==================== button_debouncer
Figure 1. Sequential cells colored by netlist name (button_debouncer).
Other sequential cells in the stronger gray, the rest of the logic in the fainter gray.
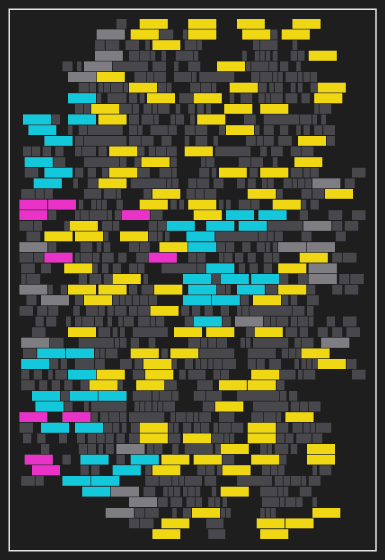

`src/rtl/button_debouncer.sv`:
```
// Multi-channel button debouncer and edge detector.
// Each channel: N-flop synchroniser -> FILTER_LEN-sample shift register -> debounced level.
// The level drives registered press/release pulses. A per-channel down-counter drives the
// auto-repeat strobe. Every output comes straight from a flop.

module button_debouncer #(
  parameter int unsigned CHANNELS      = 5,
  parameter int unsigned SYNC_STAGES   = 2,
  parameter int unsigned FILTER_LEN    = 8,
  parameter int unsigned REPEAT_DELAY  = 500000,
  parameter int unsigned REPEAT_PERIOD = 100000
) (
  input  logic                clk_i,
  input  logic                rst_i,
  input  logic [CHANNELS-1:0] buttons_i,
  input  logic [CHANNELS-1:0] repeat_en_i,
  output logic [CHANNELS-1:0] level_o,
  output logic [CHANNELS-1:0] press_o,
  output logic [CHANNELS-1:0] release_o,
  output logic [CHANNELS-1:0] strobe_o
);

  // Elaboration-time parameter checks.
  if (CHANNELS < 1) begin : g_chk_channels
    $fatal(1, "button_debouncer: CHANNELS must be >= 1");
  end
  if (SYNC_STAGES < 2) begin : g_chk_sync
    $fatal(1, "button_debouncer: SYNC_STAGES must be >= 2");
  end
  if (FILTER_LEN < 2) begin : g_chk_filter
    $fatal(1, "button_debouncer: FILTER_LEN must be >= 2");
  end
  if (REPEAT_DELAY < 1) begin : g_chk_delay
    $fatal(1, "button_debouncer: REPEAT_DELAY must be >= 1");
  end
  if (REPEAT_PERIOD < 1) begin : g_chk_period
    $fatal(1, "button_debouncer: REPEAT_PERIOD must be >= 1");
  end

  localparam int unsigned RepMax =
      (REPEAT_DELAY > REPEAT_PERIOD) ? REPEAT_DELAY : REPEAT_PERIOD;
  localparam int unsigned CntW = $clog2(RepMax + 1);

  localparam logic [CntW-1:0] DelayLd  = CntW'(REPEAT_DELAY);
  localparam logic [CntW-1:0] PeriodLd = CntW'(REPEAT_PERIOD);
  localparam logic [CntW-1:0] CntOne   = CntW'(1);

  for (genvar c = 0; c < CHANNELS; c++) begin : g_ch

    logic [SYNC_STAGES-1:0] r_sync;
    logic [FILTER_LEN-1:0]  r_filt;
    logic [CntW-1:0]        r_cnt;
    logic                   r_level;
    logic                   r_press;
    logic                   r_release;
    logic                   r_strobe;

    logic                   w_sync_out;
    logic                   w_all_ones;
    logic                   w_all_zeros;
    logic                   w_rise;
    logic                   w_fall;
    logic                   w_rep_active;
    logic                   w_rep_fire;
    logic                   w_level_next;
    logic [CntW-1:0]        w_cnt_next;

    assign w_sync_out = r_sync[SYNC_STAGES-1];

    // Synchroniser chain: bit 0 samples the raw pin, the top bit feeds the filter.
    always_ff @(posedge clk_i) begin
      if (rst_i) begin
        r_sync <= '0;
      end else begin
        r_sync <= {r_sync[SYNC_STAGES-2:0], buttons_i[c]};
      end
    end

    // Filter shift register: holds the last FILTER_LEN synchronised samples.
    always_ff @(posedge clk_i) begin
      if (rst_i) begin
        r_filt <= '0;
      end else begin
        r_filt <= {r_filt[FILTER_LEN-2:0], w_sync_out};
      end
    end

    // Level decision, edge detection and repeat counter next-state.
    always_comb begin
      w_all_ones   = &r_filt;
      w_all_zeros  = ~|r_filt;
      w_rise       = w_all_ones & ~r_level;
      w_fall       = w_all_zeros & r_level;
      w_rep_active = r_level & repeat_en_i[c];
      w_rep_fire   = 1'b0;
      w_cnt_next   = DelayLd;
      w_level_next = r_level;

      if (w_rise) begin
        w_level_next = 1'b1;
      end else if (w_fall) begin
        w_level_next = 1'b0;
      end

      if (w_rep_active) begin
        // The <= also covers the post-reset zero, though level cannot be high then.
        if (r_cnt <= CntOne) begin
          w_rep_fire = 1'b1;
          w_cnt_next = PeriodLd;
        end else begin
          w_cnt_next = r_cnt - CntOne;
        end
      end

      // A release on the same edge as a repeat wins; the counter goes back to idle.
      if (w_fall) begin
        w_rep_fire = 1'b0;
        w_cnt_next = DelayLd;
      end
    end

    // Registered level, pulses and repeat counter.
    always_ff @(posedge clk_i) begin
      if (rst_i) begin
        r_level   <= 1'b0;
        r_press   <= 1'b0;
        r_release <= 1'b0;
        r_strobe  <= 1'b0;
        r_cnt     <= '0;
      end else begin
        r_level   <= w_level_next;
        r_press   <= w_rise;
        r_release <= w_fall;
        r_strobe  <= w_rise | w_rep_fire;
        r_cnt     <= w_cnt_next;
      end
    end

    assign level_o[c]   = r_level;
    assign press_o[c]   = r_press;
    assign release_o[c] = r_release;
    assign strobe_o[c]  = r_strobe;

  end

endmodule
```
`config.mk`:
```
export PLATFORM = sky130hd
export DESIGN_NAME = button_debouncer
export DESIGN_NICKNAME = d
export VERILOG_FILES = /design/src/rtl/button_debouncer.sv
export SDC_FILE = /design/constraint.sdc
export NUM_CORES = 1
export LEC_CHECK = 0
export CAP_MARGIN = 20
export CORE_ASPECT_RATIO = 1.5
export CORE_MARGIN = 2
export CORE_UTILIZATION = 55
export CTS_BUF_LIST = sky130_fd_sc_hd__clkbuf_4 sky130_fd_sc_hd__clkbuf_8 sky130_fd_sc_hd__clkbuf_16
export DETAILED_ROUTE_END_ITERATION = 10
export GPL_ROUTABILITY_DRIVEN = 0
export GPL_TIMING_DRIVEN = 0
export PLACE_DENSITY_LB_ADDON = 0.3
export SYNTH_ARGS = -nofsm -noshare
export SYNTH_HDL_FRONTEND = slang
export SYNTH_SLANG_ARGS = --single-unit
```
`constraint.sdc`:
```
create_clock -name clk_i -period 4.7 [get_ports clk_i]
set_input_delay 1.175 -clock clk_i [delete_from_list [all_inputs] [get_ports clk_i]]
set_output_delay 1.175 -clock clk_i [all_outputs]
set_load 0.01 [all_outputs]
```
==================== branch_resolve_unit
## src/rtl/bp_pkg.sv

```systemverilog
// Shared branch-prediction types: the prediction record that travels down the
// pipeline alongside each instruction, plus the sequential PC step.
package bp_pkg;

   typedef struct packed {
      logic        valid;
      logic [31:0] pc;
      logic        hit;
      logic [31:0] target;
   } pred_info_t;

   localparam logic [31:0] PC_INC = 32'd4;

   // Empty slot: no instruction, no prediction, PCs parked at the reset value.
   function automatic pred_info_t pred_bubble(input logic [31:0] park_pc);
      pred_info_t b;
      b.valid  = 1'b0;
      b.pc     = park_pc;
      b.hit    = 1'b0;
      b.target = park_pc;
      return b;
   endfunction

endpackage

```

## src/rtl/pred_pipe_reg.sv

```systemverilog
// One pipeline stage of prediction info; reset beats flush, flush beats stall.
module pred_pipe_reg
   import bp_pkg::*;
#(
   parameter logic [31:0] RESET_PC = 32'h0
) (
   input  logic       clk,
   input  logic       rst,
   input  logic       stall,
   input  logic       flush,
   input  pred_info_t d,
   output pred_info_t q
);

   always_ff @(posedge clk) begin
      if (rst || flush) begin
         q <= pred_bubble(RESET_PC);
      end else if (!stall) begin
         q <= d;
      end
   end

endmodule

```

## src/rtl/branch_resolve_unit.sv

```systemverilog
// Carries IF predictions through ID/EX, resolves them against the EX outcome,
// drives the predictor update bus, redirects on mispredict and counts events.
module branch_resolve_unit
   import bp_pkg::*;
#(
   parameter int          CNT_W    = 32,
   parameter logic [31:0] RESET_PC = 32'h0
) (
   input  logic             clk,
   input  logic             rst,
   input  logic [31:0]      PCF,
   input  logic             pred_hitF,
   input  logic [31:0]      pred_pcF,
   input  logic             stallD,
   input  logic             flushD,
   input  logic             stallE,
   input  logic             flushE,
   input  logic             is_branchE,
   input  logic             br_takenE,
   input  logic [31:0]      br_targetE,
   output logic             branch_ex,
   output logic             branch_hit_ex,
   output logic [31:0]      PCE,
   output logic [31:0]      BrNPCE,
   output logic             mispredictE,
   output logic [31:0]      redirect_pc,
   output logic [CNT_W-1:0] branch_cnt,
   output logic [CNT_W-1:0] mispred_cnt
);

   pred_info_t  f_info;
   pred_info_t  id_q;
   pred_info_t  ex_d;
   pred_info_t  ex_q;

   logic        actual_taken;
   logic [31:0] seq_pc;
   logic [31:0] actual_npc;
   logic [31:0] pred_npc;
   logic        mispredict;
   logic        update;

   always_comb begin
      f_info.valid  = 1'b1;
      f_info.pc     = PCF;
      f_info.hit    = pred_hitF;
      f_info.target = pred_pcF;
   end

   // ID held while EX drains: EX must take a bubble, not a duplicate.
   assign ex_d = stallD ? pred_bubble(RESET_PC) : id_q;

   pred_pipe_reg #(.RESET_PC(RESET_PC)) u_id_reg (
      .clk   (clk),
      .rst   (rst),
      .stall (stallD),
      .flush (flushD || mispredict),
      .d     (f_info),
      .q     (id_q)
   );

   pred_pipe_reg #(.RESET_PC(RESET_PC)) u_ex_reg (
      .clk   (clk),
      .rst   (rst),
      .stall (stallE),
      .flush (flushE || mispredict),
      .d     (ex_d),
      .q     (ex_q)
   );

   always_comb begin
      actual_taken = is_branchE && br_takenE;
      seq_pc       = ex_q.pc + PC_INC;
      actual_npc   = actual_taken ? br_targetE : seq_pc;
      pred_npc     = ex_q.hit ? ex_q.target : seq_pc;
      mispredict   = ex_q.valid && (pred_npc != actual_npc);
      update       = ex_q.valid && is_branchE;
   end

   assign mispredictE   = mispredict;
   assign redirect_pc   = mispredict ? actual_npc : 32'h0;
   assign branch_ex     = update;
   assign branch_hit_ex = update && br_takenE;
   assign PCE           = update ? ex_q.pc : 32'h0;
   assign BrNPCE        = update ? br_targetE : 32'h0;

   // Counting only on the cycle EX advances keeps a stalled branch from
   // being counted once per stall cycle.
   always_ff @(posedge clk) begin
      if (rst) begin
         branch_cnt  <= '0;
         mispred_cnt <= '0;
      end else if (ex_q.valid && !stallE) begin
         if (update) begin
            branch_cnt <= branch_cnt + CNT_W'(1);
         end
         if (mispredict) begin
            mispred_cnt <= mispred_cnt + CNT_W'(1);
         end
      end
   end

endmodule

```

## config.mk

```make
export PLATFORM = sky130hd
export DESIGN_NAME = branch_resolve_unit
export DESIGN_NICKNAME = d
export VERILOG_FILES = /design/src/rtl/bp_pkg.sv /design/src/rtl/pred_pipe_reg.sv /design/src/rtl/branch_resolve_unit.sv
export SDC_FILE = /design/constraint.sdc
export NUM_CORES = 1
export LEC_CHECK = 0
export CORE_MARGIN = 1.5
export CORE_UTILIZATION = 46
export DETAILED_ROUTE_END_ITERATION = 12
export PLACE_DENSITY = 0.83
export SLEW_MARGIN = 20
export SYNTH_ARGS = -nofsm -noshare
export SYNTH_HDL_FRONTEND = slang
export SYNTH_SLANG_ARGS = --single-unit
```

## constraint.sdc

```tcl
create_clock -name clk -period 4.9 [get_ports clk]
set_input_delay 1.225 -clock clk [delete_from_list [all_inputs] [get_ports clk]]
set_output_delay 1.225 -clock clk [all_outputs]
set_load 0.005 [all_outputs]
```

==================== cpu_boot_ctrl
--- src/rtl/cpu_boot_ctrl.sv ---
// cpu_boot_ctrl: boot sequencer for the stack CPU.
// Holds the CPU in reset, loads a length-prefixed, checksummed byte
// image into instruction RAM one word at a time, then releases the CPU.
//
// Ports:
//   clk, reset        clock; asynchronous active-high reset
//   rx_data/rx_valid  incoming image byte stream
//   rx_ready          byte accepted when rx_valid & rx_ready at clk edge
//   boot_req          one-cycle pulse, restarts loading from any state
//   imem_addr/wdata   instruction RAM write address and data
//   imem_we           one-cycle write strobe per word
//   cpu_reset         registered CPU reset, low only in RUN
//   busy/done/error   load in progress / image running / image rejected
module cpu_boot_ctrl #(
    parameter int width       = 16,
    parameter int iaddr_width = 10
) (
    input  logic                   clk,
    input  logic                   reset,
    input  logic [7:0]             rx_data,
    input  logic                   rx_valid,
    output logic                   rx_ready,
    input  logic                   boot_req,
    output logic [iaddr_width-1:0] imem_addr,
    output logic [width-1:0]       imem_wdata,
    output logic                   imem_we,
    output logic                   cpu_reset,
    output logic                   busy,
    output logic                   done,
    output logic                   error
);

    localparam int unsigned MAXN = 32'd1 << iaddr_width;

    typedef enum logic [2:0] {
        S_LEN_HI,
        S_LEN_LO,
        S_DAT_HI,
        S_DAT_LO,
        S_CSUM,
        S_RUN,
        S_ERR
    } state_t;

    state_t                 state_q, state_d;
    logic [7:0]             sum_q, sum_d;
    logic [7:0]             len_hi_q, len_hi_d;
    logic [iaddr_width:0]   len_q, len_d;
    logic [7:0]             hi_q, hi_d;
    logic [iaddr_width-1:0] cnt_q, cnt_d;
    logic [iaddr_width-1:0] addr_q, addr_d;
    logic [width-1:0]       wdata_q, wdata_d;
    logic                   we_q, we_d;
    logic                   cpu_reset_q, cpu_reset_d;
    logic                   busy_q, busy_d;
    logic                   done_q, done_d;
    logic                   error_q, error_d;

    logic        load_st;
    logic        acc;
    logic [15:0] n16;

    assign load_st  = (state_q != S_RUN) && (state_q != S_ERR);
    assign rx_ready = load_st & ~boot_req & ~reset;
    assign acc      = rx_valid & rx_ready;
    assign n16      = {len_hi_q, rx_data};

    always_comb begin
        state_d  = state_q;
        sum_d    = acc ? 8'(sum_q + rx_data) : sum_q;
        len_hi_d = len_hi_q;
        len_d    = len_q;
        hi_d     = hi_q;
        cnt_d    = cnt_q;
        addr_d   = addr_q;
        wdata_d  = wdata_q;
        we_d     = 1'b0;

        if (acc) begin
            unique case (state_q)
                S_LEN_HI: begin
                    len_hi_d = rx_data;
                    state_d  = S_LEN_LO;
                end
                S_LEN_LO: begin
                    if (n16 == 16'd0 || 32'(n16) > MAXN) begin
                        state_d = S_ERR;
                    end else begin
                        len_d   = n16[iaddr_width:0];
                        state_d = S_DAT_HI;
                    end
                end
                S_DAT_HI: begin
                    hi_d    = rx_data;
                    state_d = S_DAT_LO;
                end
                S_DAT_LO: begin
                    we_d    = 1'b1;
                    addr_d  = cnt_q;
                    wdata_d = width'({hi_q, rx_data});
                    // Wraps to 0 after a full-size image; never read then.
                    cnt_d   = cnt_q + 1'b1;
                    if ({1'b0, cnt_q} == len_q - 1'b1) begin
                        state_d = S_CSUM;
                    end else begin
                        state_d = S_DAT_HI;
                    end
                end
                S_CSUM: begin
                    // sum_d already includes the checksum byte.
                    state_d = (sum_d == 8'h00) ? S_RUN : S_ERR;
                end
                default: ;
            endcase
        end

        if (boot_req) begin
            state_d = S_LEN_HI;
            sum_d   = 8'h00;
            cnt_d   = '0;
            addr_d  = '0;
            we_d    = 1'b0;
        end

        cpu_reset_d = (state_d != S_RUN);
        done_d      = (state_d == S_RUN);
        error_d     = (state_d == S_ERR);
        busy_d      = (state_d != S_RUN) && (state_d != S_ERR);
    end

    always_ff @(posedge clk or posedge reset) begin
        if (reset) begin
            state_q     <= S_LEN_HI;
            sum_q       <= 8'h00;
            len_hi_q    <= 8'h00;
            len_q       <= '0;
            hi_q        <= 8'h00;
            cnt_q       <= '0;
            addr_q      <= '0;
            wdata_q     <= '0;
            we_q        <= 1'b0;
            cpu_reset_q <= 1'b1;
            busy_q      <= 1'b1;
            done_q      <= 1'b0;
            error_q     <= 1'b0;
        end else begin
            state_q     <= state_d;
            sum_q       <= sum_d;
            len_hi_q    <= len_hi_d;
            len_q       <= len_d;
            hi_q        <= hi_d;
            cnt_q       <= cnt_d;
            addr_q      <= addr_d;
            wdata_q     <= wdata_d;
            we_q        <= we_d;
            cpu_reset_q <= cpu_reset_d;
            busy_q      <= busy_d;
            done_q      <= done_d;
            error_q     <= error_d;
        end
    end

    assign imem_addr  = addr_q;
    assign imem_wdata = wdata_q;
    assign imem_we    = we_q;
    assign cpu_reset  = cpu_reset_q;
    assign busy       = busy_q;
    assign done       = done_q;
    assign error      = error_q;

endmodule

--- config.mk ---
export PLATFORM = sky130hd
export DESIGN_NAME = cpu_boot_ctrl
export DESIGN_NICKNAME = d
export VERILOG_FILES = /design/src/rtl/cpu_boot_ctrl.sv
export SDC_FILE = /design/constraint.sdc
export NUM_CORES = 1
export LEC_CHECK = 0
export ABC_CLOCK_PERIOD_IN_PS = 4500
export CORE_ASPECT_RATIO = 1.75
export CORE_MARGIN = 2
export CORE_UTILIZATION = 40
export DETAILED_ROUTE_END_ITERATION = 6
export GPL_ROUTABILITY_DRIVEN = 0
export MAX_ROUTING_LAYER = met4
export PLACE_DENSITY_LB_ADDON = 0.12
export SLEW_MARGIN = 25
export SYNTH_ARGS = -nofsm -noshare
export SYNTH_HDL_FRONTEND = slang
export SYNTH_SLANG_ARGS = --single-unit
--- constraint.sdc ---
create_clock -name clk -period 4.5 [get_ports clk]
set_input_delay 0.9 -clock clk [delete_from_list [all_inputs] [get_ports clk]]
set_output_delay 0.9 -clock clk [all_outputs]
set_load 0.02 [all_outputs]
==================== blanking_framer
`src/rtl/stream_pkg.sv`:
```
// Shared types and raster defaults for the pixel/blanking stream blocks.
// Used by the framer, the downsampler and the upsampler.
package stream_pkg;

  localparam int COUNT_W = 10;

  localparam int DEF_WIDTH         = 400;
  localparam int DEF_HEIGHT        = 300;
  localparam int DEF_H_BLANK       = 16;
  localparam int DEF_V_BLANK_LINES = 2;

  typedef enum logic [1:0] {
    IDLE,
    ACTIVE,
    HBLANK,
    VBLANK
  } state_t;

endpackage

```
`src/rtl/framer_fifo.sv`:
```
// Synchronous input buffer for the blanking framer.
// Combinational read port; pointers wrap on the power-of-2 depth.
module framer_fifo #(
  parameter int DW    = 8,
  parameter int DEPTH = 16
) (
  input  logic                     clock,
  input  logic                     reset,
  input  logic                     push,
  input  logic                     pop,
  input  logic [DW-1:0]            din,
  output logic [DW-1:0]            dout,
  output logic [$clog2(DEPTH):0]   count,
  output logic                     full,
  output logic                     empty
);

  localparam int AW = $clog2(DEPTH);

  logic [DW-1:0] mem_q [DEPTH];
  logic [AW-1:0] wr_ptr_q, wr_ptr_d;
  logic [AW-1:0] rd_ptr_q, rd_ptr_d;
  logic [AW:0]   count_q, count_d;
  logic          do_push, do_pop;

  assign full    = (count_q == (AW+1)'(DEPTH));
  assign empty   = (count_q == '0);
  assign count   = count_q;
  assign dout    = mem_q[rd_ptr_q];
  assign do_push = push & ~full;
  assign do_pop  = pop & ~empty;

  always_comb begin
    wr_ptr_d = wr_ptr_q;
    rd_ptr_d = rd_ptr_q;
    count_d  = count_q;
    if (do_push) wr_ptr_d = wr_ptr_q + AW'(1);
    if (do_pop)  rd_ptr_d = rd_ptr_q + AW'(1);
    count_d = count_q
            + {{AW{1'b0}}, do_push}
            - {{AW{1'b0}}, do_pop};
  end

  always_ff @(posedge clock) begin
    if (!reset) begin
      wr_ptr_q <= '0;
      rd_ptr_q <= '0;
      count_q  <= '0;
    end else begin
      wr_ptr_q <= wr_ptr_d;
      rd_ptr_q <= rd_ptr_d;
      count_q  <= count_d;
    end
  end

  always_ff @(posedge clock) begin
    if (do_push) mem_q[wr_ptr_q] <= din;
  end

endmodule

```
`src/rtl/blanking_framer.sv`:
```
// Buffers a bare valid-pixel stream and re-emits it as a raster
// with horizontal/vertical blanking beats and beat positions.
module blanking_framer
  import stream_pkg::*;
#(
  parameter int DW            = 8,
  parameter int WIDTH         = DEF_WIDTH,
  parameter int HEIGHT        = DEF_HEIGHT,
  parameter int H_BLANK       = DEF_H_BLANK,
  parameter int V_BLANK_LINES = DEF_V_BLANK_LINES,
  parameter int FIFO_DEPTH    = 16
) (
  input  logic               clock,
  input  logic               reset,
  input  logic [DW-1:0]      din,
  input  logic               valid,
  output logic               ready,
  output logic [DW-1:0]      dout,
  output logic               blankingregion,
  output logic               validout,
  output logic [COUNT_W-1:0] rowcount,
  output logic [COUNT_W-1:0] colcount,
  output logic               overflow
);

  localparam int AW = $clog2(FIFO_DEPTH);

  localparam logic [COUNT_W-1:0] LAST_ACT  =
    COUNT_W'(WIDTH - 1);
  localparam logic [COUNT_W-1:0] LAST_COL  =
    COUNT_W'(WIDTH + H_BLANK - 1);
  localparam logic [COUNT_W-1:0] LAST_AROW =
    COUNT_W'(HEIGHT - 1);
  localparam logic [COUNT_W-1:0] LAST_ROW  =
    COUNT_W'(HEIGHT + V_BLANK_LINES - 1);

  if (WIDTH + H_BLANK > 1024 ||
      HEIGHT + V_BLANK_LINES > 1024 ||
      H_BLANK < 1 || FIFO_DEPTH < 2 ||
      (1 << AW) != FIFO_DEPTH) begin : g_bad_params
    $error("blanking_framer: illegal parameters");
  end

  logic [DW-1:0] fifo_dout;
  logic [AW:0]   fifo_count;
  logic          fifo_full, fifo_empty, push, pop;

  state_t               state_q, state_d;
  logic [COUNT_W-1:0]   row_q, row_d, col_q, col_d;
  logic                 overflow_q, overflow_d;

  logic                 beat_valid, beat_blank;
  logic [DW-1:0]        beat_data;

  logic                 s1_valid_q, s1_blank_q;
  logic [DW-1:0]        s1_data_q;
  logic [COUNT_W-1:0]   s1_row_q, s1_row_d;
  logic [COUNT_W-1:0]   s1_col_q, s1_col_d;

  logic                 validout_q, blank_q;
  logic [DW-1:0]        dout_q;
  logic [COUNT_W-1:0]   rowcount_q, colcount_q;

  assign ready = reset & (fifo_count < (AW+1)'(FIFO_DEPTH));
  assign push  = valid & ready;

  framer_fifo #(
    .DW    (DW),
    .DEPTH (FIFO_DEPTH)
  ) u_fifo (
    .clock (clock),
    .reset (reset),
    .push  (push),
    .pop   (pop),
    .din   (din),
    .dout  (fifo_dout),
    .count (fifo_count),
    .full  (fifo_full),
    .empty (fifo_empty)
  );

  always_comb begin
    state_d    = state_q;
    row_d      = row_q;
    col_d      = col_q;
    pop        = 1'b0;
    beat_valid = 1'b0;
    beat_blank = 1'b0;
    beat_data  = '0;
    unique case (state_q)
      IDLE, ACTIVE: begin
        if (!fifo_empty) begin
          pop        = 1'b1;
          beat_valid = 1'b1;
          beat_data  = fifo_dout;
          col_d      = col_q + COUNT_W'(1);
          state_d    = (col_q == LAST_ACT) ? HBLANK : ACTIVE;
        end
      end
      HBLANK: begin
        beat_valid = 1'b1;
        beat_blank = 1'b1;
        col_d      = col_q + COUNT_W'(1);
        if (col_q == LAST_COL) begin
          col_d   = '0;
          row_d   = row_q + COUNT_W'(1);
          state_d = (row_q == LAST_AROW) ? VBLANK : ACTIVE;
        end
      end
      VBLANK: begin
        beat_valid = 1'b1;
        beat_blank = 1'b1;
        col_d      = col_q + COUNT_W'(1);
        if (col_q == LAST_COL) begin
          col_d = '0;
          row_d = row_q + COUNT_W'(1);
          if (row_q == LAST_ROW) begin
            row_d   = '0;
            state_d = fifo_empty ? IDLE : ACTIVE;
          end
        end
      end
      default: state_d = IDLE;
    endcase
  end

  // Beat position holds across bubbles so consumers see the last one.
  always_comb begin
    s1_row_d   = beat_valid ? row_q : s1_row_q;
    s1_col_d   = beat_valid ? col_q : s1_col_q;
    overflow_d = overflow_q | (valid & fifo_full);
  end

  always_ff @(posedge clock) begin
    if (!reset) begin
      state_q    <= IDLE;
      row_q      <= '0;
      col_q      <= '0;
      overflow_q <= 1'b0;
      s1_valid_q <= 1'b0;
      s1_blank_q <= 1'b0;
      s1_data_q  <= '0;
      s1_row_q   <= '0;
      s1_col_q   <= '0;
      validout_q <= 1'b0;
      blank_q    <= 1'b0;
      dout_q     <= '0;
      rowcount_q <= '0;
      colcount_q <= '0;
    end else begin
      state_q    <= state_d;
      row_q      <= row_d;
      col_q      <= col_d;
      overflow_q <= overflow_d;
      s1_valid_q <= beat_valid;
      s1_blank_q <= beat_blank;
      s1_data_q  <= beat_data;
      s1_row_q   <= s1_row_d;
      s1_col_q   <= s1_col_d;
      validout_q <= s1_valid_q;
      blank_q    <= s1_blank_q;
      dout_q     <= s1_data_q;
      rowcount_q <= s1_row_q;
      colcount_q <= s1_col_q;
    end
  end

  assign dout           = dout_q;
  assign blankingregion = blank_q;
  assign validout       = validout_q;
  assign rowcount       = rowcount_q;
  assign colcount       = colcount_q;
  assign overflow       = overflow_q;

endmodule

```
`config.mk`:
```
export PLATFORM = sky130hd
export DESIGN_NAME = blanking_framer
export DESIGN_NICKNAME = d
export VERILOG_FILES = /design/src/rtl/stream_pkg.sv /design/src/rtl/framer_fifo.sv /design/src/rtl/blanking_framer.sv
export SDC_FILE = /design/constraint.sdc
export NUM_CORES = 1
export LEC_CHECK = 0
export ABC_AREA = 0
export CAP_MARGIN = 20
export CORE_MARGIN = 1
export CORE_UTILIZATION = 53
export DETAILED_ROUTE_END_ITERATION = 10
export DONT_BUFFER_PORTS = 1
export GPL_TIMING_DRIVEN = 0
export PLACE_DENSITY = 0.65
export SLEW_MARGIN = 10
export SYNTH_ARGS = -nofsm -noshare
export SYNTH_HDL_FRONTEND = slang
export SYNTH_HIERARCHICAL = 1
export SYNTH_SLANG_ARGS = --single-unit
```
`constraint.sdc`:
```
create_clock -name clock -period 6.29 [get_ports clock]
set_input_delay 0.9435 -clock clock [delete_from_list [all_inputs] [get_ports clock]]
set_output_delay 0.9435 -clock clock [all_outputs]
set_load 0.02 [all_outputs]
```
Figure 2. Port wiring (button_debouncer).
Bar = 20 µm.
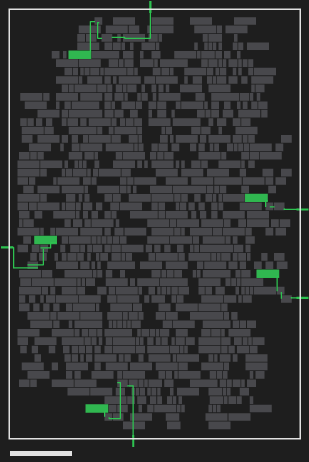
[`release_o`] green | direction: output | edge: 2 east, 1 north, 1 west, 1 south | end cells: 5 | buffers: 10 | wire: 128 µm

Figure 3. Routing congestion map (button_debouncer).
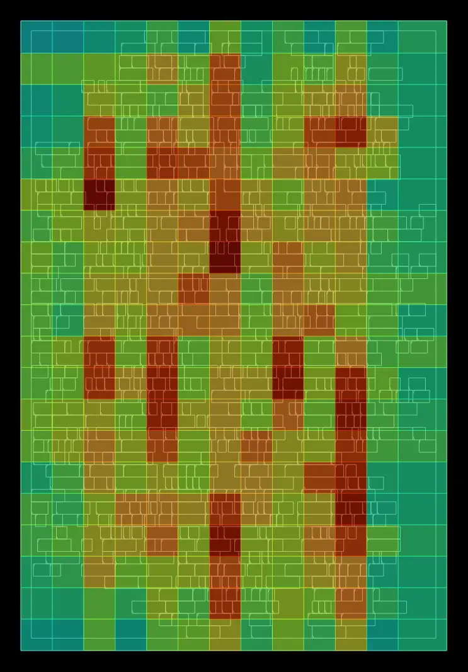
GR Util met2: 39.08%
Total Routing Usage GR: 21.85%
GR Util met1: 24.69%
most used routing layer: met2

## Picture notes: Figure 1
[`g_ch.r_cnt`] yellow | flops: 95
[`g_ch.r_sync`] magenta | flops: 10
[`g_ch.r_filt`] cyan | flops: 40

==> metrics.yaml, button_debouncer <==
cts:
  cts_tree: "yes"
  cts_resized: 0
  cts-root-buf: "clkbuf_16"
yosys:
  ys_sh_simple_pct: 26.45
  syn_area_mm2: 0.006603
  top_cell_area_share_pct: 50.03
job:
  cap_violations: 0
final_timing:
  finalSetupViolCount: 0
critical_path:
  crit_fanout: 6
  crit_cells: 2
  reg2regPathDepth: 8
  end_kind: "primary output"
  slowest_delay_ns: 0.52
  crit_family: "buffers and inverters"
placed_design:
  placed_area_mm2: 0.007094
finish:
  logic_area_mm2: 0.002983
  num-fill-cells: 952
  clock_buffers: 20
  mostFrequentLayoutCells: "165 x dfxtp_1, 74 x nor2_1, 53 x nor2b_1"
  seq_area_mm2: 0.003303
  comb_share_pct: 38.55
routing:
  drc_errors: 0
  viasPerCell: 5.469
floorplanning:
  die_area_mm2: 0.01292
  core_mm2: 0.01183
run_status:
  outcome: "complete, no violations"
global_route:
  grt_pass1_wl_mm: 22.82
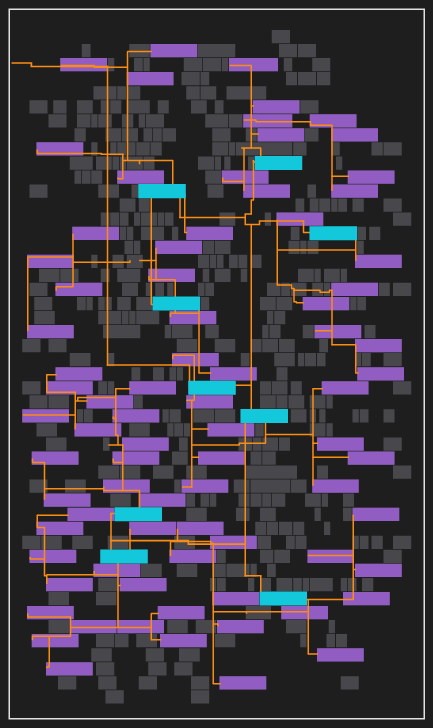
Figure 4: cpu_boot_ctrl, routed clock nets over the placement.
[flip-flops] purple | count: 79
[clock-net drivers] cyan | count: 9
[clock wires] orange | length: 1050 µm
flops lie: spread over the die

==> metrics.yaml, cpu_boot_ctrl <==
power_and_ir_drop:
  clk-power_uw: 746
  p_switching_uw: 413.3
  powerDensity_mw_per_mm2: 340.8
  pg_seq_uw: 770
  power.total_mw: 1.681
  power.group.top: "registers"
critical_path:
  worst_path_max_delay_cell: "clkdlybuf4s50_1"
  crit_required_ns: 4.75
  end_kind: "flop"
  startpoint: "rx_data[0]"
finish:
  final_core_util_pct: 50.06
  nets: 451
  layout_top_cell: "dfrtp_1"
  seq_share_pct: 40.14
routing:
  antenna_left: 0
  top_layer: "met4"
yosys:
  ys_sh_xor_pct: 4.328
run_status:
  outcome: "complete, no violations"
cts:
  cts_sinks: 79
  cts-root-buf: "clkbuf_16"
global_route:
  grt_util_met2_pct: 33.66
final_timing:
  fin_hold_ws_ns: 0.4994
Figure 5. Port wiring (branch_resolve_unit).
Bar = 50 µm.
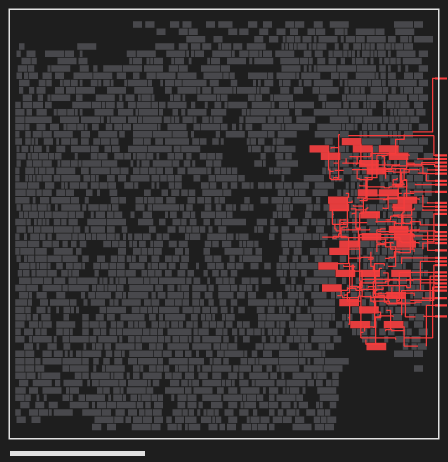
[`mispred_cnt`] red | direction: output | edge: east | end cells: 32 | buffers: 32 | wire: 1610 µm
IO Count: 268
Port Buffers: 267

Figure 6. The metal 1 layer (branch_resolve_unit).
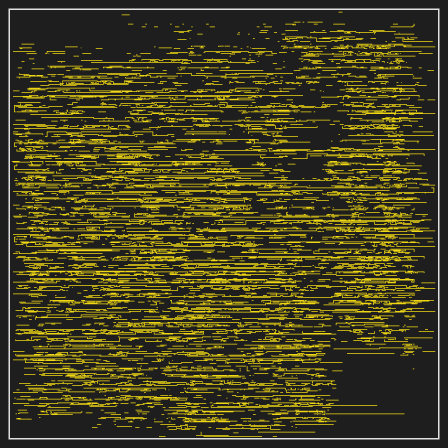
main direction: horizontal
share of all routed wire: 40%
GR Util met1: 40.21%
via count: 12.16k
drt total wl: 42.78 mm

==> metrics.yaml, branch_resolve_unit <==
routing:
  antenna_left: 0
  first_pass_iters: 5
run_status:
  outcome: "complete, but fails checks"
  violations: "negative setup slack"
cts:
  h-tree-depth: 4
  cts_tree: "yes"
floorplanning:
  fp_util_pct: 47.31
  core_mm2: 0.02368
  die_x_um: 159.1
yosys:
  yosysTopAreaCell: "dfxtp_1"
  async_reset_ff_share_pct: 0
  yosysMostFrequentCell: "nor2_1"
  yosys.area_share.adder_pct: 0.3350
critical_path:
  start_kind: "input port"
  startpoint: "br_targetE[4]"
power_and_ir_drop:
  p_switching_uw: 988.1
  ir_worst_vdd_uv: 258.1
global_route:
  grt_pass1_wl_mm: 65.29
  antenna_found_initial: 2
  grt_overflow: 0
finish:
  nets: 1858
  layout_top_cell: "nor2_1"
final_timing:
  final.setup.worst_slack_ns: -0.4294
  finalSetupViolCount: 33
  tightest_slew_ns: 0.9452
  layout_min_cycle_time_ns: 5.329
Figure 7. Routing congestion map (blanking_framer).
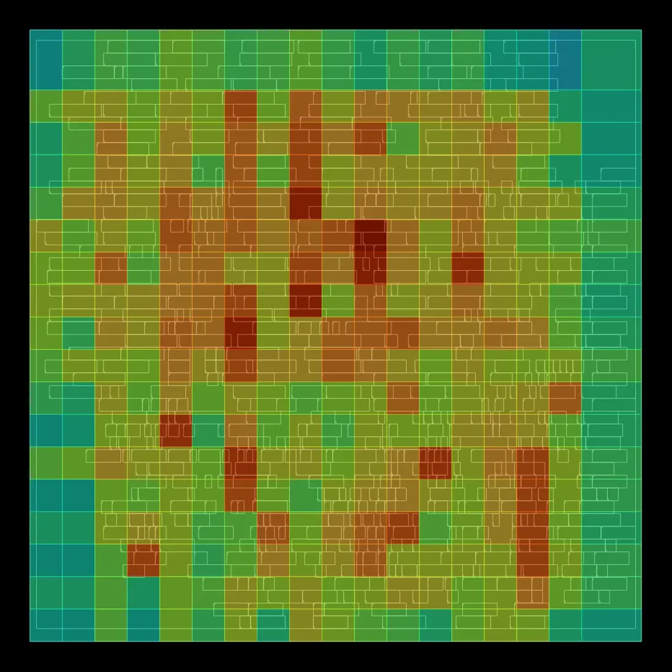
wire length per cell: 19.81 µm
most used routing layer: met2

==> metrics.yaml, blanking_framer <==
yosys:
  synth_nets: 612
  yosys.area_share.adder_pct: 2.247
placed_design:
  io_buffer_count: 0
finish:
  seq_cell_count: 228
  seq_area_mm2: 0.005846
  largest_register: "u_fifo/mem_q"
global_route:
  antenna_found_initial: 0
floorplanning:
  die_h_um: 130.0
  die_area_mm2: 0.01691
final_timing:
  layout_min_cycle_time_ns: 4.244
power_and_ir_drop:
  swShare_pct: 27.09
  pg_seq_mw: 1.84
  clock_power_share_pct: 33.8
  p_leak_nw: 3.508
critical_path:
  startpoint: "reset"
routing:
  first_pass_iters: 5
run_status:
  outcome: "complete, no violations"

==================== qmca_clk_seq
Figure 8. Routing congestion map (qmca_clk_seq).
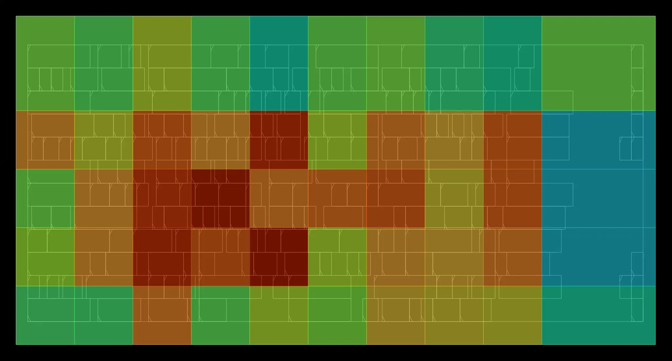

### config.mk
export PLATFORM = sky130hd
export DESIGN_NAME = qmca_clk_seq
export DESIGN_NICKNAME = d
export VERILOG_FILES = /design/src/rtl/qmca_clk_seq.sv
export SDC_FILE = /design/constraint.sdc
export NUM_CORES = 1
export LEC_CHECK = 0
export CAP_MARGIN = 10
export CORE_ASPECT_RATIO = 0.5
export CORE_UTILIZATION = 67
export CTS_CLUSTER_DIAMETER = 40
export DETAILED_ROUTE_END_ITERATION = 10
export DONT_BUFFER_PORTS = 1
export PLACE_DENSITY = 0.94
export SETUP_SLACK_MARGIN = 0.1
export SYNTH_ARGS = -nofsm -noshare
export SYNTH_HDL_FRONTEND = slang
export SYNTH_SLANG_ARGS = --single-unit
### constraint.sdc
create_clock -name BUS_CLK -period 3.2 [get_ports BUS_CLK]
set_clock_uncertainty 0.1 [all_clocks]
set_input_delay 0.64 -clock BUS_CLK [delete_from_list [all_inputs] [get_ports BUS_CLK]]
set_output_delay 0.64 -clock BUS_CLK [all_outputs]
set_load 0.005 [all_outputs]
### src/rtl/qmca_clk_seq.sv
// Power-up / re-lock sequencer for the two-stage DCM chain; lock inputs pass 2-FF synchronisers, outputs registered from next state.
// Optional lock-loss counter enabled by defining QMCA_CLK_SEQ_LOSS_CNT_EN (otherwise LOSS_CNT reads 0).
module qmca_clk_seq #(
  parameter int RST_PULSE    = 4,
  parameter int LOCK_TIMEOUT = 48000,
  parameter int SETTLE       = 256,
  parameter int MAX_RETRY    = 3
) (
  input  logic        BUS_CLK,
  input  logic        BUS_RST,
  input  logic        LOCKED_U1,
  input  logic        LOCKED_U2,
  input  logic        RESTART,
  output logic        DCM2_RST,
  output logic        ADC_RST,
  output logic        READY,
  output logic        ERROR,
  output logic [2:0]  STATE,
  output logic [2:0]  RETRY_CNT,
  output logic [15:0] LOSS_CNT
);

  localparam int MAX_AB = (LOCK_TIMEOUT > SETTLE) ? LOCK_TIMEOUT : SETTLE;
  localparam int MAX_T  = (MAX_AB > RST_PULSE) ? MAX_AB : RST_PULSE;
  localparam int TW     = (MAX_T > 1) ? $clog2(MAX_T) : 1;

  localparam logic [TW-1:0] T_RST    = TW'(RST_PULSE - 1);
  localparam logic [TW-1:0] T_LOCK   = TW'(LOCK_TIMEOUT - 1);
  localparam logic [TW-1:0] T_SETTLE = TW'(SETTLE - 1);
  localparam logic [2:0]    RETRY_MAX = 3'(MAX_RETRY);

  typedef enum logic [2:0] {
    S_WAIT_U1 = 3'd0,
    S_RST_U2  = 3'd1,
    S_WAIT_U2 = 3'd2,
    S_SETTLE  = 3'd3,
    S_RUN     = 3'd4,
    S_FAIL    = 3'd5
  } state_t;

  state_t        state, state_n;
  logic [TW-1:0] timer, timer_n;
  logic [2:0]    retry, retry_n, retry_inc;
  logic [1:0]    l1_sync, l2_sync;
  logic          l1, l2;

  assign l1        = l1_sync[1];
  assign l2        = l2_sync[1];
  assign retry_inc = retry + 3'd1;

  always_ff @(posedge BUS_CLK) begin
    if (BUS_RST) begin
      l1_sync <= 2'b00;
      l2_sync <= 2'b00;
    end else begin
      l1_sync <= {l1_sync[0], LOCKED_U1};
      l2_sync <= {l2_sync[0], LOCKED_U2};
    end
  end

  always_comb begin
    state_n = state;
    timer_n = (timer != '0) ? timer - TW'(1) : '0;
    retry_n = retry;
    if (RESTART) begin
      state_n = S_WAIT_U1;
      retry_n = 3'd0;
    end else if (!l1 && state != S_WAIT_U1 && state != S_FAIL) begin
      state_n = S_WAIT_U1;
    end else begin
      case (state)
        S_WAIT_U1: if (l1) begin
          state_n = S_RST_U2;
          timer_n = T_RST;
        end
        S_RST_U2: if (timer == '0) begin
          state_n = S_WAIT_U2;
          timer_n = T_LOCK;
        end
        S_WAIT_U2: begin
          // Lock wins over a coincident timeout.
          if (l2) begin
            state_n = S_SETTLE;
            timer_n = T_SETTLE;
          end else if (timer == '0) begin
            retry_n = retry_inc;
            state_n = (retry_inc == RETRY_MAX) ? S_FAIL : S_RST_U2;
            timer_n = T_RST;
          end
        end
        S_SETTLE: begin
          if (!l2) begin
            retry_n = retry_inc;
            state_n = (retry_inc == RETRY_MAX) ? S_FAIL : S_RST_U2;
            timer_n = T_RST;
          end else if (timer == '0) begin
            state_n = S_RUN;
            retry_n = 3'd0;
          end
        end
        S_RUN: if (!l2) begin
          state_n = S_RST_U2;
          timer_n = T_RST;
        end
        default: state_n = state;
      endcase
    end
  end

  always_ff @(posedge BUS_CLK) begin
    if (BUS_RST) begin
      state    <= S_WAIT_U1;
      timer    <= '0;
      retry    <= 3'd0;
      DCM2_RST <= 1'b1;
      ADC_RST  <= 1'b1;
      READY    <= 1'b0;
      ERROR    <= 1'b0;
    end else begin
      state    <= state_n;
      timer    <= timer_n;
      retry    <= retry_n;
      DCM2_RST <= (state_n == S_WAIT_U1) || (state_n == S_RST_U2) || (state_n == S_FAIL);
      ADC_RST  <= (state_n != S_RUN);
      READY    <= (state_n == S_RUN);
      ERROR    <= (state_n == S_FAIL);
    end
  end

  assign STATE     = state;
  assign RETRY_CNT = retry;

`ifdef QMCA_CLK_SEQ_LOSS_CNT_EN
  logic        loss_evt;
  logic [15:0] loss_cnt;

  // Any lock loss leaving RUN counts; RESTART takes priority and is not a loss.
  assign loss_evt = (state == S_RUN) && !RESTART && !(l1 && l2);

  always_ff @(posedge BUS_CLK) begin
    if (BUS_RST)
      loss_cnt <= 16'h0000;
    else if (loss_evt && loss_cnt != 16'hFFFF)
      loss_cnt <= loss_cnt + 16'd1;
  end

  assign LOSS_CNT = loss_cnt;
`else
  assign LOSS_CNT = 16'h0000;
`endif

endmodule
==================== optical_frame_serializer
## src/rtl/optical_pkg.sv

```systemverilog
// Shared constants and state type for the optical link (transmitter, serializer, receiver).
// Frame layout: preamble, payload MSB-first, parity, low guard bits.
package optical_pkg;

  localparam int unsigned DATA_W     = 28;
  localparam int unsigned PREAMBLE_W = 8;
  localparam logic [PREAMBLE_W-1:0] PREAMBLE = 8'b1010_1011;
  localparam int unsigned STOP_BITS  = 2;

  // Preamble, payload and parity travel through one shift register.
  localparam int unsigned FRAME_W = PREAMBLE_W + DATA_W + 1;

  function automatic int unsigned max3(input int unsigned a, input int unsigned b,
                                       input int unsigned c);
    int unsigned m;
    m = a;
    if (b > m) m = b;
    if (c > m) m = c;
    return m;
  endfunction

  // The bit index must cover the longest field, whichever it is.
  localparam int unsigned IDX_MAX = max3(DATA_W, PREAMBLE_W, STOP_BITS);
  localparam int unsigned IDX_W   = (IDX_MAX > 1) ? $clog2(IDX_MAX) : 1;

  typedef enum logic [2:0] {
    StIdle,
    StPreamble,
    StData,
    StParity,
    StStop
  } tx_state_t;

endpackage

```

## src/rtl/bit_timer.sv

```systemverilog
// Symbol-period timer: counts 0..CLKS_PER_BIT-1 while enabled, pulsing bit_tick on the
// last cycle of each bit. Holds at 0 whenever enable is low.
module bit_timer #(
  parameter int unsigned CLKS_PER_BIT = 100
) (
  input  logic clk,
  input  logic rst,
  input  logic enable,
  output logic bit_tick
);

  localparam int unsigned CNT_W = (CLKS_PER_BIT > 1) ? $clog2(CLKS_PER_BIT) : 1;
  localparam logic [CNT_W-1:0] LAST = CNT_W'(CLKS_PER_BIT - 1);

  logic [CNT_W-1:0] cnt_q, cnt_d;

  always_comb begin
    cnt_d = cnt_q;
    if (!enable) begin
      cnt_d = '0;
    end else if (cnt_q == LAST) begin
      cnt_d = '0;
    end else begin
      cnt_d = cnt_q + 1'b1;
    end
  end

  always_ff @(posedge clk) begin
    if (!rst) begin
      cnt_q <= '0;
    end else begin
      cnt_q <= cnt_d;
    end
  end

  assign bit_tick = enable && (cnt_q == LAST);

endmodule

```

## src/rtl/optical_frame_serializer.sv

```systemverilog
// On-off-keyed frame serializer: accepts a word plus parity, then drives preamble, payload
// MSB-first, parity and low guard bits on tx_out, each held for CLKS_PER_BIT cycles.
module optical_frame_serializer
  import optical_pkg::*;
#(
  parameter int unsigned CLKS_PER_BIT = 100
) (
  input  logic              clk,
  input  logic              rst,
  input  logic [DATA_W-1:0] data_in,
  input  logic              parity_in,
  input  logic              valid_in,
  output logic              ready_out,
  output logic              tx_out,
  output logic              busy_out,
  output logic              frame_done
);

  tx_state_t        state_q, state_d;
  logic [IDX_W-1:0] idx_q, idx_d;
  logic [FRAME_W-1:0] shift_q, shift_d;
  logic             tx_q, tx_d;
  logic             done_q, done_d;
  logic             bit_tick;
  logic             timer_en;
  logic             accept;

  assign timer_en = (state_q != StIdle);

  bit_timer #(
    .CLKS_PER_BIT(CLKS_PER_BIT)
  ) u_bit_timer (
    .clk     (clk),
    .rst     (rst),
    .enable  (timer_en),
    .bit_tick(bit_tick)
  );

  assign ready_out = rst && (state_q == StIdle);
  assign accept    = valid_in && ready_out;

  always_comb begin
    state_d = state_q;
    idx_d   = idx_q;
    shift_d = shift_q;
    done_d  = 1'b0;

    unique case (state_q)
      StIdle: begin
        if (accept) begin
          shift_d = {PREAMBLE, data_in, parity_in};
          idx_d   = '0;
          state_d = StPreamble;
        end
      end
      StPreamble: begin
        if (bit_tick) begin
          shift_d = shift_q << 1;
          if (idx_q == IDX_W'(PREAMBLE_W - 1)) begin
            idx_d   = '0;
            state_d = StData;
          end else begin
            idx_d = idx_q + 1'b1;
          end
        end
      end
      StData: begin
        if (bit_tick) begin
          shift_d = shift_q << 1;
          if (idx_q == IDX_W'(DATA_W - 1)) begin
            idx_d   = '0;
            state_d = StParity;
          end else begin
            idx_d = idx_q + 1'b1;
          end
        end
      end
      StParity: begin
        if (bit_tick) begin
          shift_d = shift_q << 1;
          idx_d   = '0;
          state_d = StStop;
        end
      end
      StStop: begin
        if (bit_tick) begin
          if (idx_q == IDX_W'(STOP_BITS - 1)) begin
            idx_d   = '0;
            state_d = StIdle;
            done_d  = 1'b1;
          end else begin
            idx_d = idx_q + 1'b1;
          end
        end
      end
      default: begin
        state_d = StIdle;
        idx_d   = '0;
      end
    endcase

    // Output bit is chosen from the next state so tx_out changes on the same edge as the FSM.
    tx_d = 1'b0;
    if ((state_d == StPreamble) || (state_d == StData) || (state_d == StParity)) begin
      tx_d = shift_d[FRAME_W-1];
    end
  end

  always_ff @(posedge clk) begin
    if (!rst) begin
      state_q <= StIdle;
      idx_q   <= '0;
      shift_q <= '0;
      tx_q    <= 1'b0;
      done_q  <= 1'b0;
    end else begin
      state_q <= state_d;
      idx_q   <= idx_d;
      shift_q <= shift_d;
      tx_q    <= tx_d;
      done_q  <= done_d;
    end
  end

  assign tx_out     = tx_q;
  assign busy_out   = (state_q != StIdle);
  assign frame_done = done_q;

endmodule

```

## config.mk

```make
export PLATFORM = sky130hd
export DESIGN_NAME = optical_frame_serializer
export DESIGN_NICKNAME = d
export VERILOG_FILES = /design/src/rtl/optical_pkg.sv /design/src/rtl/bit_timer.sv /design/src/rtl/optical_frame_serializer.sv
export SDC_FILE = /design/constraint.sdc
export NUM_CORES = 1
export LEC_CHECK = 0
export ABC_CLOCK_PERIOD_IN_PS = 4270
export CAP_MARGIN = 30
export CORE_MARGIN = 2
export CORE_UTILIZATION = 55
export CTS_BUF_LIST = sky130_fd_sc_hd__clkbuf_8
export DETAILED_ROUTE_END_ITERATION = 7
export GPL_TIMING_DRIVEN = 0
export PLACE_DENSITY = 0.86
export SYNTH_ARGS = -nofsm -noshare
export SYNTH_HDL_FRONTEND = slang
export SYNTH_SLANG_ARGS = --single-unit
```

## constraint.sdc

```tcl
create_clock -name clk -period 4.27 [get_ports clk]
set_input_delay 1.0675 -clock clk [delete_from_list [all_inputs] [get_ports clk]]
set_output_delay 1.0675 -clock clk [all_outputs]
set_load 0.01 [all_outputs]
```

==================== mem_port_arbiter
<file path="config.mk">
export PLATFORM = sky130hd
export DESIGN_NAME = mem_port_arbiter
export DESIGN_NICKNAME = d
export VERILOG_FILES = /design/src/rtl/mem_port_arbiter_pkg.sv /design/src/rtl/mem_port_arbiter_arb_priority.sv /design/src/rtl/mem_port_arbiter.sv
export SDC_FILE = /design/constraint.sdc
export NUM_CORES = 1
export LEC_CHECK = 0
export ABC_AREA = 0
export CAP_MARGIN = 30
export CORE_UTILIZATION = 44
export CTS_BUF_LIST = sky130_fd_sc_hd__clkbuf_2 sky130_fd_sc_hd__clkbuf_4 sky130_fd_sc_hd__clkbuf_8
export DETAILED_ROUTE_END_ITERATION = 8
export GPL_ROUTABILITY_DRIVEN = 0
export HOLD_SLACK_MARGIN = 0.05
export PLACE_DENSITY = 0.84
export SETUP_SLACK_MARGIN = 0.5
export SLEW_MARGIN = 25
export SYNTH_ARGS = -nofsm -noshare
export SYNTH_HDL_FRONTEND = slang
export SYNTH_HIERARCHICAL = 1
export SYNTH_SLANG_ARGS = --single-unit
</file>
<file path="constraint.sdc">
create_clock -name clk -period 9.82 [get_ports clk]
set_input_delay 1.964 -clock clk [delete_from_list [all_inputs] [get_ports clk]]
set_output_delay 1.964 -clock clk [all_outputs]
set_load 0.1 [all_outputs]
</file>
<file path="src/rtl/mem_port_arbiter_pkg.sv">
// Shared RISC-V ISA header: base opcodes, load/store funct3 codes and the
// memory-port arbiter state encoding and default limits.
package mem_port_arbiter_pkg;

   localparam logic [6:0] OPC_LOAD   = 7'b0000011;
   localparam logic [6:0] OPC_STORE  = 7'b0100011;
   localparam logic [6:0] OPC_OP_IMM = 7'b0010011;
   localparam logic [6:0] OPC_OP     = 7'b0110011;
   localparam logic [6:0] OPC_BRANCH = 7'b1100011;
   localparam logic [6:0] OPC_JAL    = 7'b1101111;
   localparam logic [6:0] OPC_JALR   = 7'b1100111;
   localparam logic [6:0] OPC_LUI    = 7'b0110111;
   localparam logic [6:0] OPC_AUIPC  = 7'b0010111;

   localparam logic [2:0] F3_LB  = 3'b000;
   localparam logic [2:0] F3_LH  = 3'b001;
   localparam logic [2:0] F3_LW  = 3'b010;
   localparam logic [2:0] F3_LBU = 3'b100;
   localparam logic [2:0] F3_LHU = 3'b101;
   localparam logic [2:0] F3_SB  = 3'b000;
   localparam logic [2:0] F3_SH  = 3'b001;
   localparam logic [2:0] F3_SW  = 3'b010;

   localparam int ARB_TIMEOUT_DEF         = 255;
   localparam int ARB_MAX_DATA_STREAK_DEF = 2;

   typedef enum logic [1:0] {
      ARB_IDLE  = 2'd0,
      ARB_FETCH = 2'd1,
      ARB_DATA  = 2'd2
   } arb_state_e;

endpackage

</file>
<file path="src/rtl/mem_port_arbiter_arb_priority.sv">
// Grant decision for the shared memory port: data first, unless a waiting
// fetch has already watched a full streak of data grants go by.
module arb_priority (
   input  logic f_req,
   input  logic d_req,
   input  logic streak_full,
   output logic grant_data
);

   assign grant_data = d_req & ~(f_req & streak_full);

endmodule

</file>
<file path="src/rtl/mem_port_arbiter.sv">
// Arbitrates instruction-fetch and data requests onto one memory port, with
// a starvation limit for fetch and a per-access m_ack timeout.
module mem_port_arbiter
   import mem_port_arbiter_pkg::*;
#(
   parameter int XLEN            = 32,
   parameter int MAX_DATA_STREAK = ARB_MAX_DATA_STREAK_DEF,
   parameter int TIMEOUT         = ARB_TIMEOUT_DEF
) (
   input  logic            clk,
   input  logic            rst,
   input  logic            f_req,
   input  logic [XLEN-1:0] f_addr,
   output logic            f_done,
   output logic            f_err,
   output logic [XLEN-1:0] f_rdata,
   input  logic            d_req,
   input  logic            d_we,
   input  logic [XLEN-1:0] d_addr,
   input  logic [XLEN-1:0] d_wdata,
   input  logic [3:0]      d_wstrb,
   output logic            d_done,
   output logic            d_err,
   output logic [XLEN-1:0] d_rdata,
   output logic            m_req,
   output logic            m_we,
   output logic [XLEN-1:0] m_addr,
   output logic [XLEN-1:0] m_wdata,
   output logic [3:0]      m_wstrb,
   input  logic            m_ack,
   input  logic [XLEN-1:0] m_rdata,
   output logic            busy
);

   // state  | meaning
   // IDLE   | port free; requests arbitrated at every edge
   // FETCH  | fetch granted; first cycle raises m_req, then waits for m_ack
   // DATA   | data granted; first cycle raises m_req, then waits for m_ack

   localparam logic [7:0] STREAK_MAX = 8'(MAX_DATA_STREAK);
   localparam logic [7:0] WAIT_LAST  = 8'(TIMEOUT - 1);

   arb_state_e      state_q, state_d;
   logic            m_req_q, m_req_d;
   logic            m_we_q, m_we_d;
   logic [XLEN-1:0] m_addr_q, m_addr_d;
   logic [XLEN-1:0] m_wdata_q, m_wdata_d;
   logic [3:0]      m_wstrb_q, m_wstrb_d;
   logic            f_done_q, f_done_d, f_err_q, f_err_d;
   logic [XLEN-1:0] f_rdata_q, f_rdata_d;
   logic            d_done_q, d_done_d, d_err_q, d_err_d;
   logic [XLEN-1:0] d_rdata_q, d_rdata_d;
   logic            busy_q, busy_d;
   logic [7:0]      streak_q, streak_d;
   logic [7:0]      wait_q, wait_d;
   logic            grant_data;

   arb_priority u_arb_priority (
      .f_req       (f_req),
      .d_req       (d_req),
      .streak_full (streak_q == STREAK_MAX),
      .grant_data  (grant_data)
   );

   always_comb begin
      state_d   = state_q;
      m_req_d   = m_req_q;
      m_we_d    = m_we_q;
      m_addr_d  = m_addr_q;
      m_wdata_d = m_wdata_q;
      m_wstrb_d = m_wstrb_q;
      f_done_d  = 1'b0;
      f_err_d   = 1'b0;
      f_rdata_d = f_rdata_q;
      d_done_d  = 1'b0;
      d_err_d   = 1'b0;
      d_rdata_d = d_rdata_q;
      streak_d  = streak_q;
      wait_d    = wait_q;
      case (state_q)
         ARB_IDLE: begin
            if (!f_req) streak_d = '0;
            if (grant_data) begin
               state_d   = ARB_DATA;
               m_we_d    = d_we;
               m_addr_d  = d_addr;
               m_wdata_d = d_wdata;
               m_wstrb_d = d_wstrb;
               if (f_req) streak_d = streak_q + 8'd1;
            end else if (f_req) begin
               state_d   = ARB_FETCH;
               m_we_d    = 1'b0;
               m_addr_d  = f_addr;
               m_wdata_d = '0;
               m_wstrb_d = '0;
               streak_d  = '0;
            end
         end
         default: begin
            if (!m_req_q) begin
               m_req_d = 1'b1;
               wait_d  = '0;
            end else if (m_ack || (wait_q == WAIT_LAST)) begin
               // an ack in the last allowed cycle still wins over the timeout
               state_d = ARB_IDLE;
               m_req_d = 1'b0;
               wait_d  = '0;
               if (state_q == ARB_FETCH) begin
                  f_done_d  = 1'b1;
                  f_err_d   = ~m_ack;
                  f_rdata_d = m_ack ? m_rdata : '0;
               end else begin
                  d_done_d  = 1'b1;
                  d_err_d   = ~m_ack;
                  d_rdata_d = (m_ack && !m_we_q) ? m_rdata : '0;
               end
            end else begin
               wait_d = wait_q + 8'd1;
            end
         end
      endcase
      busy_d = (state_d != ARB_IDLE);
   end

   always_ff @(posedge clk or posedge rst) begin
      if (rst) begin
         state_q   <= ARB_IDLE;
         m_req_q   <= 1'b0;
         m_we_q    <= 1'b0;
         m_addr_q  <= '0;
         m_wdata_q <= '0;
         m_wstrb_q <= '0;
         f_done_q  <= 1'b0;
         f_err_q   <= 1'b0;
         f_rdata_q <= '0;
         d_done_q  <= 1'b0;
         d_err_q   <= 1'b0;
         d_rdata_q <= '0;
         busy_q    <= 1'b0;
         streak_q  <= '0;
         wait_q    <= '0;
      end else begin
         state_q   <= state_d;
         m_req_q   <= m_req_d;
         m_we_q    <= m_we_d;
         m_addr_q  <= m_addr_d;
         m_wdata_q <= m_wdata_d;
         m_wstrb_q <= m_wstrb_d;
         f_done_q  <= f_done_d;
         f_err_q   <= f_err_d;
         f_rdata_q <= f_rdata_d;
         d_done_q  <= d_done_d;
         d_err_q   <= d_err_d;
         d_rdata_q <= d_rdata_d;
         busy_q    <= busy_d;
         streak_q  <= streak_d;
         wait_q    <= wait_d;
      end
   end

   assign m_req   = m_req_q;
   assign m_we    = m_we_q;
   assign m_addr  = m_addr_q;
   assign m_wdata = m_wdata_q;
   assign m_wstrb = m_wstrb_q;
   assign f_done  = f_done_q;
   assign f_err   = f_err_q;
   assign f_rdata = f_rdata_q;
   assign d_done  = d_done_q;
   assign d_err   = d_err_q;
   assign d_rdata = d_rdata_q;
   assign busy    = busy_q;

endmodule

</file>

==> notes/layouts.md <==
Pictures saved along the way, in no particular order.

Sequential cells colored by netlist name.
Other sequential cells in the stronger gray, the rest of the logic in the fainter gray.
picture 1
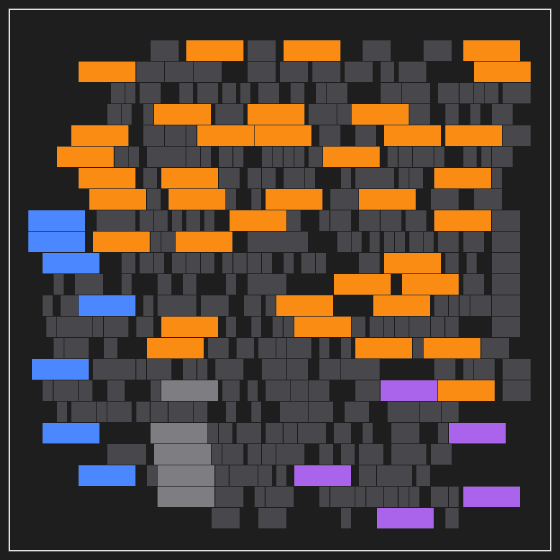
picture 2
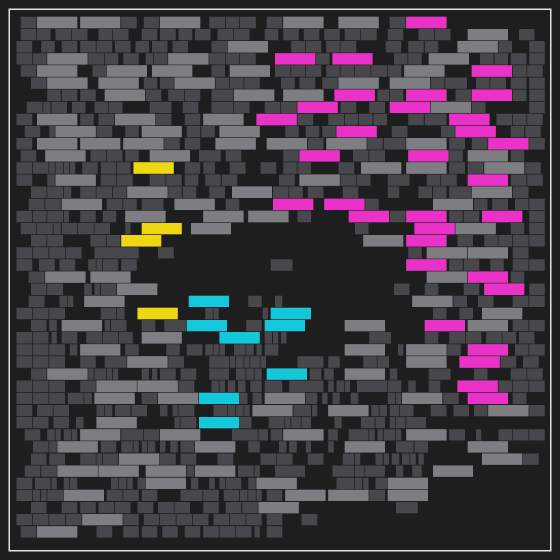
picture 3
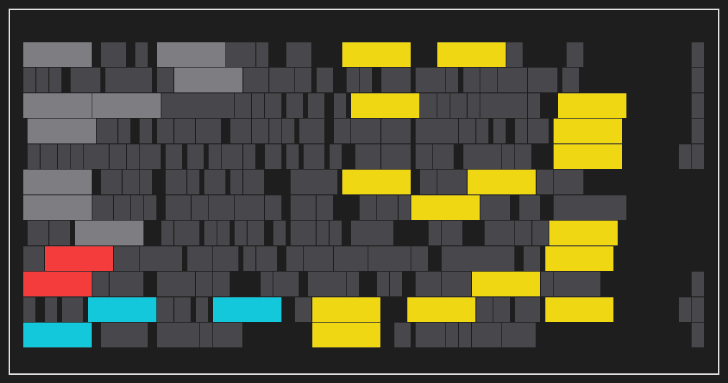
- most cells: picture 2
- fewest cells: picture 3
- picture 3 = qmca_clk_seq
- picture 1 = optical_frame_serializer
- picture 2 = mem_port_arbiter

Key to picture 1:
[`shift_q`] orange | flops: 37
[`u_bit_timer.cnt_q`] blue | flops: 7
[`idx_q`] purple | flops: 5 | where: south-east
not colored: 5

Figure 9. Port wiring (optical_frame_serializer).
Bar = 20 µm.
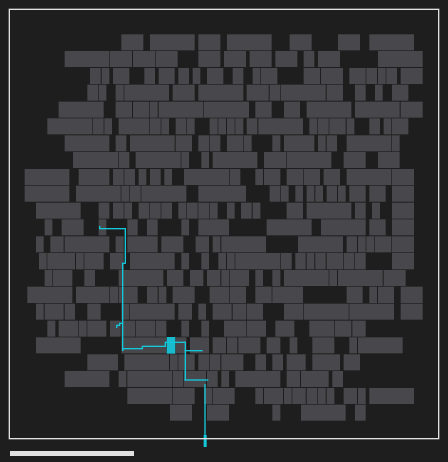
[`busy_out`] cyan | direction: output | edge: south | end cells: 1 | buffers: 1 | wire: 58.6 µm

==> metrics.yaml, optical_frame_serializer <==
final_timing:
  layout_min_cycle_time_ns: 4.001
  tightest_slew_ns: 0.5940
  hold_viol: 0
  fmax_mhz: 249.9
routing:
  met3_length_um: 189
  m1WireLength_mm: 2.397
  dr_total_vias: 2116
  first_pass_iters: 5
  route.met2.wl_mm: 2.402
  top_layer: "met4"
global_route:
  grt_max_degree: 18
  grt_use_met3_pct: 5.702
  grt_util_met2_pct: 35.04
  antenna_found_initial: 0
finish:
  nets: 351
  seq_area_mm2: 0.001081
cts:
  post_cts_buffers: 0
  cts_resized: 0
  h-tree-depth: 2
run_status:
  outcome: "complete, no violations"
yosys:
  yosys_warnings: 0
  ys_sh_mux_pct: 0.8584
  syn_area_per_cell_um2: 8.512
floorplanning:
  core_mm2: 0.004029
  fp_util_pct: 57.89
Figure 10. The metal 1 layer (qmca_clk_seq).
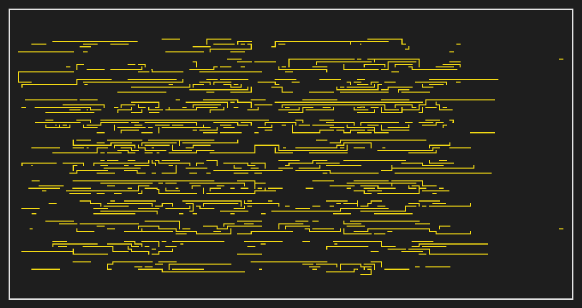
longest straight run: 22.5 µm
main direction: horizontal
share of all routed wire: 44%
wire length on this layer: 1610 µm
GR Util met1: 37.62%
via count: 1585
drt total wl: 3.694 mm

About Figure 8:
GR Util met2: 46.88%
met3 Use GR: 10.42%
most used routing layer: met2
Total Routing Usage GR: 30.18%

==> metrics.yaml, qmca_clk_seq <==
placed_design:
  preCtsSetupSlack_ns: 1.014
routing:
  drtIter0Drc: 180
  avgRoutedWirePerCell_um: 14.43
yosys:
  ys_sh_xor_pct: 5.321
  ys_sh_aoi_pct: 19.07
  yosys.area_share.adder_pct: 3.386
cts:
  clock_latency_ns: 0.29
critical_path:
  crit_fanout: 6
global_route:
  antenna_found_initial: 0
finish:
  comb_share_pct: 59.14
  largest_cell_class: "combinational gates"
floorplanning:
  ioPinCount: 31
  num_tap_cells: 35
run_status:
  outcome: "complete, no violations"
Figure 11. Port wiring (mem_port_arbiter).
Bar = 20 µm.
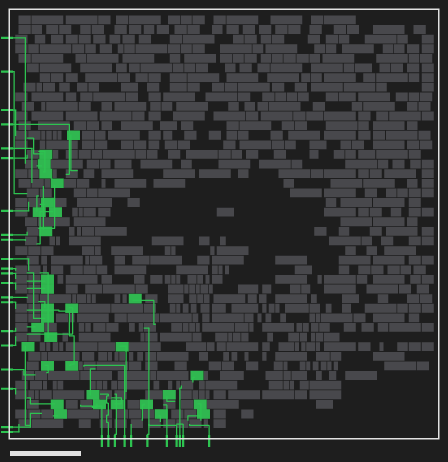
[`d_addr`] green | direction: input | edge: 21 west, 11 south | end cells: 32 | buffers: 32 | wire: 668 µm
Port Buffers: 276
IO Count: 277

==> metrics.yaml, mem_port_arbiter <==
final_timing:
  final.setup.worst_slack_ns: 5.652
critical_path:
  crit_family: "buffers and inverters"
  r2r-end: "m_addr[25]$_DFFE_PP0P_"
  r2r_start: "streak_q[0]$_DFFE_PP0P_"
  start_kind: "flop"
yosys:
  yosysMostFrequentCell: "dfrtp_1"
  syn_inst: 493
  ys_sh_simple_pct: 6.874
  synth_cell_type_count: 38
  top_cell_area_share_pct: 62.93
  synthTopCellsByArea: "dfrtp_1 63%, a22o_1 14%, mux2i_1 5.1%"
job:
  tool_warnings: 30
run_status:
  outcome: "complete, no violations"
floorplanning:
  die_h_um: 121.1
  rows: 43
finish:
  n_all_buffers: 284
  logic_gates: 292
  comb_share_pct: 22.24
  nonClockInverterCount: 8
  drive_above_1_share_pct: 6.598
  num_antenna_cells: 0
global_route:
  grt_pass1_vias: 5274
  grt_util_met2_pct: 41.32
routing:
  avgRoutedWirePerCell_um: 18.34
  route.met2.wl_mm: 8.719
cts:
  clkTransAtPathRegs_ns: 0.08

==================== riscv_cache_writebuffer
Figure 12. Routed clock nets over the placement (riscv_cache_writebuffer).
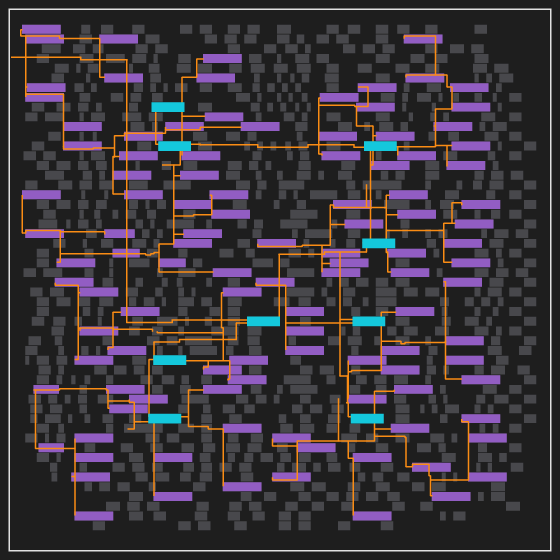

File: src/rtl/riscv_cache_writebuffer_pkg.sv
// Purpose: shared cache helpers and the write-buffer entry type for the default configuration.
// Latency: n/a (types and elaboration-time functions only).
// Backpressure: n/a.
package riscv_cache_writebuffer_pkg;

    // Number of sets for a cache of cache_size KBytes, block_size bits per block, ways ways
    function automatic integer no_of_sets(input integer cache_size,
                                          input integer block_size,
                                          input integer ways);
        no_of_sets = cache_size * 1024 * 8 / block_size / ways;
    endfunction

    // Width of the set index for the same geometry
    function automatic integer no_of_index_bits(input integer cache_size,
                                                input integer block_size,
                                                input integer ways);
        no_of_index_bits = $clog2(no_of_sets(cache_size, block_size, ways));
    endfunction

    // Default geometry: 64 KByte, 32-bit blocks, 2 ways
    localparam int WB_XLEN     = 32;
    localparam int WB_WAYS     = 2;
    localparam int WB_IDX_BITS = no_of_index_bits(64, WB_XLEN, WB_WAYS);

    // One buffered store: a full XLEN word plus the bytes it actually writes
    typedef struct packed {
        logic                   valid;
        logic [WB_IDX_BITS-1:0] idx;
        logic [WB_WAYS-1:0]     way;
        logic [WB_XLEN-1:0]     data;
        logic [WB_XLEN/8-1:0]   be;
    } wb_entry_t;

endpackage

File: src/rtl/riscv_cache_wb_fwd.sv
// Purpose: per-byte store-to-load forwarding over the write-buffer entries, youngest match wins.
// Latency: purely combinational, reads registered entries only.
// Backpressure: none; never stalls, a miss just returns fwd_be=0.
module riscv_cache_wb_fwd
    import riscv_cache_writebuffer_pkg::*;
#(
    parameter int XLEN     = 32,
    parameter int IDX_BITS = 13,
    parameter int WAYS     = 2,
    parameter int DEPTH    = 2,
    localparam int PTR_W   = $clog2(DEPTH),
    localparam int BE_W    = XLEN / 8
) (
    input  logic [PTR_W-1:0]    head,
    input  logic [DEPTH-1:0]    ent_valid,
    input  logic [IDX_BITS-1:0] ent_idx  [DEPTH],
    input  logic [WAYS-1:0]     ent_way  [DEPTH],
    input  logic [XLEN-1:0]     ent_data [DEPTH],
    input  logic [BE_W-1:0]     ent_be   [DEPTH],
    input  logic [IDX_BITS-1:0] lookup_idx,
    input  logic [WAYS-1:0]     lookup_way,
    output logic [BE_W-1:0]     fwd_be,
    output logic [XLEN-1:0]     fwd_data
);

    logic [PTR_W-1:0] slot;

    // Walk entries oldest to youngest so later (younger) matches overwrite earlier bytes
    always_comb begin
        fwd_be   = '0;
        fwd_data = '0;
        slot     = head;
        for (int k = 0; k < DEPTH; k++) begin
            slot = head + PTR_W'(k);
            if (ent_valid[slot] && (ent_idx[slot] == lookup_idx) &&
                ((ent_way[slot] & lookup_way) != '0)) begin
                fwd_be = fwd_be | ent_be[slot];
                for (int b = 0; b < BE_W; b++) begin
                    if (ent_be[slot][b]) begin
                        fwd_data[b*8 +: 8] = ent_data[slot][b*8 +: 8];
                    end
                end
            end
        end
    end

endmodule

File: src/rtl/riscv_cache_writebuffer.sv
// Purpose: circular store write buffer with youngest-entry coalescing, draining into cache data memory.
// Latency: a push is visible on mem_* and to forwarding one cycle later at the earliest.
// Backpressure: drains only when mem_rdy_i=1; upstream must stall on full_o unless a pop or merge frees room.
module riscv_cache_writebuffer
    import riscv_cache_writebuffer_pkg::*;
#(
    parameter int XLEN       = 32,
    parameter int SIZE       = 64,
    parameter int BLOCK_SIZE = XLEN,
    parameter int WAYS       = 2,
    parameter int DEPTH      = 2,
    localparam int IDX_BITS  = no_of_index_bits(SIZE, BLOCK_SIZE, WAYS),
    localparam int BE_W      = XLEN / 8
) (
    input  logic                clk_i,
    input  logic                rst_i,

    input  logic                push_i,
    input  logic [IDX_BITS-1:0] push_idx_i,
    input  logic [WAYS-1:0]     push_way_i,
    input  logic [XLEN-1:0]     push_data_i,
    input  logic [BE_W-1:0]     push_be_i,
    output logic                full_o,
    output logic                empty_o,

    output logic                mem_we_o,
    input  logic                mem_rdy_i,
    output logic [IDX_BITS-1:0] mem_idx_o,
    output logic [WAYS-1:0]     mem_way_o,
    output logic [XLEN-1:0]     mem_data_o,
    output logic [BE_W-1:0]     mem_be_o,

    input  logic [IDX_BITS-1:0] lookup_idx_i,
    input  logic [WAYS-1:0]     lookup_way_i,
    output logic [BE_W-1:0]     fwd_be_o,
    output logic [XLEN-1:0]     fwd_data_o
);

    localparam int PTR_W = $clog2(DEPTH);
    localparam int CNT_W = PTR_W + 1;

    // Same layout as wb_entry_t, but sized from this instance's parameters
    typedef struct packed {
        logic                valid;
        logic [IDX_BITS-1:0] idx;
        logic [WAYS-1:0]     way;
        logic [XLEN-1:0]     data;
        logic [BE_W-1:0]     be;
    } entry_t;

    entry_t           ent [DEPTH];
    logic [PTR_W-1:0] head;
    logic [PTR_W-1:0] tail;
    logic [PTR_W-1:0] youngest;
    logic [CNT_W-1:0] count;

    logic empty;
    logic full;
    logic pop;
    logic coalesce;
    logic alloc;

    // Byte-wise merge of a new store into an existing word
    function automatic logic [XLEN-1:0] merge_bytes(input logic [XLEN-1:0] old_d,
                                                    input logic [XLEN-1:0] new_d,
                                                    input logic [BE_W-1:0] be);
        logic [XLEN-1:0] res;
        res = old_d;
        for (int b = 0; b < BE_W; b++) begin
            if (be[b]) res[b*8 +: 8] = new_d[b*8 +: 8];
        end
        return res;
    endfunction

    assign empty    = (count == '0);
    assign full     = (count == CNT_W'(DEPTH));
    assign youngest = tail - PTR_W'(1);
    assign pop      = !empty && mem_rdy_i;

    // Merge only into the youngest entry, and never into a head that leaves this cycle
    assign coalesce = push_i && !empty &&
                      (ent[youngest].idx == push_idx_i) &&
                      (ent[youngest].way == push_way_i) &&
                      !(pop && (count == CNT_W'(1)));

    // When full, an allocation reuses the slot the head is vacating
    assign alloc    = push_i && !coalesce && (!full || pop);

    assign empty_o    = empty;
    assign full_o     = full;
    assign mem_we_o   = !empty;
    assign mem_idx_o  = ent[head].idx;
    assign mem_way_o  = ent[head].way;
    assign mem_data_o = ent[head].data;
    assign mem_be_o   = ent[head].be;

    // FIFO state: pop clears the head, merge updates the youngest, allocate writes the tail
    always_ff @(posedge clk_i) begin
        if (rst_i) begin
            head  <= '0;
            tail  <= '0;
            count <= '0;
            for (int i = 0; i < DEPTH; i++) begin
                ent[i].valid <= 1'b0;
            end
        end else begin
            if (pop) begin
                ent[head].valid <= 1'b0;
                head            <= head + PTR_W'(1);
            end
            if (coalesce) begin
                ent[youngest].data <= merge_bytes(ent[youngest].data, push_data_i, push_be_i);
                ent[youngest].be   <= ent[youngest].be | push_be_i;
            end
            // Placed after the pop so a full-buffer allocate into the vacated slot wins
            if (alloc) begin
                ent[tail] <= '{valid: 1'b1, idx: push_idx_i, way: push_way_i,
                               data: push_data_i, be: push_be_i};
                tail      <= tail + PTR_W'(1);
            end
            count <= count + CNT_W'(alloc) - CNT_W'(pop);
        end
    end

    // A push into a full buffer with no pop and no merge would be silently lost
    always_ff @(posedge clk_i) begin
        if (!rst_i) begin
            assert (!(push_i && full && !pop && !coalesce));
        end
    end

    logic [DEPTH-1:0]    f_valid;
    logic [IDX_BITS-1:0] f_idx  [DEPTH];
    logic [WAYS-1:0]     f_way  [DEPTH];
    logic [XLEN-1:0]     f_data [DEPTH];
    logic [BE_W-1:0]     f_be   [DEPTH];

    // Split the entry array into per-field views for the forwarding mux
    always_comb begin
        f_valid = '0;
        for (int i = 0; i < DEPTH; i++) begin
            f_valid[i] = ent[i].valid;
            f_idx[i]   = ent[i].idx;
            f_way[i]   = ent[i].way;
            f_data[i]  = ent[i].data;
            f_be[i]    = ent[i].be;
        end
    end

    riscv_cache_wb_fwd #(
        .XLEN     (XLEN),
        .IDX_BITS (IDX_BITS),
        .WAYS     (WAYS),
        .DEPTH    (DEPTH)
    ) u_fwd (
        .head       (head),
        .ent_valid  (f_valid),
        .ent_idx    (f_idx),
        .ent_way    (f_way),
        .ent_data   (f_data),
        .ent_be     (f_be),
        .lookup_idx (lookup_idx_i),
        .lookup_way (lookup_way_i),
        .fwd_be     (fwd_be_o),
        .fwd_data   (fwd_data_o)
    );

endmodule

File: config.mk
export PLATFORM = sky130hd
export DESIGN_NAME = riscv_cache_writebuffer
export DESIGN_NICKNAME = d
export VERILOG_FILES = /design/src/rtl/riscv_cache_writebuffer_pkg.sv /design/src/rtl/riscv_cache_wb_fwd.sv /design/src/rtl/riscv_cache_writebuffer.sv
export SDC_FILE = /design/constraint.sdc
export NUM_CORES = 1
export LEC_CHECK = 0
export CELL_PAD_IN_SITES_DETAIL_PLACEMENT = 2
export CELL_PAD_IN_SITES_GLOBAL_PLACEMENT = 2
export CORE_MARGIN = 3
export CORE_UTILIZATION = 37
export DETAILED_ROUTE_END_ITERATION = 12
export PLACE_DENSITY_LB_ADDON = 0.1
export REMOVE_ABC_BUFFERS = 1
export SYNTH_ARGS = -nofsm -noshare
export SYNTH_HDL_FRONTEND = slang
export SYNTH_HIERARCHICAL = 1
export SYNTH_SLANG_ARGS = --single-unit
File: constraint.sdc
create_clock -name clk_i -period 9.2 [get_ports clk_i]
set_clock_uncertainty 0.15 [all_clocks]
set_input_delay 2.3 -clock clk_i [delete_from_list [all_inputs] [get_ports clk_i]]
set_output_delay 2.3 -clock clk_i [all_outputs]
set_load 0.05 [all_outputs]
==================== hazard_ctrl_flat
--- config.mk ---
export PLATFORM = sky130hd
export DESIGN_NAME = hazard_ctrl_flat
export DESIGN_NICKNAME = d
export VERILOG_FILES = /design/src/rtl/hazard_ctrl_pkg.sv /design/src/rtl/hazard_ctrl_if.sv /design/src/rtl/hazard_wait_timer.sv /design/src/rtl/hazard_ctrl.sv /design/src/flat_wrapper.sv
export SDC_FILE = /design/constraint.sdc
export NUM_CORES = 1
export LEC_CHECK = 0
export ABC_AREA = 1
export CAP_MARGIN = 0
export CELL_PAD_IN_SITES_DETAIL_PLACEMENT = 0
export CELL_PAD_IN_SITES_GLOBAL_PLACEMENT = 2
export CORE_MARGIN = 8
export CORE_UTILIZATION = 16
export CTS_BUF_LIST = sky130_fd_sc_hd__clkbuf_8
export CTS_CLUSTER_DIAMETER = 50
export DETAILED_ROUTE_END_ITERATION = 8
export GPL_TIMING_DRIVEN = 0
export PLACE_DENSITY = 0.78
export SLEW_MARGIN = 20
export SYNTH_ARGS = -nofsm -noshare
export SYNTH_HDL_FRONTEND = slang
export SYNTH_SLANG_ARGS = --single-unit
--- constraint.sdc ---
create_clock -name Clk -period 1.8 [get_ports Clk]
set_input_delay 0.54 -clock Clk [delete_from_list [all_inputs] [get_ports Clk]]
set_output_delay 0.54 -clock Clk [all_outputs]
set_load 0.05 [all_outputs]
--- src/rtl/hazard_ctrl_pkg.sv ---
// Shared types for the pipeline hazard controller: FSM states, control bundle, load-use helper.
package hazard_ctrl_pkg;

  localparam int unsigned REG_W  = 5;
  localparam int unsigned PERF_W = 32;
  localparam logic [REG_W-1:0] REG_ZERO = '0;

  typedef enum logic [1:0] {
    ST_RUN   = 2'd0,
    ST_MWAIT = 2'd1,
    ST_FLUSH = 2'd2,
    ST_ERROR = 2'd3
  } state_e;

  typedef struct packed {
    logic pc_stall;
    logic ifid_stall;
    logic ifid_bubble;
    logic idex_stall;
    logic idex_bubble;
    logic exmem_stall;
    logic exmem_bubble;
    logic memwb_bubble;
    logic mem_timeout;
  } hz_ctl_t;

  // Load in EX whose nonzero destination feeds a source of the instruction in ID.
  function automatic logic load_use_hit(input logic             memtoreg,
                                        input logic             regwr,
                                        input logic [REG_W-1:0] ex_rt,
                                        input logic [REG_W-1:0] id_rs,
                                        input logic [REG_W-1:0] id_rt,
                                        input logic             uses_rt);
    return memtoreg & regwr & (ex_rt != REG_ZERO) &
           ((ex_rt == id_rs) | (uses_rt & (ex_rt == id_rt)));
  endfunction

endpackage

--- src/rtl/hazard_ctrl_if.sv ---
// Pipeline-side hazard signals and the stall/bubble controls returned to the pipeline registers.
interface hazard_ctrl_if;
  import hazard_ctrl_pkg::*;

  logic [REG_W-1:0]  id_Rs;
  logic [REG_W-1:0]  id_Rt;
  logic              id_uses_rt;
  logic              ex_MemtoReg;
  logic              ex_RegWr;
  logic [REG_W-1:0]  ex_Rt;
  logic              ex_Jump;
  logic              mem_branch_taken;
  logic              mem_MemRd;
  logic              mem_MemWr;
  logic              dmem_ready;

  logic              pc_stall;
  logic              ifid_stall;
  logic              ifid_bubble;
  logic              idex_stall;
  logic              idex_bubble;
  logic              exmem_stall;
  logic              exmem_bubble;
  logic              memwb_bubble;
  logic              mem_timeout;
  logic [PERF_W-1:0] perf_stall_cnt;
  logic [PERF_W-1:0] perf_flush_cnt;

  modport master (
    output id_Rs, id_Rt, id_uses_rt, ex_MemtoReg, ex_RegWr, ex_Rt, ex_Jump,
           mem_branch_taken, mem_MemRd, mem_MemWr, dmem_ready,
    input  pc_stall, ifid_stall, ifid_bubble, idex_stall, idex_bubble,
           exmem_stall, exmem_bubble, memwb_bubble, mem_timeout,
           perf_stall_cnt, perf_flush_cnt
  );

  modport slave (
    input  id_Rs, id_Rt, id_uses_rt, ex_MemtoReg, ex_RegWr, ex_Rt, ex_Jump,
           mem_branch_taken, mem_MemRd, mem_MemWr, dmem_ready,
    output pc_stall, ifid_stall, ifid_bubble, idex_stall, idex_bubble,
           exmem_stall, exmem_bubble, memwb_bubble, mem_timeout,
           perf_stall_cnt, perf_flush_cnt
  );

endinterface

--- src/rtl/hazard_wait_timer.sv ---
// Counts consecutive data-memory wait cycles; expired_o flags that this wait cycle reaches WAIT_TIMEOUT.
module hazard_wait_timer #(
  parameter int unsigned WAIT_TIMEOUT = 64
) (
  input  logic clk,
  input  logic rst,
  input  logic load_i,
  input  logic inc_i,
  input  logic clr_i,
  output logic expired_o
);

  localparam int unsigned CNT_W = $clog2(WAIT_TIMEOUT + 2);

  logic [CNT_W-1:0] wait_cnt_q;
  logic [CNT_W-1:0] wait_cnt_d;

  // Saturating so a disabled timeout never wraps.
  always_comb begin
    wait_cnt_d = wait_cnt_q;
    if (clr_i) begin
      wait_cnt_d = '0;
    end else if (load_i) begin
      wait_cnt_d = CNT_W'(1);
    end else if (inc_i && (wait_cnt_q != '1)) begin
      wait_cnt_d = wait_cnt_q + CNT_W'(1);
    end
  end

  always_ff @(posedge clk or posedge rst) begin
    if (rst) begin
      wait_cnt_q <= '0;
    end else begin
      wait_cnt_q <= wait_cnt_d;
    end
  end

  assign expired_o = (WAIT_TIMEOUT != 0) &&
                     ((32'(wait_cnt_q) + 32'd1) >= 32'(WAIT_TIMEOUT));

endmodule

--- src/rtl/hazard_ctrl.sv ---
// Stall/bubble generator for the 5-stage pipeline (load-use, branch, jump, dmem wait).
// Optional performance counters are built when HAZARD_PERF_EN is defined.
module hazard_ctrl
  import hazard_ctrl_pkg::*;
#(
  parameter int unsigned WAIT_TIMEOUT = 64,
  parameter int unsigned FLUSH_HOLD   = 0
) (
  input  logic           Clk,
  input  logic           Reset,
  hazard_ctrl_if.slave   hz
);

  localparam int unsigned FL_W = (FLUSH_HOLD > 1) ? $clog2(FLUSH_HOLD + 1) : 1;

  localparam hz_ctl_t CTL_FREEZE = '{pc_stall: 1'b1, ifid_stall: 1'b1, idex_stall: 1'b1,
                                     exmem_stall: 1'b1, memwb_bubble: 1'b1, default: 1'b0};
  localparam hz_ctl_t CTL_BRANCH = '{ifid_bubble: 1'b1, idex_bubble: 1'b1,
                                     exmem_bubble: 1'b1, default: 1'b0};
  localparam hz_ctl_t CTL_JUMP   = '{ifid_bubble: 1'b1, idex_bubble: 1'b1, default: 1'b0};
  localparam hz_ctl_t CTL_LDUSE  = '{pc_stall: 1'b1, ifid_stall: 1'b1, idex_bubble: 1'b1,
                                     default: 1'b0};
  localparam hz_ctl_t CTL_RESET  = '{ifid_bubble: 1'b1, idex_bubble: 1'b1, exmem_bubble: 1'b1,
                                     memwb_bubble: 1'b1, default: 1'b0};

  state_e          state_q, state_d;
  logic [FL_W-1:0] flush_cnt_q, flush_cnt_d;
  hz_ctl_t         ctl;
  logic            memwait_c;
  logic            eval_rest_c;
  logic            tmr_load, tmr_inc, tmr_clr, tmr_expired;

  hazard_wait_timer #(
    .WAIT_TIMEOUT (WAIT_TIMEOUT)
  ) u_wait_timer (
    .clk       (Clk),
    .rst       (Reset),
    .load_i    (tmr_load),
    .inc_i     (tmr_inc),
    .clr_i     (tmr_clr),
    .expired_o (tmr_expired)
  );

  always_ff @(posedge Clk or posedge Reset) begin
    if (Reset) begin
      state_q     <= ST_RUN;
      flush_cnt_q <= '0;
    end else begin
      state_q     <= state_d;
      flush_cnt_q <= flush_cnt_d;
    end
  end

  // Next state and same-cycle pipeline controls.
  always_comb begin
    state_d     = state_q;
    flush_cnt_d = flush_cnt_q;
    ctl         = '0;
    eval_rest_c = 1'b0;
    tmr_load    = 1'b0;
    tmr_inc     = 1'b0;
    tmr_clr     = 1'b0;
    memwait_c   = (hz.mem_MemRd | hz.mem_MemWr) & ~hz.dmem_ready;

    case (state_q)
      ST_RUN: begin
        if (memwait_c) begin
          ctl      = CTL_FREEZE;
          state_d  = ST_MWAIT;
          tmr_load = 1'b1;
        end else begin
          eval_rest_c = 1'b1;
        end
      end
      ST_MWAIT: begin
        if (!hz.dmem_ready) begin
          ctl = CTL_FREEZE;
          if (tmr_expired) begin
            state_d = ST_ERROR;
          end else begin
            tmr_inc = 1'b1;
          end
        end else begin
          state_d     = ST_RUN;
          tmr_clr     = 1'b1;
          eval_rest_c = 1'b1;
        end
      end
      ST_FLUSH: begin
        ctl.ifid_bubble = 1'b1;
        flush_cnt_d     = flush_cnt_q - FL_W'(1);
        if (flush_cnt_q <= FL_W'(1)) begin
          state_d = ST_RUN;
        end
      end
      ST_ERROR: begin
        ctl             = CTL_FREEZE;
        ctl.mem_timeout = 1'b1;
      end
      default: begin
        state_d = ST_RUN;
      end
    endcase

    // The older branch in MEM squashes whatever jump or load-use sits behind it.
    if (eval_rest_c) begin
      if (hz.mem_branch_taken) begin
        ctl = CTL_BRANCH;
        if (FLUSH_HOLD > 0) begin
          state_d     = ST_FLUSH;
          flush_cnt_d = FL_W'(FLUSH_HOLD);
        end
      end else if (hz.ex_Jump) begin
        ctl = CTL_JUMP;
      end else if (load_use_hit(hz.ex_MemtoReg, hz.ex_RegWr, hz.ex_Rt,
                                hz.id_Rs, hz.id_Rt, hz.id_uses_rt)) begin
        ctl = CTL_LDUSE;
      end
    end

    if (Reset) begin
      ctl = CTL_RESET;
    end
  end

  assign hz.pc_stall     = ctl.pc_stall;
  assign hz.ifid_stall   = ctl.ifid_stall;
  assign hz.ifid_bubble  = ctl.ifid_bubble;
  assign hz.idex_stall   = ctl.idex_stall;
  assign hz.idex_bubble  = ctl.idex_bubble;
  assign hz.exmem_stall  = ctl.exmem_stall;
  assign hz.exmem_bubble = ctl.exmem_bubble;
  assign hz.memwb_bubble = ctl.memwb_bubble;
  assign hz.mem_timeout  = ctl.mem_timeout;

`ifdef HAZARD_PERF_EN
  logic [PERF_W-1:0] perf_stall_q, perf_stall_d;
  logic [PERF_W-1:0] perf_flush_q, perf_flush_d;
  logic              flush_evt_c;

  assign flush_evt_c = eval_rest_c & (hz.mem_branch_taken | hz.ex_Jump);

  // Saturating event counters.
  always_comb begin
    perf_stall_d = perf_stall_q;
    perf_flush_d = perf_flush_q;
    if (ctl.pc_stall && (perf_stall_q != '1)) begin
      perf_stall_d = perf_stall_q + PERF_W'(1);
    end
    if (flush_evt_c && (perf_flush_q != '1)) begin
      perf_flush_d = perf_flush_q + PERF_W'(1);
    end
  end

  always_ff @(posedge Clk or posedge Reset) begin
    if (Reset) begin
      perf_stall_q <= '0;
      perf_flush_q <= '0;
    end else begin
      perf_stall_q <= perf_stall_d;
      perf_flush_q <= perf_flush_d;
    end
  end

  assign hz.perf_stall_cnt = perf_stall_q;
  assign hz.perf_flush_cnt = perf_flush_q;
`else
  assign hz.perf_stall_cnt = '0;
  assign hz.perf_flush_cnt = '0;
`endif

endmodule

--- src/flat_wrapper.sv ---
// flat-port wrapper written by rule: the top's interface ports become plain ports
module hazard_ctrl_flat import hazard_ctrl_pkg::*;
#(
  parameter int unsigned WAIT_TIMEOUT = 64,
  parameter int unsigned FLUSH_HOLD   = 0
)
  (Clk, Reset, hz_id_Rs, hz_id_Rt, hz_id_uses_rt, hz_ex_MemtoReg, hz_ex_RegWr, hz_ex_Rt, hz_ex_Jump, hz_mem_branch_taken, hz_mem_MemRd, hz_mem_MemWr, hz_dmem_ready, hz_pc_stall, hz_ifid_stall, hz_ifid_bubble, hz_idex_stall, hz_idex_bubble, hz_exmem_stall, hz_exmem_bubble, hz_memwb_bubble, hz_mem_timeout, hz_perf_stall_cnt, hz_perf_flush_cnt);
  hazard_ctrl_if hz_i ();
  input  logic Clk;
  input  logic Reset;
  input wire logic [$bits(hz_i.id_Rs)-1:0] hz_id_Rs;
  input wire logic [$bits(hz_i.id_Rt)-1:0] hz_id_Rt;
  input wire logic [$bits(hz_i.id_uses_rt)-1:0] hz_id_uses_rt;
  input wire logic [$bits(hz_i.ex_MemtoReg)-1:0] hz_ex_MemtoReg;
  input wire logic [$bits(hz_i.ex_RegWr)-1:0] hz_ex_RegWr;
  input wire logic [$bits(hz_i.ex_Rt)-1:0] hz_ex_Rt;
  input wire logic [$bits(hz_i.ex_Jump)-1:0] hz_ex_Jump;
  input wire logic [$bits(hz_i.mem_branch_taken)-1:0] hz_mem_branch_taken;
  input wire logic [$bits(hz_i.mem_MemRd)-1:0] hz_mem_MemRd;
  input wire logic [$bits(hz_i.mem_MemWr)-1:0] hz_mem_MemWr;
  input wire logic [$bits(hz_i.dmem_ready)-1:0] hz_dmem_ready;
  output wire logic [$bits(hz_i.pc_stall)-1:0] hz_pc_stall;
  output wire logic [$bits(hz_i.ifid_stall)-1:0] hz_ifid_stall;
  output wire logic [$bits(hz_i.ifid_bubble)-1:0] hz_ifid_bubble;
  output wire logic [$bits(hz_i.idex_stall)-1:0] hz_idex_stall;
  output wire logic [$bits(hz_i.idex_bubble)-1:0] hz_idex_bubble;
  output wire logic [$bits(hz_i.exmem_stall)-1:0] hz_exmem_stall;
  output wire logic [$bits(hz_i.exmem_bubble)-1:0] hz_exmem_bubble;
  output wire logic [$bits(hz_i.memwb_bubble)-1:0] hz_memwb_bubble;
  output wire logic [$bits(hz_i.mem_timeout)-1:0] hz_mem_timeout;
  output wire logic [$bits(hz_i.perf_stall_cnt)-1:0] hz_perf_stall_cnt;
  output wire logic [$bits(hz_i.perf_flush_cnt)-1:0] hz_perf_flush_cnt;
  assign hz_i.id_Rs = hz_id_Rs;
  assign hz_i.id_Rt = hz_id_Rt;
  assign hz_i.id_uses_rt = hz_id_uses_rt;
  assign hz_i.ex_MemtoReg = hz_ex_MemtoReg;
  assign hz_i.ex_RegWr = hz_ex_RegWr;
  assign hz_i.ex_Rt = hz_ex_Rt;
  assign hz_i.ex_Jump = hz_ex_Jump;
  assign hz_i.mem_branch_taken = hz_mem_branch_taken;
  assign hz_i.mem_MemRd = hz_mem_MemRd;
  assign hz_i.mem_MemWr = hz_mem_MemWr;
  assign hz_i.dmem_ready = hz_dmem_ready;
  assign hz_pc_stall = hz_i.pc_stall;
  assign hz_ifid_stall = hz_i.ifid_stall;
  assign hz_ifid_bubble = hz_i.ifid_bubble;
  assign hz_idex_stall = hz_i.idex_stall;
  assign hz_idex_bubble = hz_i.idex_bubble;
  assign hz_exmem_stall = hz_i.exmem_stall;
  assign hz_exmem_bubble = hz_i.exmem_bubble;
  assign hz_memwb_bubble = hz_i.memwb_bubble;
  assign hz_mem_timeout = hz_i.mem_timeout;
  assign hz_perf_stall_cnt = hz_i.perf_stall_cnt;
  assign hz_perf_flush_cnt = hz_i.perf_flush_cnt;
  hazard_ctrl #(.WAIT_TIMEOUT(WAIT_TIMEOUT), .FLUSH_HOLD(FLUSH_HOLD)) u_core (.Clk(Clk), .Reset(Reset), .hz(hz_i));
endmodule

==> notes/layouts.md <==
Pictures saved along the way, in no particular order.

Routing congestion map.
shot_01.png
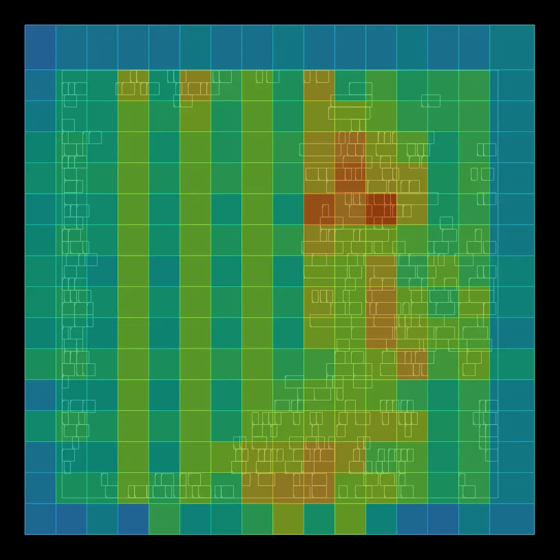
shot_02.png
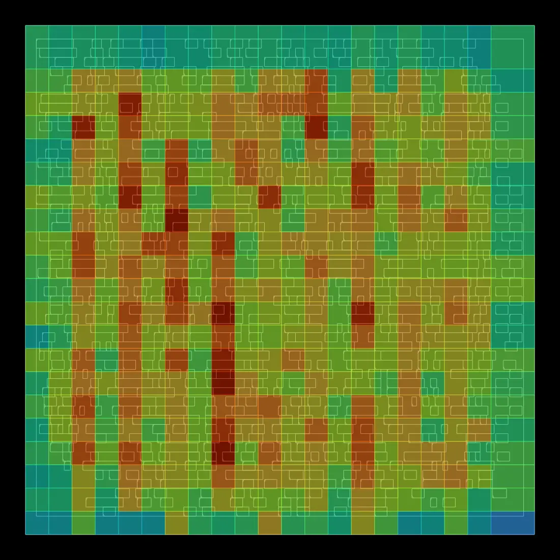
riscv_cache_writebuffer: shot_02.png
hazard_ctrl_flat: shot_01.png
Of these, highest track usage: shot_02.png

Figure 13. The metal 1 layer (riscv_cache_writebuffer).
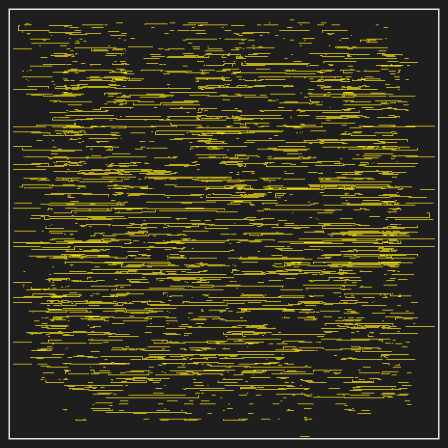
share of all routed wire: 43%
wire length on this layer: 10700 µm
main direction: horizontal

Notes on Figure 12 above:
[clock-net drivers] cyan | count: 9
[flip-flops] purple | count: 109
[clock wires] orange | length: 1650 µm
routed clock nets: 10
flops lie: spread over the die
clock share of power: 16.9%
Clock Latency Late Sink: 0.36 ns
clock network power: 437 µW

==> metrics.yaml, riscv_cache_writebuffer <==
run_status:
  outcome: "complete, no violations"
finish:
  buf_share_pct: 16.72
  seq_share_pct: 32.55
  n_all_buffers: 168
  seq_cell_count: 109
placed_design:
  placed_area_mm2: 0.009599
  hpwl_mm: 17.24
cts:
  numCtsBuffers: 9
  cts_resized: 0
  hold_buffers: 0
critical_path:
  end_kind: "primary output"
  crit_arrival_ns: 6.07
yosys:
  ys_sh_xor_pct: 4.961
  ys_chip_area_mm2: 0.007769
floorplanning:
  die_area_mm2: 0.02277
  fp_util_pct: 38.03
final_timing:
  rsz0062_at_grt: "false"
  tightest_slew_ns: 1.036
  layout_min_cycle_time_ns: 8.515
global_route:
  grt_pass1_vias: 6845
  grt_overflow: 0
routing:
  drtIter0Drc: 283
  dr_total_vias: 6067
  top_layer: "met4"
power_and_ir_drop:
  swShare_pct: 46.05
min_path:
  hold_class: "reg -> reg"
Figure 14. Sequential cells colored by netlist name (hazard_ctrl_flat).
Other cells in gray.
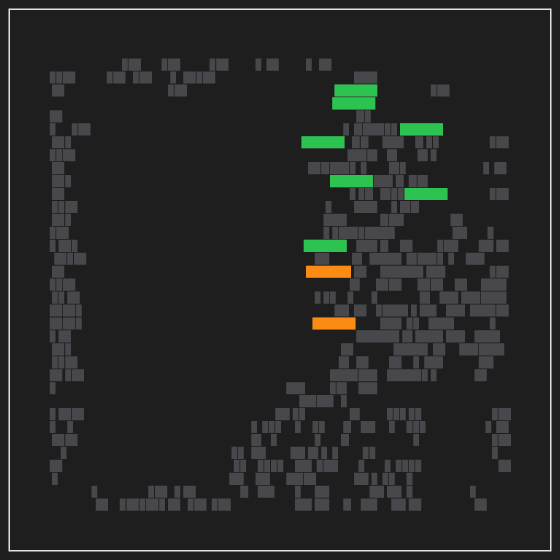
[`u_core.state_q`] orange | flops: 2
[`u_core.u_wait_timer.wait_cnt_q`] green | flops: 7

==> metrics.yaml, hazard_ctrl_flat <==
finish:
  largest_reg_flops: 7
  num-fill-cells: 1030
  num_antenna_cells: 0
global_route:
  met1_usage_pct: 5.853
routing:
  drc_errors: 0
  met3_length_um: 232
  top_layer: "met4"
  route.met2.wl_mm: 1.797
min_path:
  hold_class: "reg -> reg"
yosys:
  logic_family: "buffers and inverters"
  synth-edff-count: 0
  ys_sh_xor_pct: 1.152
  ys_seq_share_pct: 14.81
run_status:
  violations: "negative setup slack"
  outcome: "complete, but fails checks"
placed_design:
  hpwl_mm: 3.271
final_timing:
  finalSetupViolCount: 9
  finalSetupTns_ns: -3.983
  final.setup.worst_slack_ns: -0.5181
critical_path:
  crit_end: "hz_pc_stall"
  end_kind: "primary output"
job:
  cap_violations: 0
cts:
  cts_max_path_buffers: 2
  post_cts_buffers: 8
power_and_ir_drop:
  pg_seq_uw: 310
  p_leak_nw: 1.412

==================== stream_mux_rr
Figure 15. Routed clock nets over the placement (stream_mux_rr).
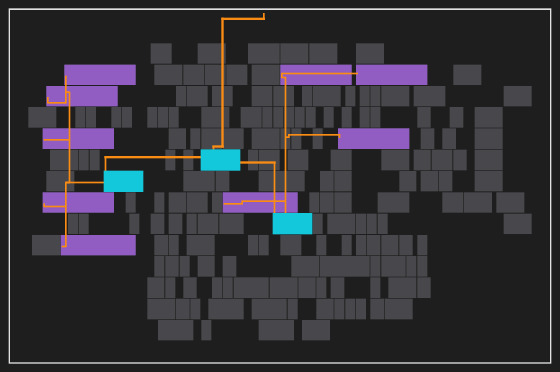

--- src/rtl/stream_mux_rr.sv ---
// CH-to-1 stream multiplexer with a registered output stage, fixed-select or round-robin arbitration.
// Optional per-channel accepted-transfer counters are enabled by defining STREAM_MUX_GRANT_CNT_EN.
module stream_mux_rr #(
    parameter int WIDTH = 4,
    parameter int CH    = 4,
    parameter int SEL_W = 2
) (
    input  logic                  clk,
    input  logic                  rst_n,
    input  logic [CH*WIDTH-1:0]   din,
    input  logic [CH-1:0]         din_valid,
    output logic [CH-1:0]         din_ready,
    input  logic                  mode,
    input  logic [SEL_W-1:0]      sel,
    output logic [WIDTH-1:0]      dout,
    output logic                  dout_valid,
    output logic [SEL_W-1:0]      dout_ch,
    input  logic                  dout_ready
`ifdef STREAM_MUX_GRANT_CNT_EN
    ,
    output logic [CH*16-1:0]      grant_cnt
`endif
);

    // Handshake: a word moves on a rising edge when valid and ready are both high on that
    // interface; ready never waits on the same channel's valid beyond the grant decision.
    localparam int NPAD = 1 << SEL_W;

    logic                 load;
    logic                 grant_valid;
    logic [SEL_W-1:0]     grant;
    logic [SEL_W-1:0]     rr_grant;
    logic [SEL_W-1:0]     ptr;
    logic [NPAD-1:0]      valid_pad;
    logic [2*CH-1:0]      valid_dbl;
    logic [CH-1:0]        valid_rot;
    logic [WIDTH-1:0]     grant_data;
    int                   idx;

    assign load = ~dout_valid | dout_ready;

    always_comb begin
        // Zero padding makes an out-of-range sel read as "not valid".
        valid_pad            = '0;
        valid_pad[CH-1:0]    = din_valid;

        // Rotate so bit 0 is channel ptr+1; the lowest set bit is the round-robin winner.
        valid_dbl = {din_valid, din_valid} >> ({1'b0, ptr} + 1'b1);
        valid_rot = valid_dbl[CH-1:0];
        rr_grant  = ptr;
        idx       = 0;
        for (int k = CH - 1; k >= 0; k--) begin
            if (valid_rot[k]) begin
                idx = int'(ptr) + 1 + k;
                if (idx >= CH) idx = idx - CH;
                rr_grant = SEL_W'(idx);
            end
        end

        if (mode) begin
            grant       = rr_grant;
            grant_valid = |din_valid;
        end else begin
            grant       = sel;
            grant_valid = valid_pad[sel];
        end

        grant_data = '0;
        for (int i = 0; i < CH; i++) begin
            if (grant == SEL_W'(i)) grant_data = din[i*WIDTH +: WIDTH];
        end

        for (int i = 0; i < CH; i++) begin
            din_ready[i] = load & grant_valid & (grant == SEL_W'(i));
        end
    end

    always_ff @(posedge clk or negedge rst_n) begin
        if (!rst_n) begin
            dout       <= '0;
            dout_valid <= 1'b0;
            dout_ch    <= '0;
            ptr        <= SEL_W'(CH - 1);
        end else if (load) begin
            if (grant_valid) begin
                dout       <= grant_data;
                dout_ch    <= grant;
                dout_valid <= 1'b1;
                if (mode) ptr <= grant;
            end else begin
                dout_valid <= 1'b0;
            end
        end
    end

`ifdef STREAM_MUX_GRANT_CNT_EN
    always_ff @(posedge clk or negedge rst_n) begin
        if (!rst_n) begin
            grant_cnt <= '0;
        end else begin
            for (int i = 0; i < CH; i++) begin
                if (din_valid[i] && din_ready[i] && grant_cnt[i*16 +: 16] != 16'hFFFF)
                    grant_cnt[i*16 +: 16] <= grant_cnt[i*16 +: 16] + 16'd1;
            end
        end
    end
`endif

endmodule

--- config.mk ---
export PLATFORM = sky130hd
export DESIGN_NAME = stream_mux_rr
export DESIGN_NICKNAME = d
export VERILOG_FILES = /design/src/rtl/stream_mux_rr.sv
export SDC_FILE = /design/constraint.sdc
export NUM_CORES = 1
export LEC_CHECK = 0
export ABC_AREA = 1
export CORE_AREA = 2 2 67 43
export DETAILED_ROUTE_END_ITERATION = 10
export DIE_AREA = 0 0 69 45
export PLACE_DENSITY = 0.67
export SYNTH_ARGS = -nofsm -noshare
export SYNTH_HDL_FRONTEND = slang
export SYNTH_SLANG_ARGS = --single-unit
--- constraint.sdc ---
create_clock -name clk -period 2.7 [get_ports clk]
set_input_delay 0.54 -clock clk [delete_from_list [all_inputs] [get_ports clk]]
set_output_delay 0.54 -clock clk [all_outputs]
set_load 0.03 [all_outputs]
==================== icache_loader
==> src/rtl/icache_loader.sv <==
// icache_loader: streams 32-bit instruction words into a byte-wide,
// little-endian instruction memory, one byte per cycle from address 0.
// Stops on the 0xFFFFFFFF sentinel (which is itself written) or when full.
// Optional: define ICACHE_LOADER_CHECKSUM_EN to add a running word checksum.
module icache_loader #(
  parameter int WIDTH     = 32,
  parameter int SIZE      = 60,
  parameter int WIDTH_ADD = 6,
  parameter int BYTE      = 8
) (
  input  logic                 clk,
  input  logic                 rst,
  input  logic                 start,
  input  logic                 in_valid,
  output logic                 in_ready,
  input  logic [WIDTH-1:0]     in_data,
  output logic                 mem_we,
  output logic [WIDTH_ADD-1:0] mem_addr,
  output logic [BYTE-1:0]      mem_wdata,
  output logic                 busy,
  output logic                 done,
  output logic                 overflow,
  output logic [WIDTH_ADD-1:0] word_count
`ifdef ICACHE_LOADER_CHECKSUM_EN
  ,
  output logic [WIDTH-1:0]     checksum
`endif
);

  typedef enum logic [1:0] {IDLE, ACCEPT, WRITE, FINISH} state_t;

  // Highest base address at which a full word still fits.
  localparam logic [WIDTH_ADD+1:0] LAST_BASE = (WIDTH_ADD+2)'(SIZE - 4);

  state_t               state, state_next;
  logic [WIDTH-1:0]     word;
  logic [WIDTH_ADD-1:0] base;
  logic [1:0]           idx;
  logic [1:0]           idx_next;
  logic [WIDTH_ADD+1:0] base_next;
  logic                 accept;
  logic                 last_byte;
  logic                 sentinel;
  logic                 full;

  // State register
  always_ff @(posedge clk) begin
    if (rst) state <= IDLE;
    else     state <= state_next;
  end

  // Next-state selection; the sentinel check outranks the full check
  always_comb begin
    state_next = state;
    case (state)
      IDLE:    if (start) state_next = ACCEPT;
      ACCEPT:  if (in_valid) state_next = WRITE;
      WRITE:   if (last_byte) state_next = (sentinel || full) ? FINISH : ACCEPT;
      FINISH:  state_next = IDLE;
      default: state_next = IDLE;
    endcase
  end

  // Combinational outputs and derived control terms
  always_comb begin
    in_ready  = (state == ACCEPT);
    busy      = (state == ACCEPT) || (state == WRITE);
    accept    = in_ready && in_valid;
    last_byte = (state == WRITE) && (idx == 2'd3);
    idx_next  = idx + 2'd1;
    base_next = {2'b00, base} + (WIDTH_ADD+2)'(4);
    sentinel  = (word == '1);
    full      = (base_next > LAST_BASE);
  end

  // Datapath: registered memory write port, word latch, status flags.
  // The memory port is loaded one cycle ahead so it lines up with WRITE:
  // the accept cycle presents byte 0 straight from in_data.
  always_ff @(posedge clk) begin
    if (rst) begin
      word       <= '0;
      base       <= '0;
      idx        <= '0;
      mem_we     <= 1'b0;
      mem_addr   <= '0;
      mem_wdata  <= '0;
      done       <= 1'b0;
      overflow   <= 1'b0;
      word_count <= '0;
`ifdef ICACHE_LOADER_CHECKSUM_EN
      checksum   <= '0;
`endif
    end else begin
      if (state == IDLE && start) begin
        done       <= 1'b0;
        overflow   <= 1'b0;
        word_count <= '0;
        base       <= '0;
`ifdef ICACHE_LOADER_CHECKSUM_EN
        checksum   <= '0;
`endif
      end
      if (accept) begin
        word       <= in_data;
        idx        <= 2'd0;
        word_count <= word_count + 1'b1;
        mem_we     <= 1'b1;
        mem_addr   <= base;
        mem_wdata  <= in_data[BYTE-1:0];
`ifdef ICACHE_LOADER_CHECKSUM_EN
        checksum   <= checksum + in_data;
`endif
      end else if (state == WRITE) begin
        if (idx == 2'd3) begin
          mem_we <= 1'b0;
          base   <= base_next[WIDTH_ADD-1:0];
          if (!sentinel && full) overflow <= 1'b1;
        end else begin
          idx       <= idx_next;
          mem_we    <= 1'b1;
          mem_addr  <= base + WIDTH_ADD'(idx_next);
          mem_wdata <= word[BYTE*int'(idx_next) +: BYTE];
        end
      end
      if (state == FINISH) done <= 1'b1;
    end
  end

endmodule

==> config.mk <==
export PLATFORM = sky130hd
export DESIGN_NAME = icache_loader
export DESIGN_NICKNAME = d
export VERILOG_FILES = /design/src/rtl/icache_loader.sv
export SDC_FILE = /design/constraint.sdc
export NUM_CORES = 1
export LEC_CHECK = 0
export CAP_MARGIN = 10
export CORE_UTILIZATION = 46
export DETAILED_ROUTE_END_ITERATION = 16
export GPL_TIMING_DRIVEN = 0
export PLACE_DENSITY = 0.79
export SETUP_SLACK_MARGIN = 0.2
export SYNTH_ARGS = -nofsm -noshare
export SYNTH_HDL_FRONTEND = slang
export SYNTH_SLANG_ARGS = --single-unit
export TNS_END_PERCENT = 5
==> constraint.sdc <==
create_clock -name clk -period 2 [get_ports clk]
set_clock_uncertainty 0.15 [all_clocks]
set_input_delay 0.4 -clock clk [delete_from_list [all_inputs] [get_ports clk]]
set_output_delay 0.4 -clock clk [all_outputs]
set_load 0.01 [all_outputs]
==================== handshake_seq_receiver
[src/rtl/handshake_seq_receiver.sv]
// Valid/ready sink: drives a stall pattern on ready, checks for an incrementing data sequence and handshake rules.
// Optional macro HS_RX_LFSR_STALL_EN replaces the random_stall input with an internal 16-bit LFSR.
module handshake_seq_receiver #(
    parameter int              DW        = 8,
    parameter int              CW        = 16,
    parameter logic [DW-1:0]   INIT_VAL  = '0,
    parameter int              NUM_BEATS = 100,
    parameter logic [15:0]     LFSR_SEED = 16'hACE1
) (
    input  logic          clk,
    input  logic          rst,
    input  logic          random_stall,
    input  logic          valid_i,
    input  logic [DW-1:0] data_i,
    output logic          ready_o,
    output logic [CW-1:0] beat_cnt_o,
    output logic [CW-1:0] err_cnt_o,
    output logic          seq_err_o,
    output logic          proto_err_o,
    output logic [DW-1:0] first_exp_o,
    output logic [DW-1:0] first_got_o,
    output logic          done_o
);

    typedef enum logic [1:0] {IDLE = 2'd0, RUN = 2'd1, FAIL = 2'd2} state_t;

    state_t        state_q, state_n;
    logic [DW-1:0] exp_q;
    logic          pend_q;
    logic [DW-1:0] held_q;
    logic          stall;
    logic          xfer, mismatch, viol;

`ifdef HS_RX_LFSR_STALL_EN
    logic [15:0] lfsr_q;

    // Fibonacci taps 16,14,13,11; bit0 is the newest bit
    always_ff @(posedge clk) begin
        if (rst) lfsr_q <= LFSR_SEED;
        else     lfsr_q <= {lfsr_q[14:0], lfsr_q[15] ^ lfsr_q[13] ^ lfsr_q[12] ^ lfsr_q[10]};
    end

    assign stall = lfsr_q[0];
`else
    assign stall = random_stall;
`endif

    assign xfer     = valid_i & ready_o;
    assign mismatch = xfer & (data_i != exp_q);
    // A beat offered while stalled must still be offered, unchanged, on the next edge
    assign viol     = pend_q & (~valid_i | (data_i != held_q));
    assign done_o   = (int'(beat_cnt_o) >= NUM_BEATS);

    always_ff @(posedge clk) begin
        if (rst) begin
            ready_o     <= 1'b0;
            beat_cnt_o  <= '0;
            err_cnt_o   <= '0;
            seq_err_o   <= 1'b0;
            proto_err_o <= 1'b0;
            first_exp_o <= '0;
            first_got_o <= '0;
            exp_q       <= INIT_VAL;
            pend_q      <= 1'b0;
            held_q      <= '0;
        end else begin
            ready_o <= ~stall;
            pend_q  <= valid_i & ~ready_o;
            held_q  <= data_i;
            if (viol) proto_err_o <= 1'b1;
            if (xfer) begin
                if (beat_cnt_o != '1) beat_cnt_o <= beat_cnt_o + 1'b1;
                if (mismatch) begin
                    if (err_cnt_o != '1) err_cnt_o <= err_cnt_o + 1'b1;
                    if (!seq_err_o) begin
                        first_exp_o <= exp_q;
                        first_got_o <= data_i;
                    end
                    seq_err_o <= 1'b1;
                    // Resync on the received value so one bad beat costs one error
                    exp_q     <= data_i + 1'b1;
                end else begin
                    exp_q <= exp_q + 1'b1;
                end
            end
        end
    end

    always_ff @(posedge clk) begin
        if (rst) state_q <= IDLE;
        else     state_q <= state_n;
    end

    always_comb begin
        state_n = state_q;
        case (state_q)
            IDLE:    if (mismatch | viol) state_n = FAIL;
                     else if (xfer)       state_n = RUN;
            RUN:     if (mismatch | viol) state_n = FAIL;
            FAIL:    state_n = FAIL;
            default: state_n = IDLE;
        endcase
    end

endmodule

[config.mk]
export PLATFORM = sky130hd
export DESIGN_NAME = handshake_seq_receiver
export DESIGN_NICKNAME = d
export VERILOG_FILES = /design/src/rtl/handshake_seq_receiver.sv
export SDC_FILE = /design/constraint.sdc
export NUM_CORES = 1
export LEC_CHECK = 0
export CORE_UTILIZATION = 30
export CTS_BUF_LIST = sky130_fd_sc_hd__clkbuf_16
export DETAILED_ROUTE_END_ITERATION = 10
export HOLD_SLACK_MARGIN = 0.06
export PLACE_DENSITY_LB_ADDON = 0.25
export SYNTH_ARGS = -nofsm -noshare
export SYNTH_HDL_FRONTEND = slang
export SYNTH_SLANG_ARGS = --single-unit
[constraint.sdc]
create_clock -name clk -period 5 [get_ports clk]
set_input_delay 0.75 -clock clk [delete_from_list [all_inputs] [get_ports clk]]
set_output_delay 0.75 -clock clk [all_outputs]
set_load 0.005 [all_outputs]
Figure 16. Routed clock nets over the placement (handshake_seq_receiver).
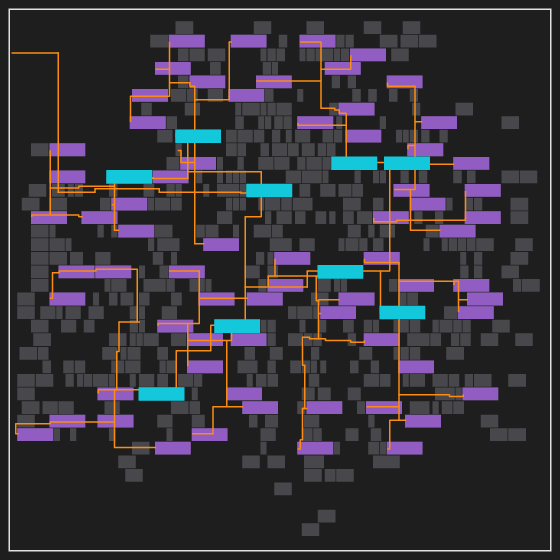
[clock-net drivers] cyan | count: 9
[clock wires] orange | length: 928 µm
[flip-flops] purple | count: 68
flops lie: spread over the die
routed clock nets: 10
clock share of power: 45.1%
Clock Latency Late Sink: 0.33 ns

Figure 17. Sequential cells colored by netlist name (handshake_seq_receiver).
Other sequential cells in the stronger gray, the rest of the logic in the fainter gray.
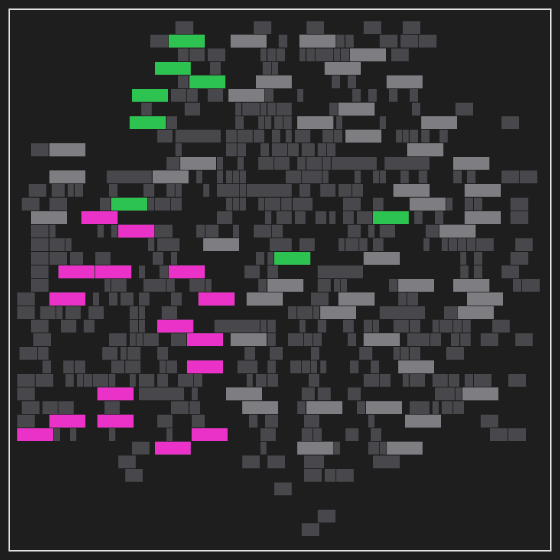
[`held_q`] green | flops: 8
[`beat_cnt_o`] magenta | flops: 16

==> metrics.yaml, handshake_seq_receiver <==
critical_path:
  crit_arrival_ns: 3.38
  crit_type: "in -> reg"
  r2r_start: "exp_q[0]$_SDFFE_PP0P_"
  startpoint: "data_i[4]"
  regToRegSetupSlack_ns: 2.54
yosys:
  yosysTopAreaCell: "dfxtp_1"
  ys_seq_share_pct: 40.19
  ys_chip_area_mm2: 0.003387
  synth_nets: 423
  syn_inst: 407
  common_cells: "68 x dfxtp_1, 41 x nand2_1, 38 x a21oi_1, 38 x nor2_1, 24 x o21ai_0"
global_route:
  grt_pass1_vias: 2894
  antenna_found_initial: 0
  grtUsageTotal_pct: 15.62
  met1_usage_pct: 22.07
placed_design:
  dp_cells: 586
  gp_congestion: 0.7893
floorplanning:
  fp_util_pct: 30.97
power_and_ir_drop:
  clk-power_uw: 538
  pg_seq_uw: 568
  swShare_pct: 23.40
cts:
  clkTransAtPathRegs_ns: 0.05
  post_cts_buffers: 0
run_status:
  outcome: "complete, no violations"
routing:
  wl_mm: 8.615
  drtIter0Drc: 133
  antenna_left: 0
  m1WireLength_mm: 4.338
finish:
  layout_top_cell: "dfxtp_1"
  final_core_util_pct: 39.43
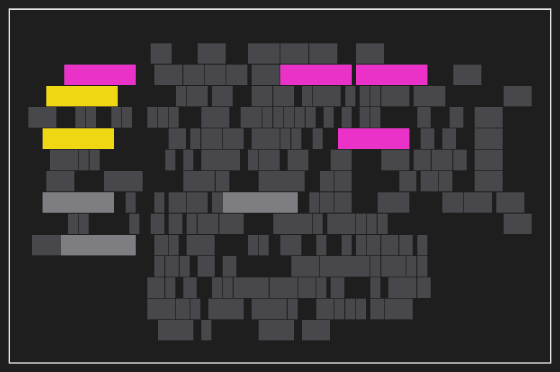
Figure 18: stream_mux_rr, sequential cells colored by netlist name.
Other sequential cells in the stronger gray, the rest of the logic in the fainter gray.
[`dout`] magenta | flops: 4
[`dout_ch`] yellow | flops: 2

Notes on Figure 15 above:
[clock wires] orange | length: 149 µm
[clock-net drivers] cyan | count: 3
[flip-flops] purple | count: 9
routed clock nets: 4
Final Skew: 0.003206 ns
Clock Latency Late Sink: 0.23 ns
clock share of power: 14.0%
clock network power: 155 µW

==> metrics.yaml, stream_mux_rr <==
routing:
  drtIter0Drc: 46
  route.met2.wl_um: 950
  m1WireLength_mm: 1.303
  first_pass_iters: 4
  dr_total_vias: 957
  antenna_left: 0
yosys:
  ys_sh_xor_pct: 1.045
floorplanning:
  ioPinCount: 37
placed_design:
  dp_cells: 202
  placed_area_mm2: 0.001270
  gp_congestion: 0.8313
critical_path:
  r2r-end: "dout[3]$_DFFE_PN0P_"
  crit_end: "din_ready[0]"
  crit_buf_inv: 5
power_and_ir_drop:
  pg_comb_uw: 713
  powerDensity_mw_per_mm2: 820.3
cts:
  hold_buffers: 0
  clkTransAtPathRegs_ns: 0.04
final_timing:
  hold_viol: 0
  fmax_mhz: 401.4
finish:
  clock_buffers: 4
  logic_area_um2: 523.0
  syn2layout_area_growth_pct: 61.64
  layout_top_cell: "nand2_1"
min_path:
  hold_depth: 2
run_status:
  outcome: "complete, no violations"
Figure 19. Routed clock nets over the placement (icache_loader).
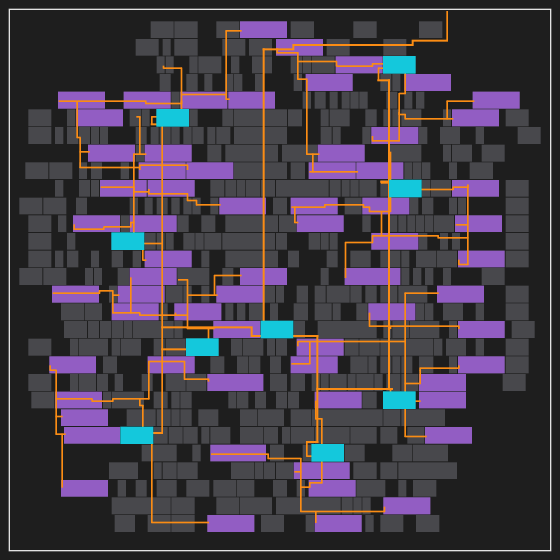
[flip-flops] purple | count: 65
[clock-net drivers] cyan | count: 9
[clock wires] orange | length: 856 µm
routed clock nets: 10

==> metrics.yaml, icache_loader <==
routing:
  route.met2.wl_mm: 3.718
  viasPerCell: 5.761
  drc_errors: 0
placed_design:
  hpwl_mm: 5.719
  placed_area_mm2: 0.003737
  dp_cells: 501
finish:
  layoutNonFillerInstCount: 523
  layout_top_cell: "nand2_1"
  syn2layout_area_growth_pct: 36.08
  final_area_mm2: 0.004134
yosys:
  ys_cells: 364
  ys_seq_share_pct: 42.83
  ys_sh_mux_pct: 6.260
power_and_ir_drop:
  power.share.combinational_pct: 33.5
cts:
  cts_tree: "yes"
final_timing:
  rsz0062_at_grt: "true"
  period_used_pct: 95.93
  finalSetupTns_ns: 0
critical_path:
  startpoint: "state[0]$_SDFFE_PP0P_"
  crit_family: "flip-flops"
  crit_type: "reg -> out"
run_status:
  outcome: "complete, no violations"

==> screenshots <==
Port wiring.
Bar = 20 µm.
(a)
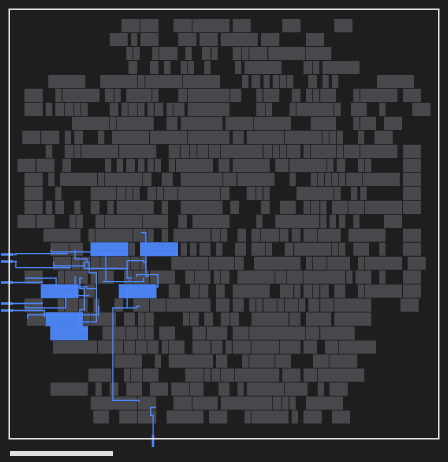
(b)
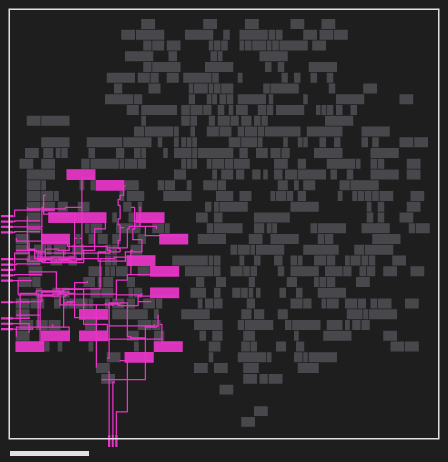
(c)
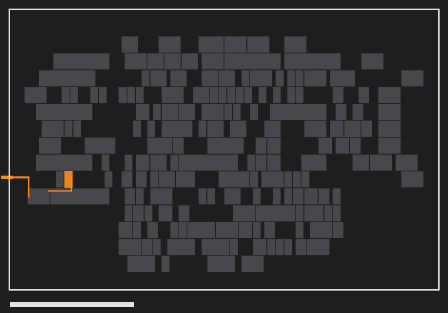
The one with the fewest cells is (c).
The one with the largest die is (b).
For handshake_seq_receiver, see (b).
For icache_loader, see (a).
For stream_mux_rr, see (c).

Key to (c):
[`dout_ready`] orange | direction: input | edge: west | end cells: 1 | buffers: 1 | wire: 11.5 µm



## Gallery

Port wiring.
panel A
Bar = 20 µm.
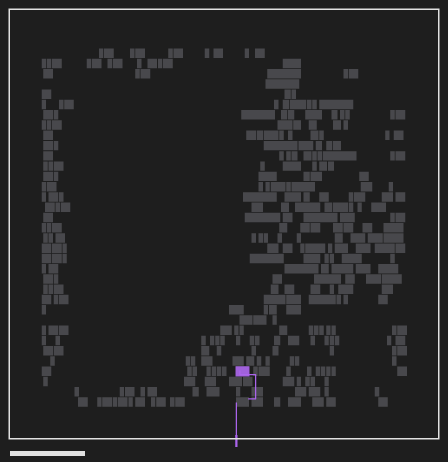
panel B
Bar = 20 µm.
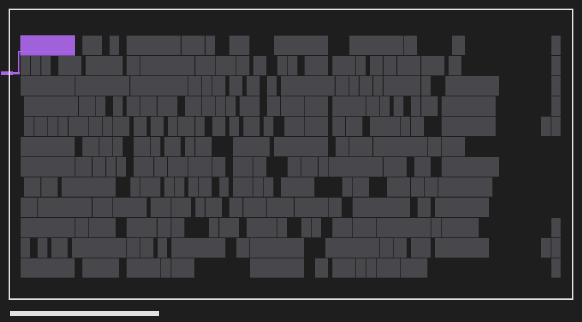
panel C
Bar = 50 µm.
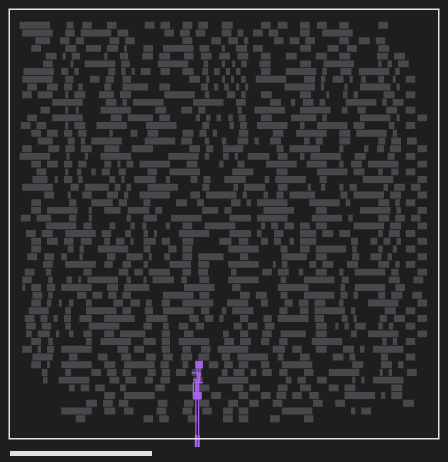
panel D
Bar = 50 µm.
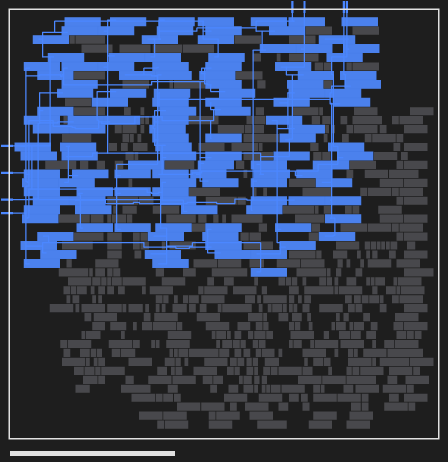
panel E
Bar = 20 µm.
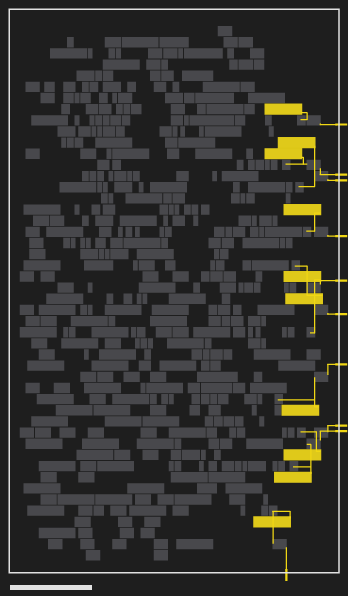
cpu_boot_ctrl: panel E
qmca_clk_seq: panel B
blanking_framer: panel D
hazard_ctrl_flat: panel A
riscv_cache_writebuffer: panel C
- most cells: panel C
- fewest cells: panel B


==> layout pictures side by side <==
The metal 1 layer.
Plate I
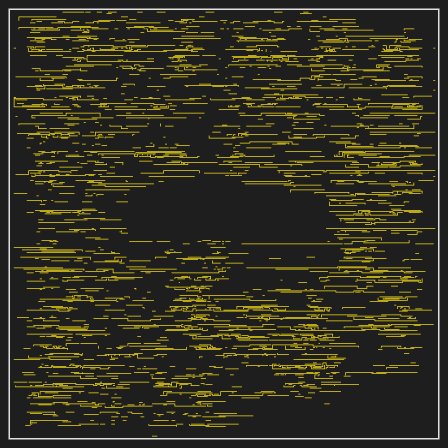
Plate II
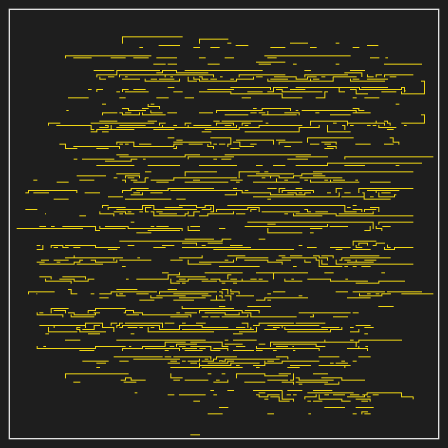
Plate III
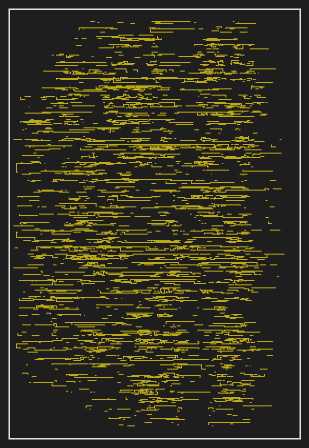
Plate IV
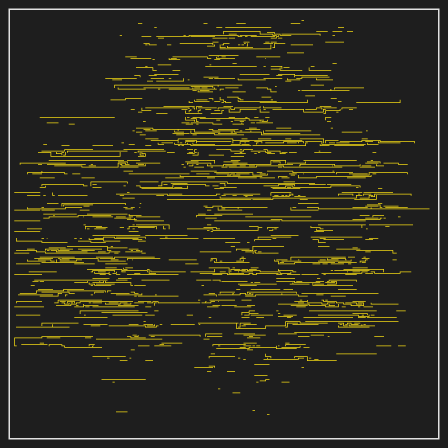
Plate V
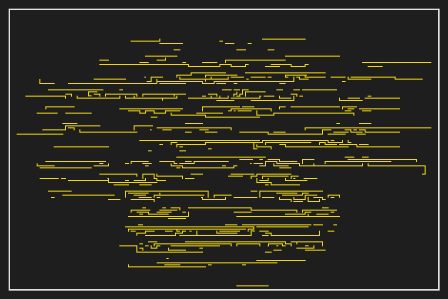
Plate VI
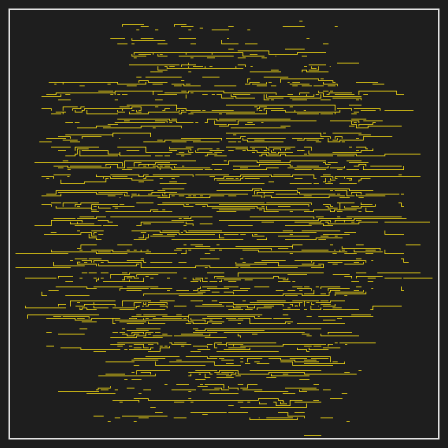
icache_loader -> Plate VI
stream_mux_rr -> Plate V
optical_frame_serializer -> Plate II
handshake_seq_receiver -> Plate IV
mem_port_arbiter -> Plate I
button_debouncer -> Plate III

Key to Plate V:
main direction: horizontal
share of all routed wire: 53%
wire length on this layer: 1300 µm
longest straight run: 20.7 µm
nets with wire on the layer: 176

Power figures rest on the tool's default switching activity, not on a simulated workload.
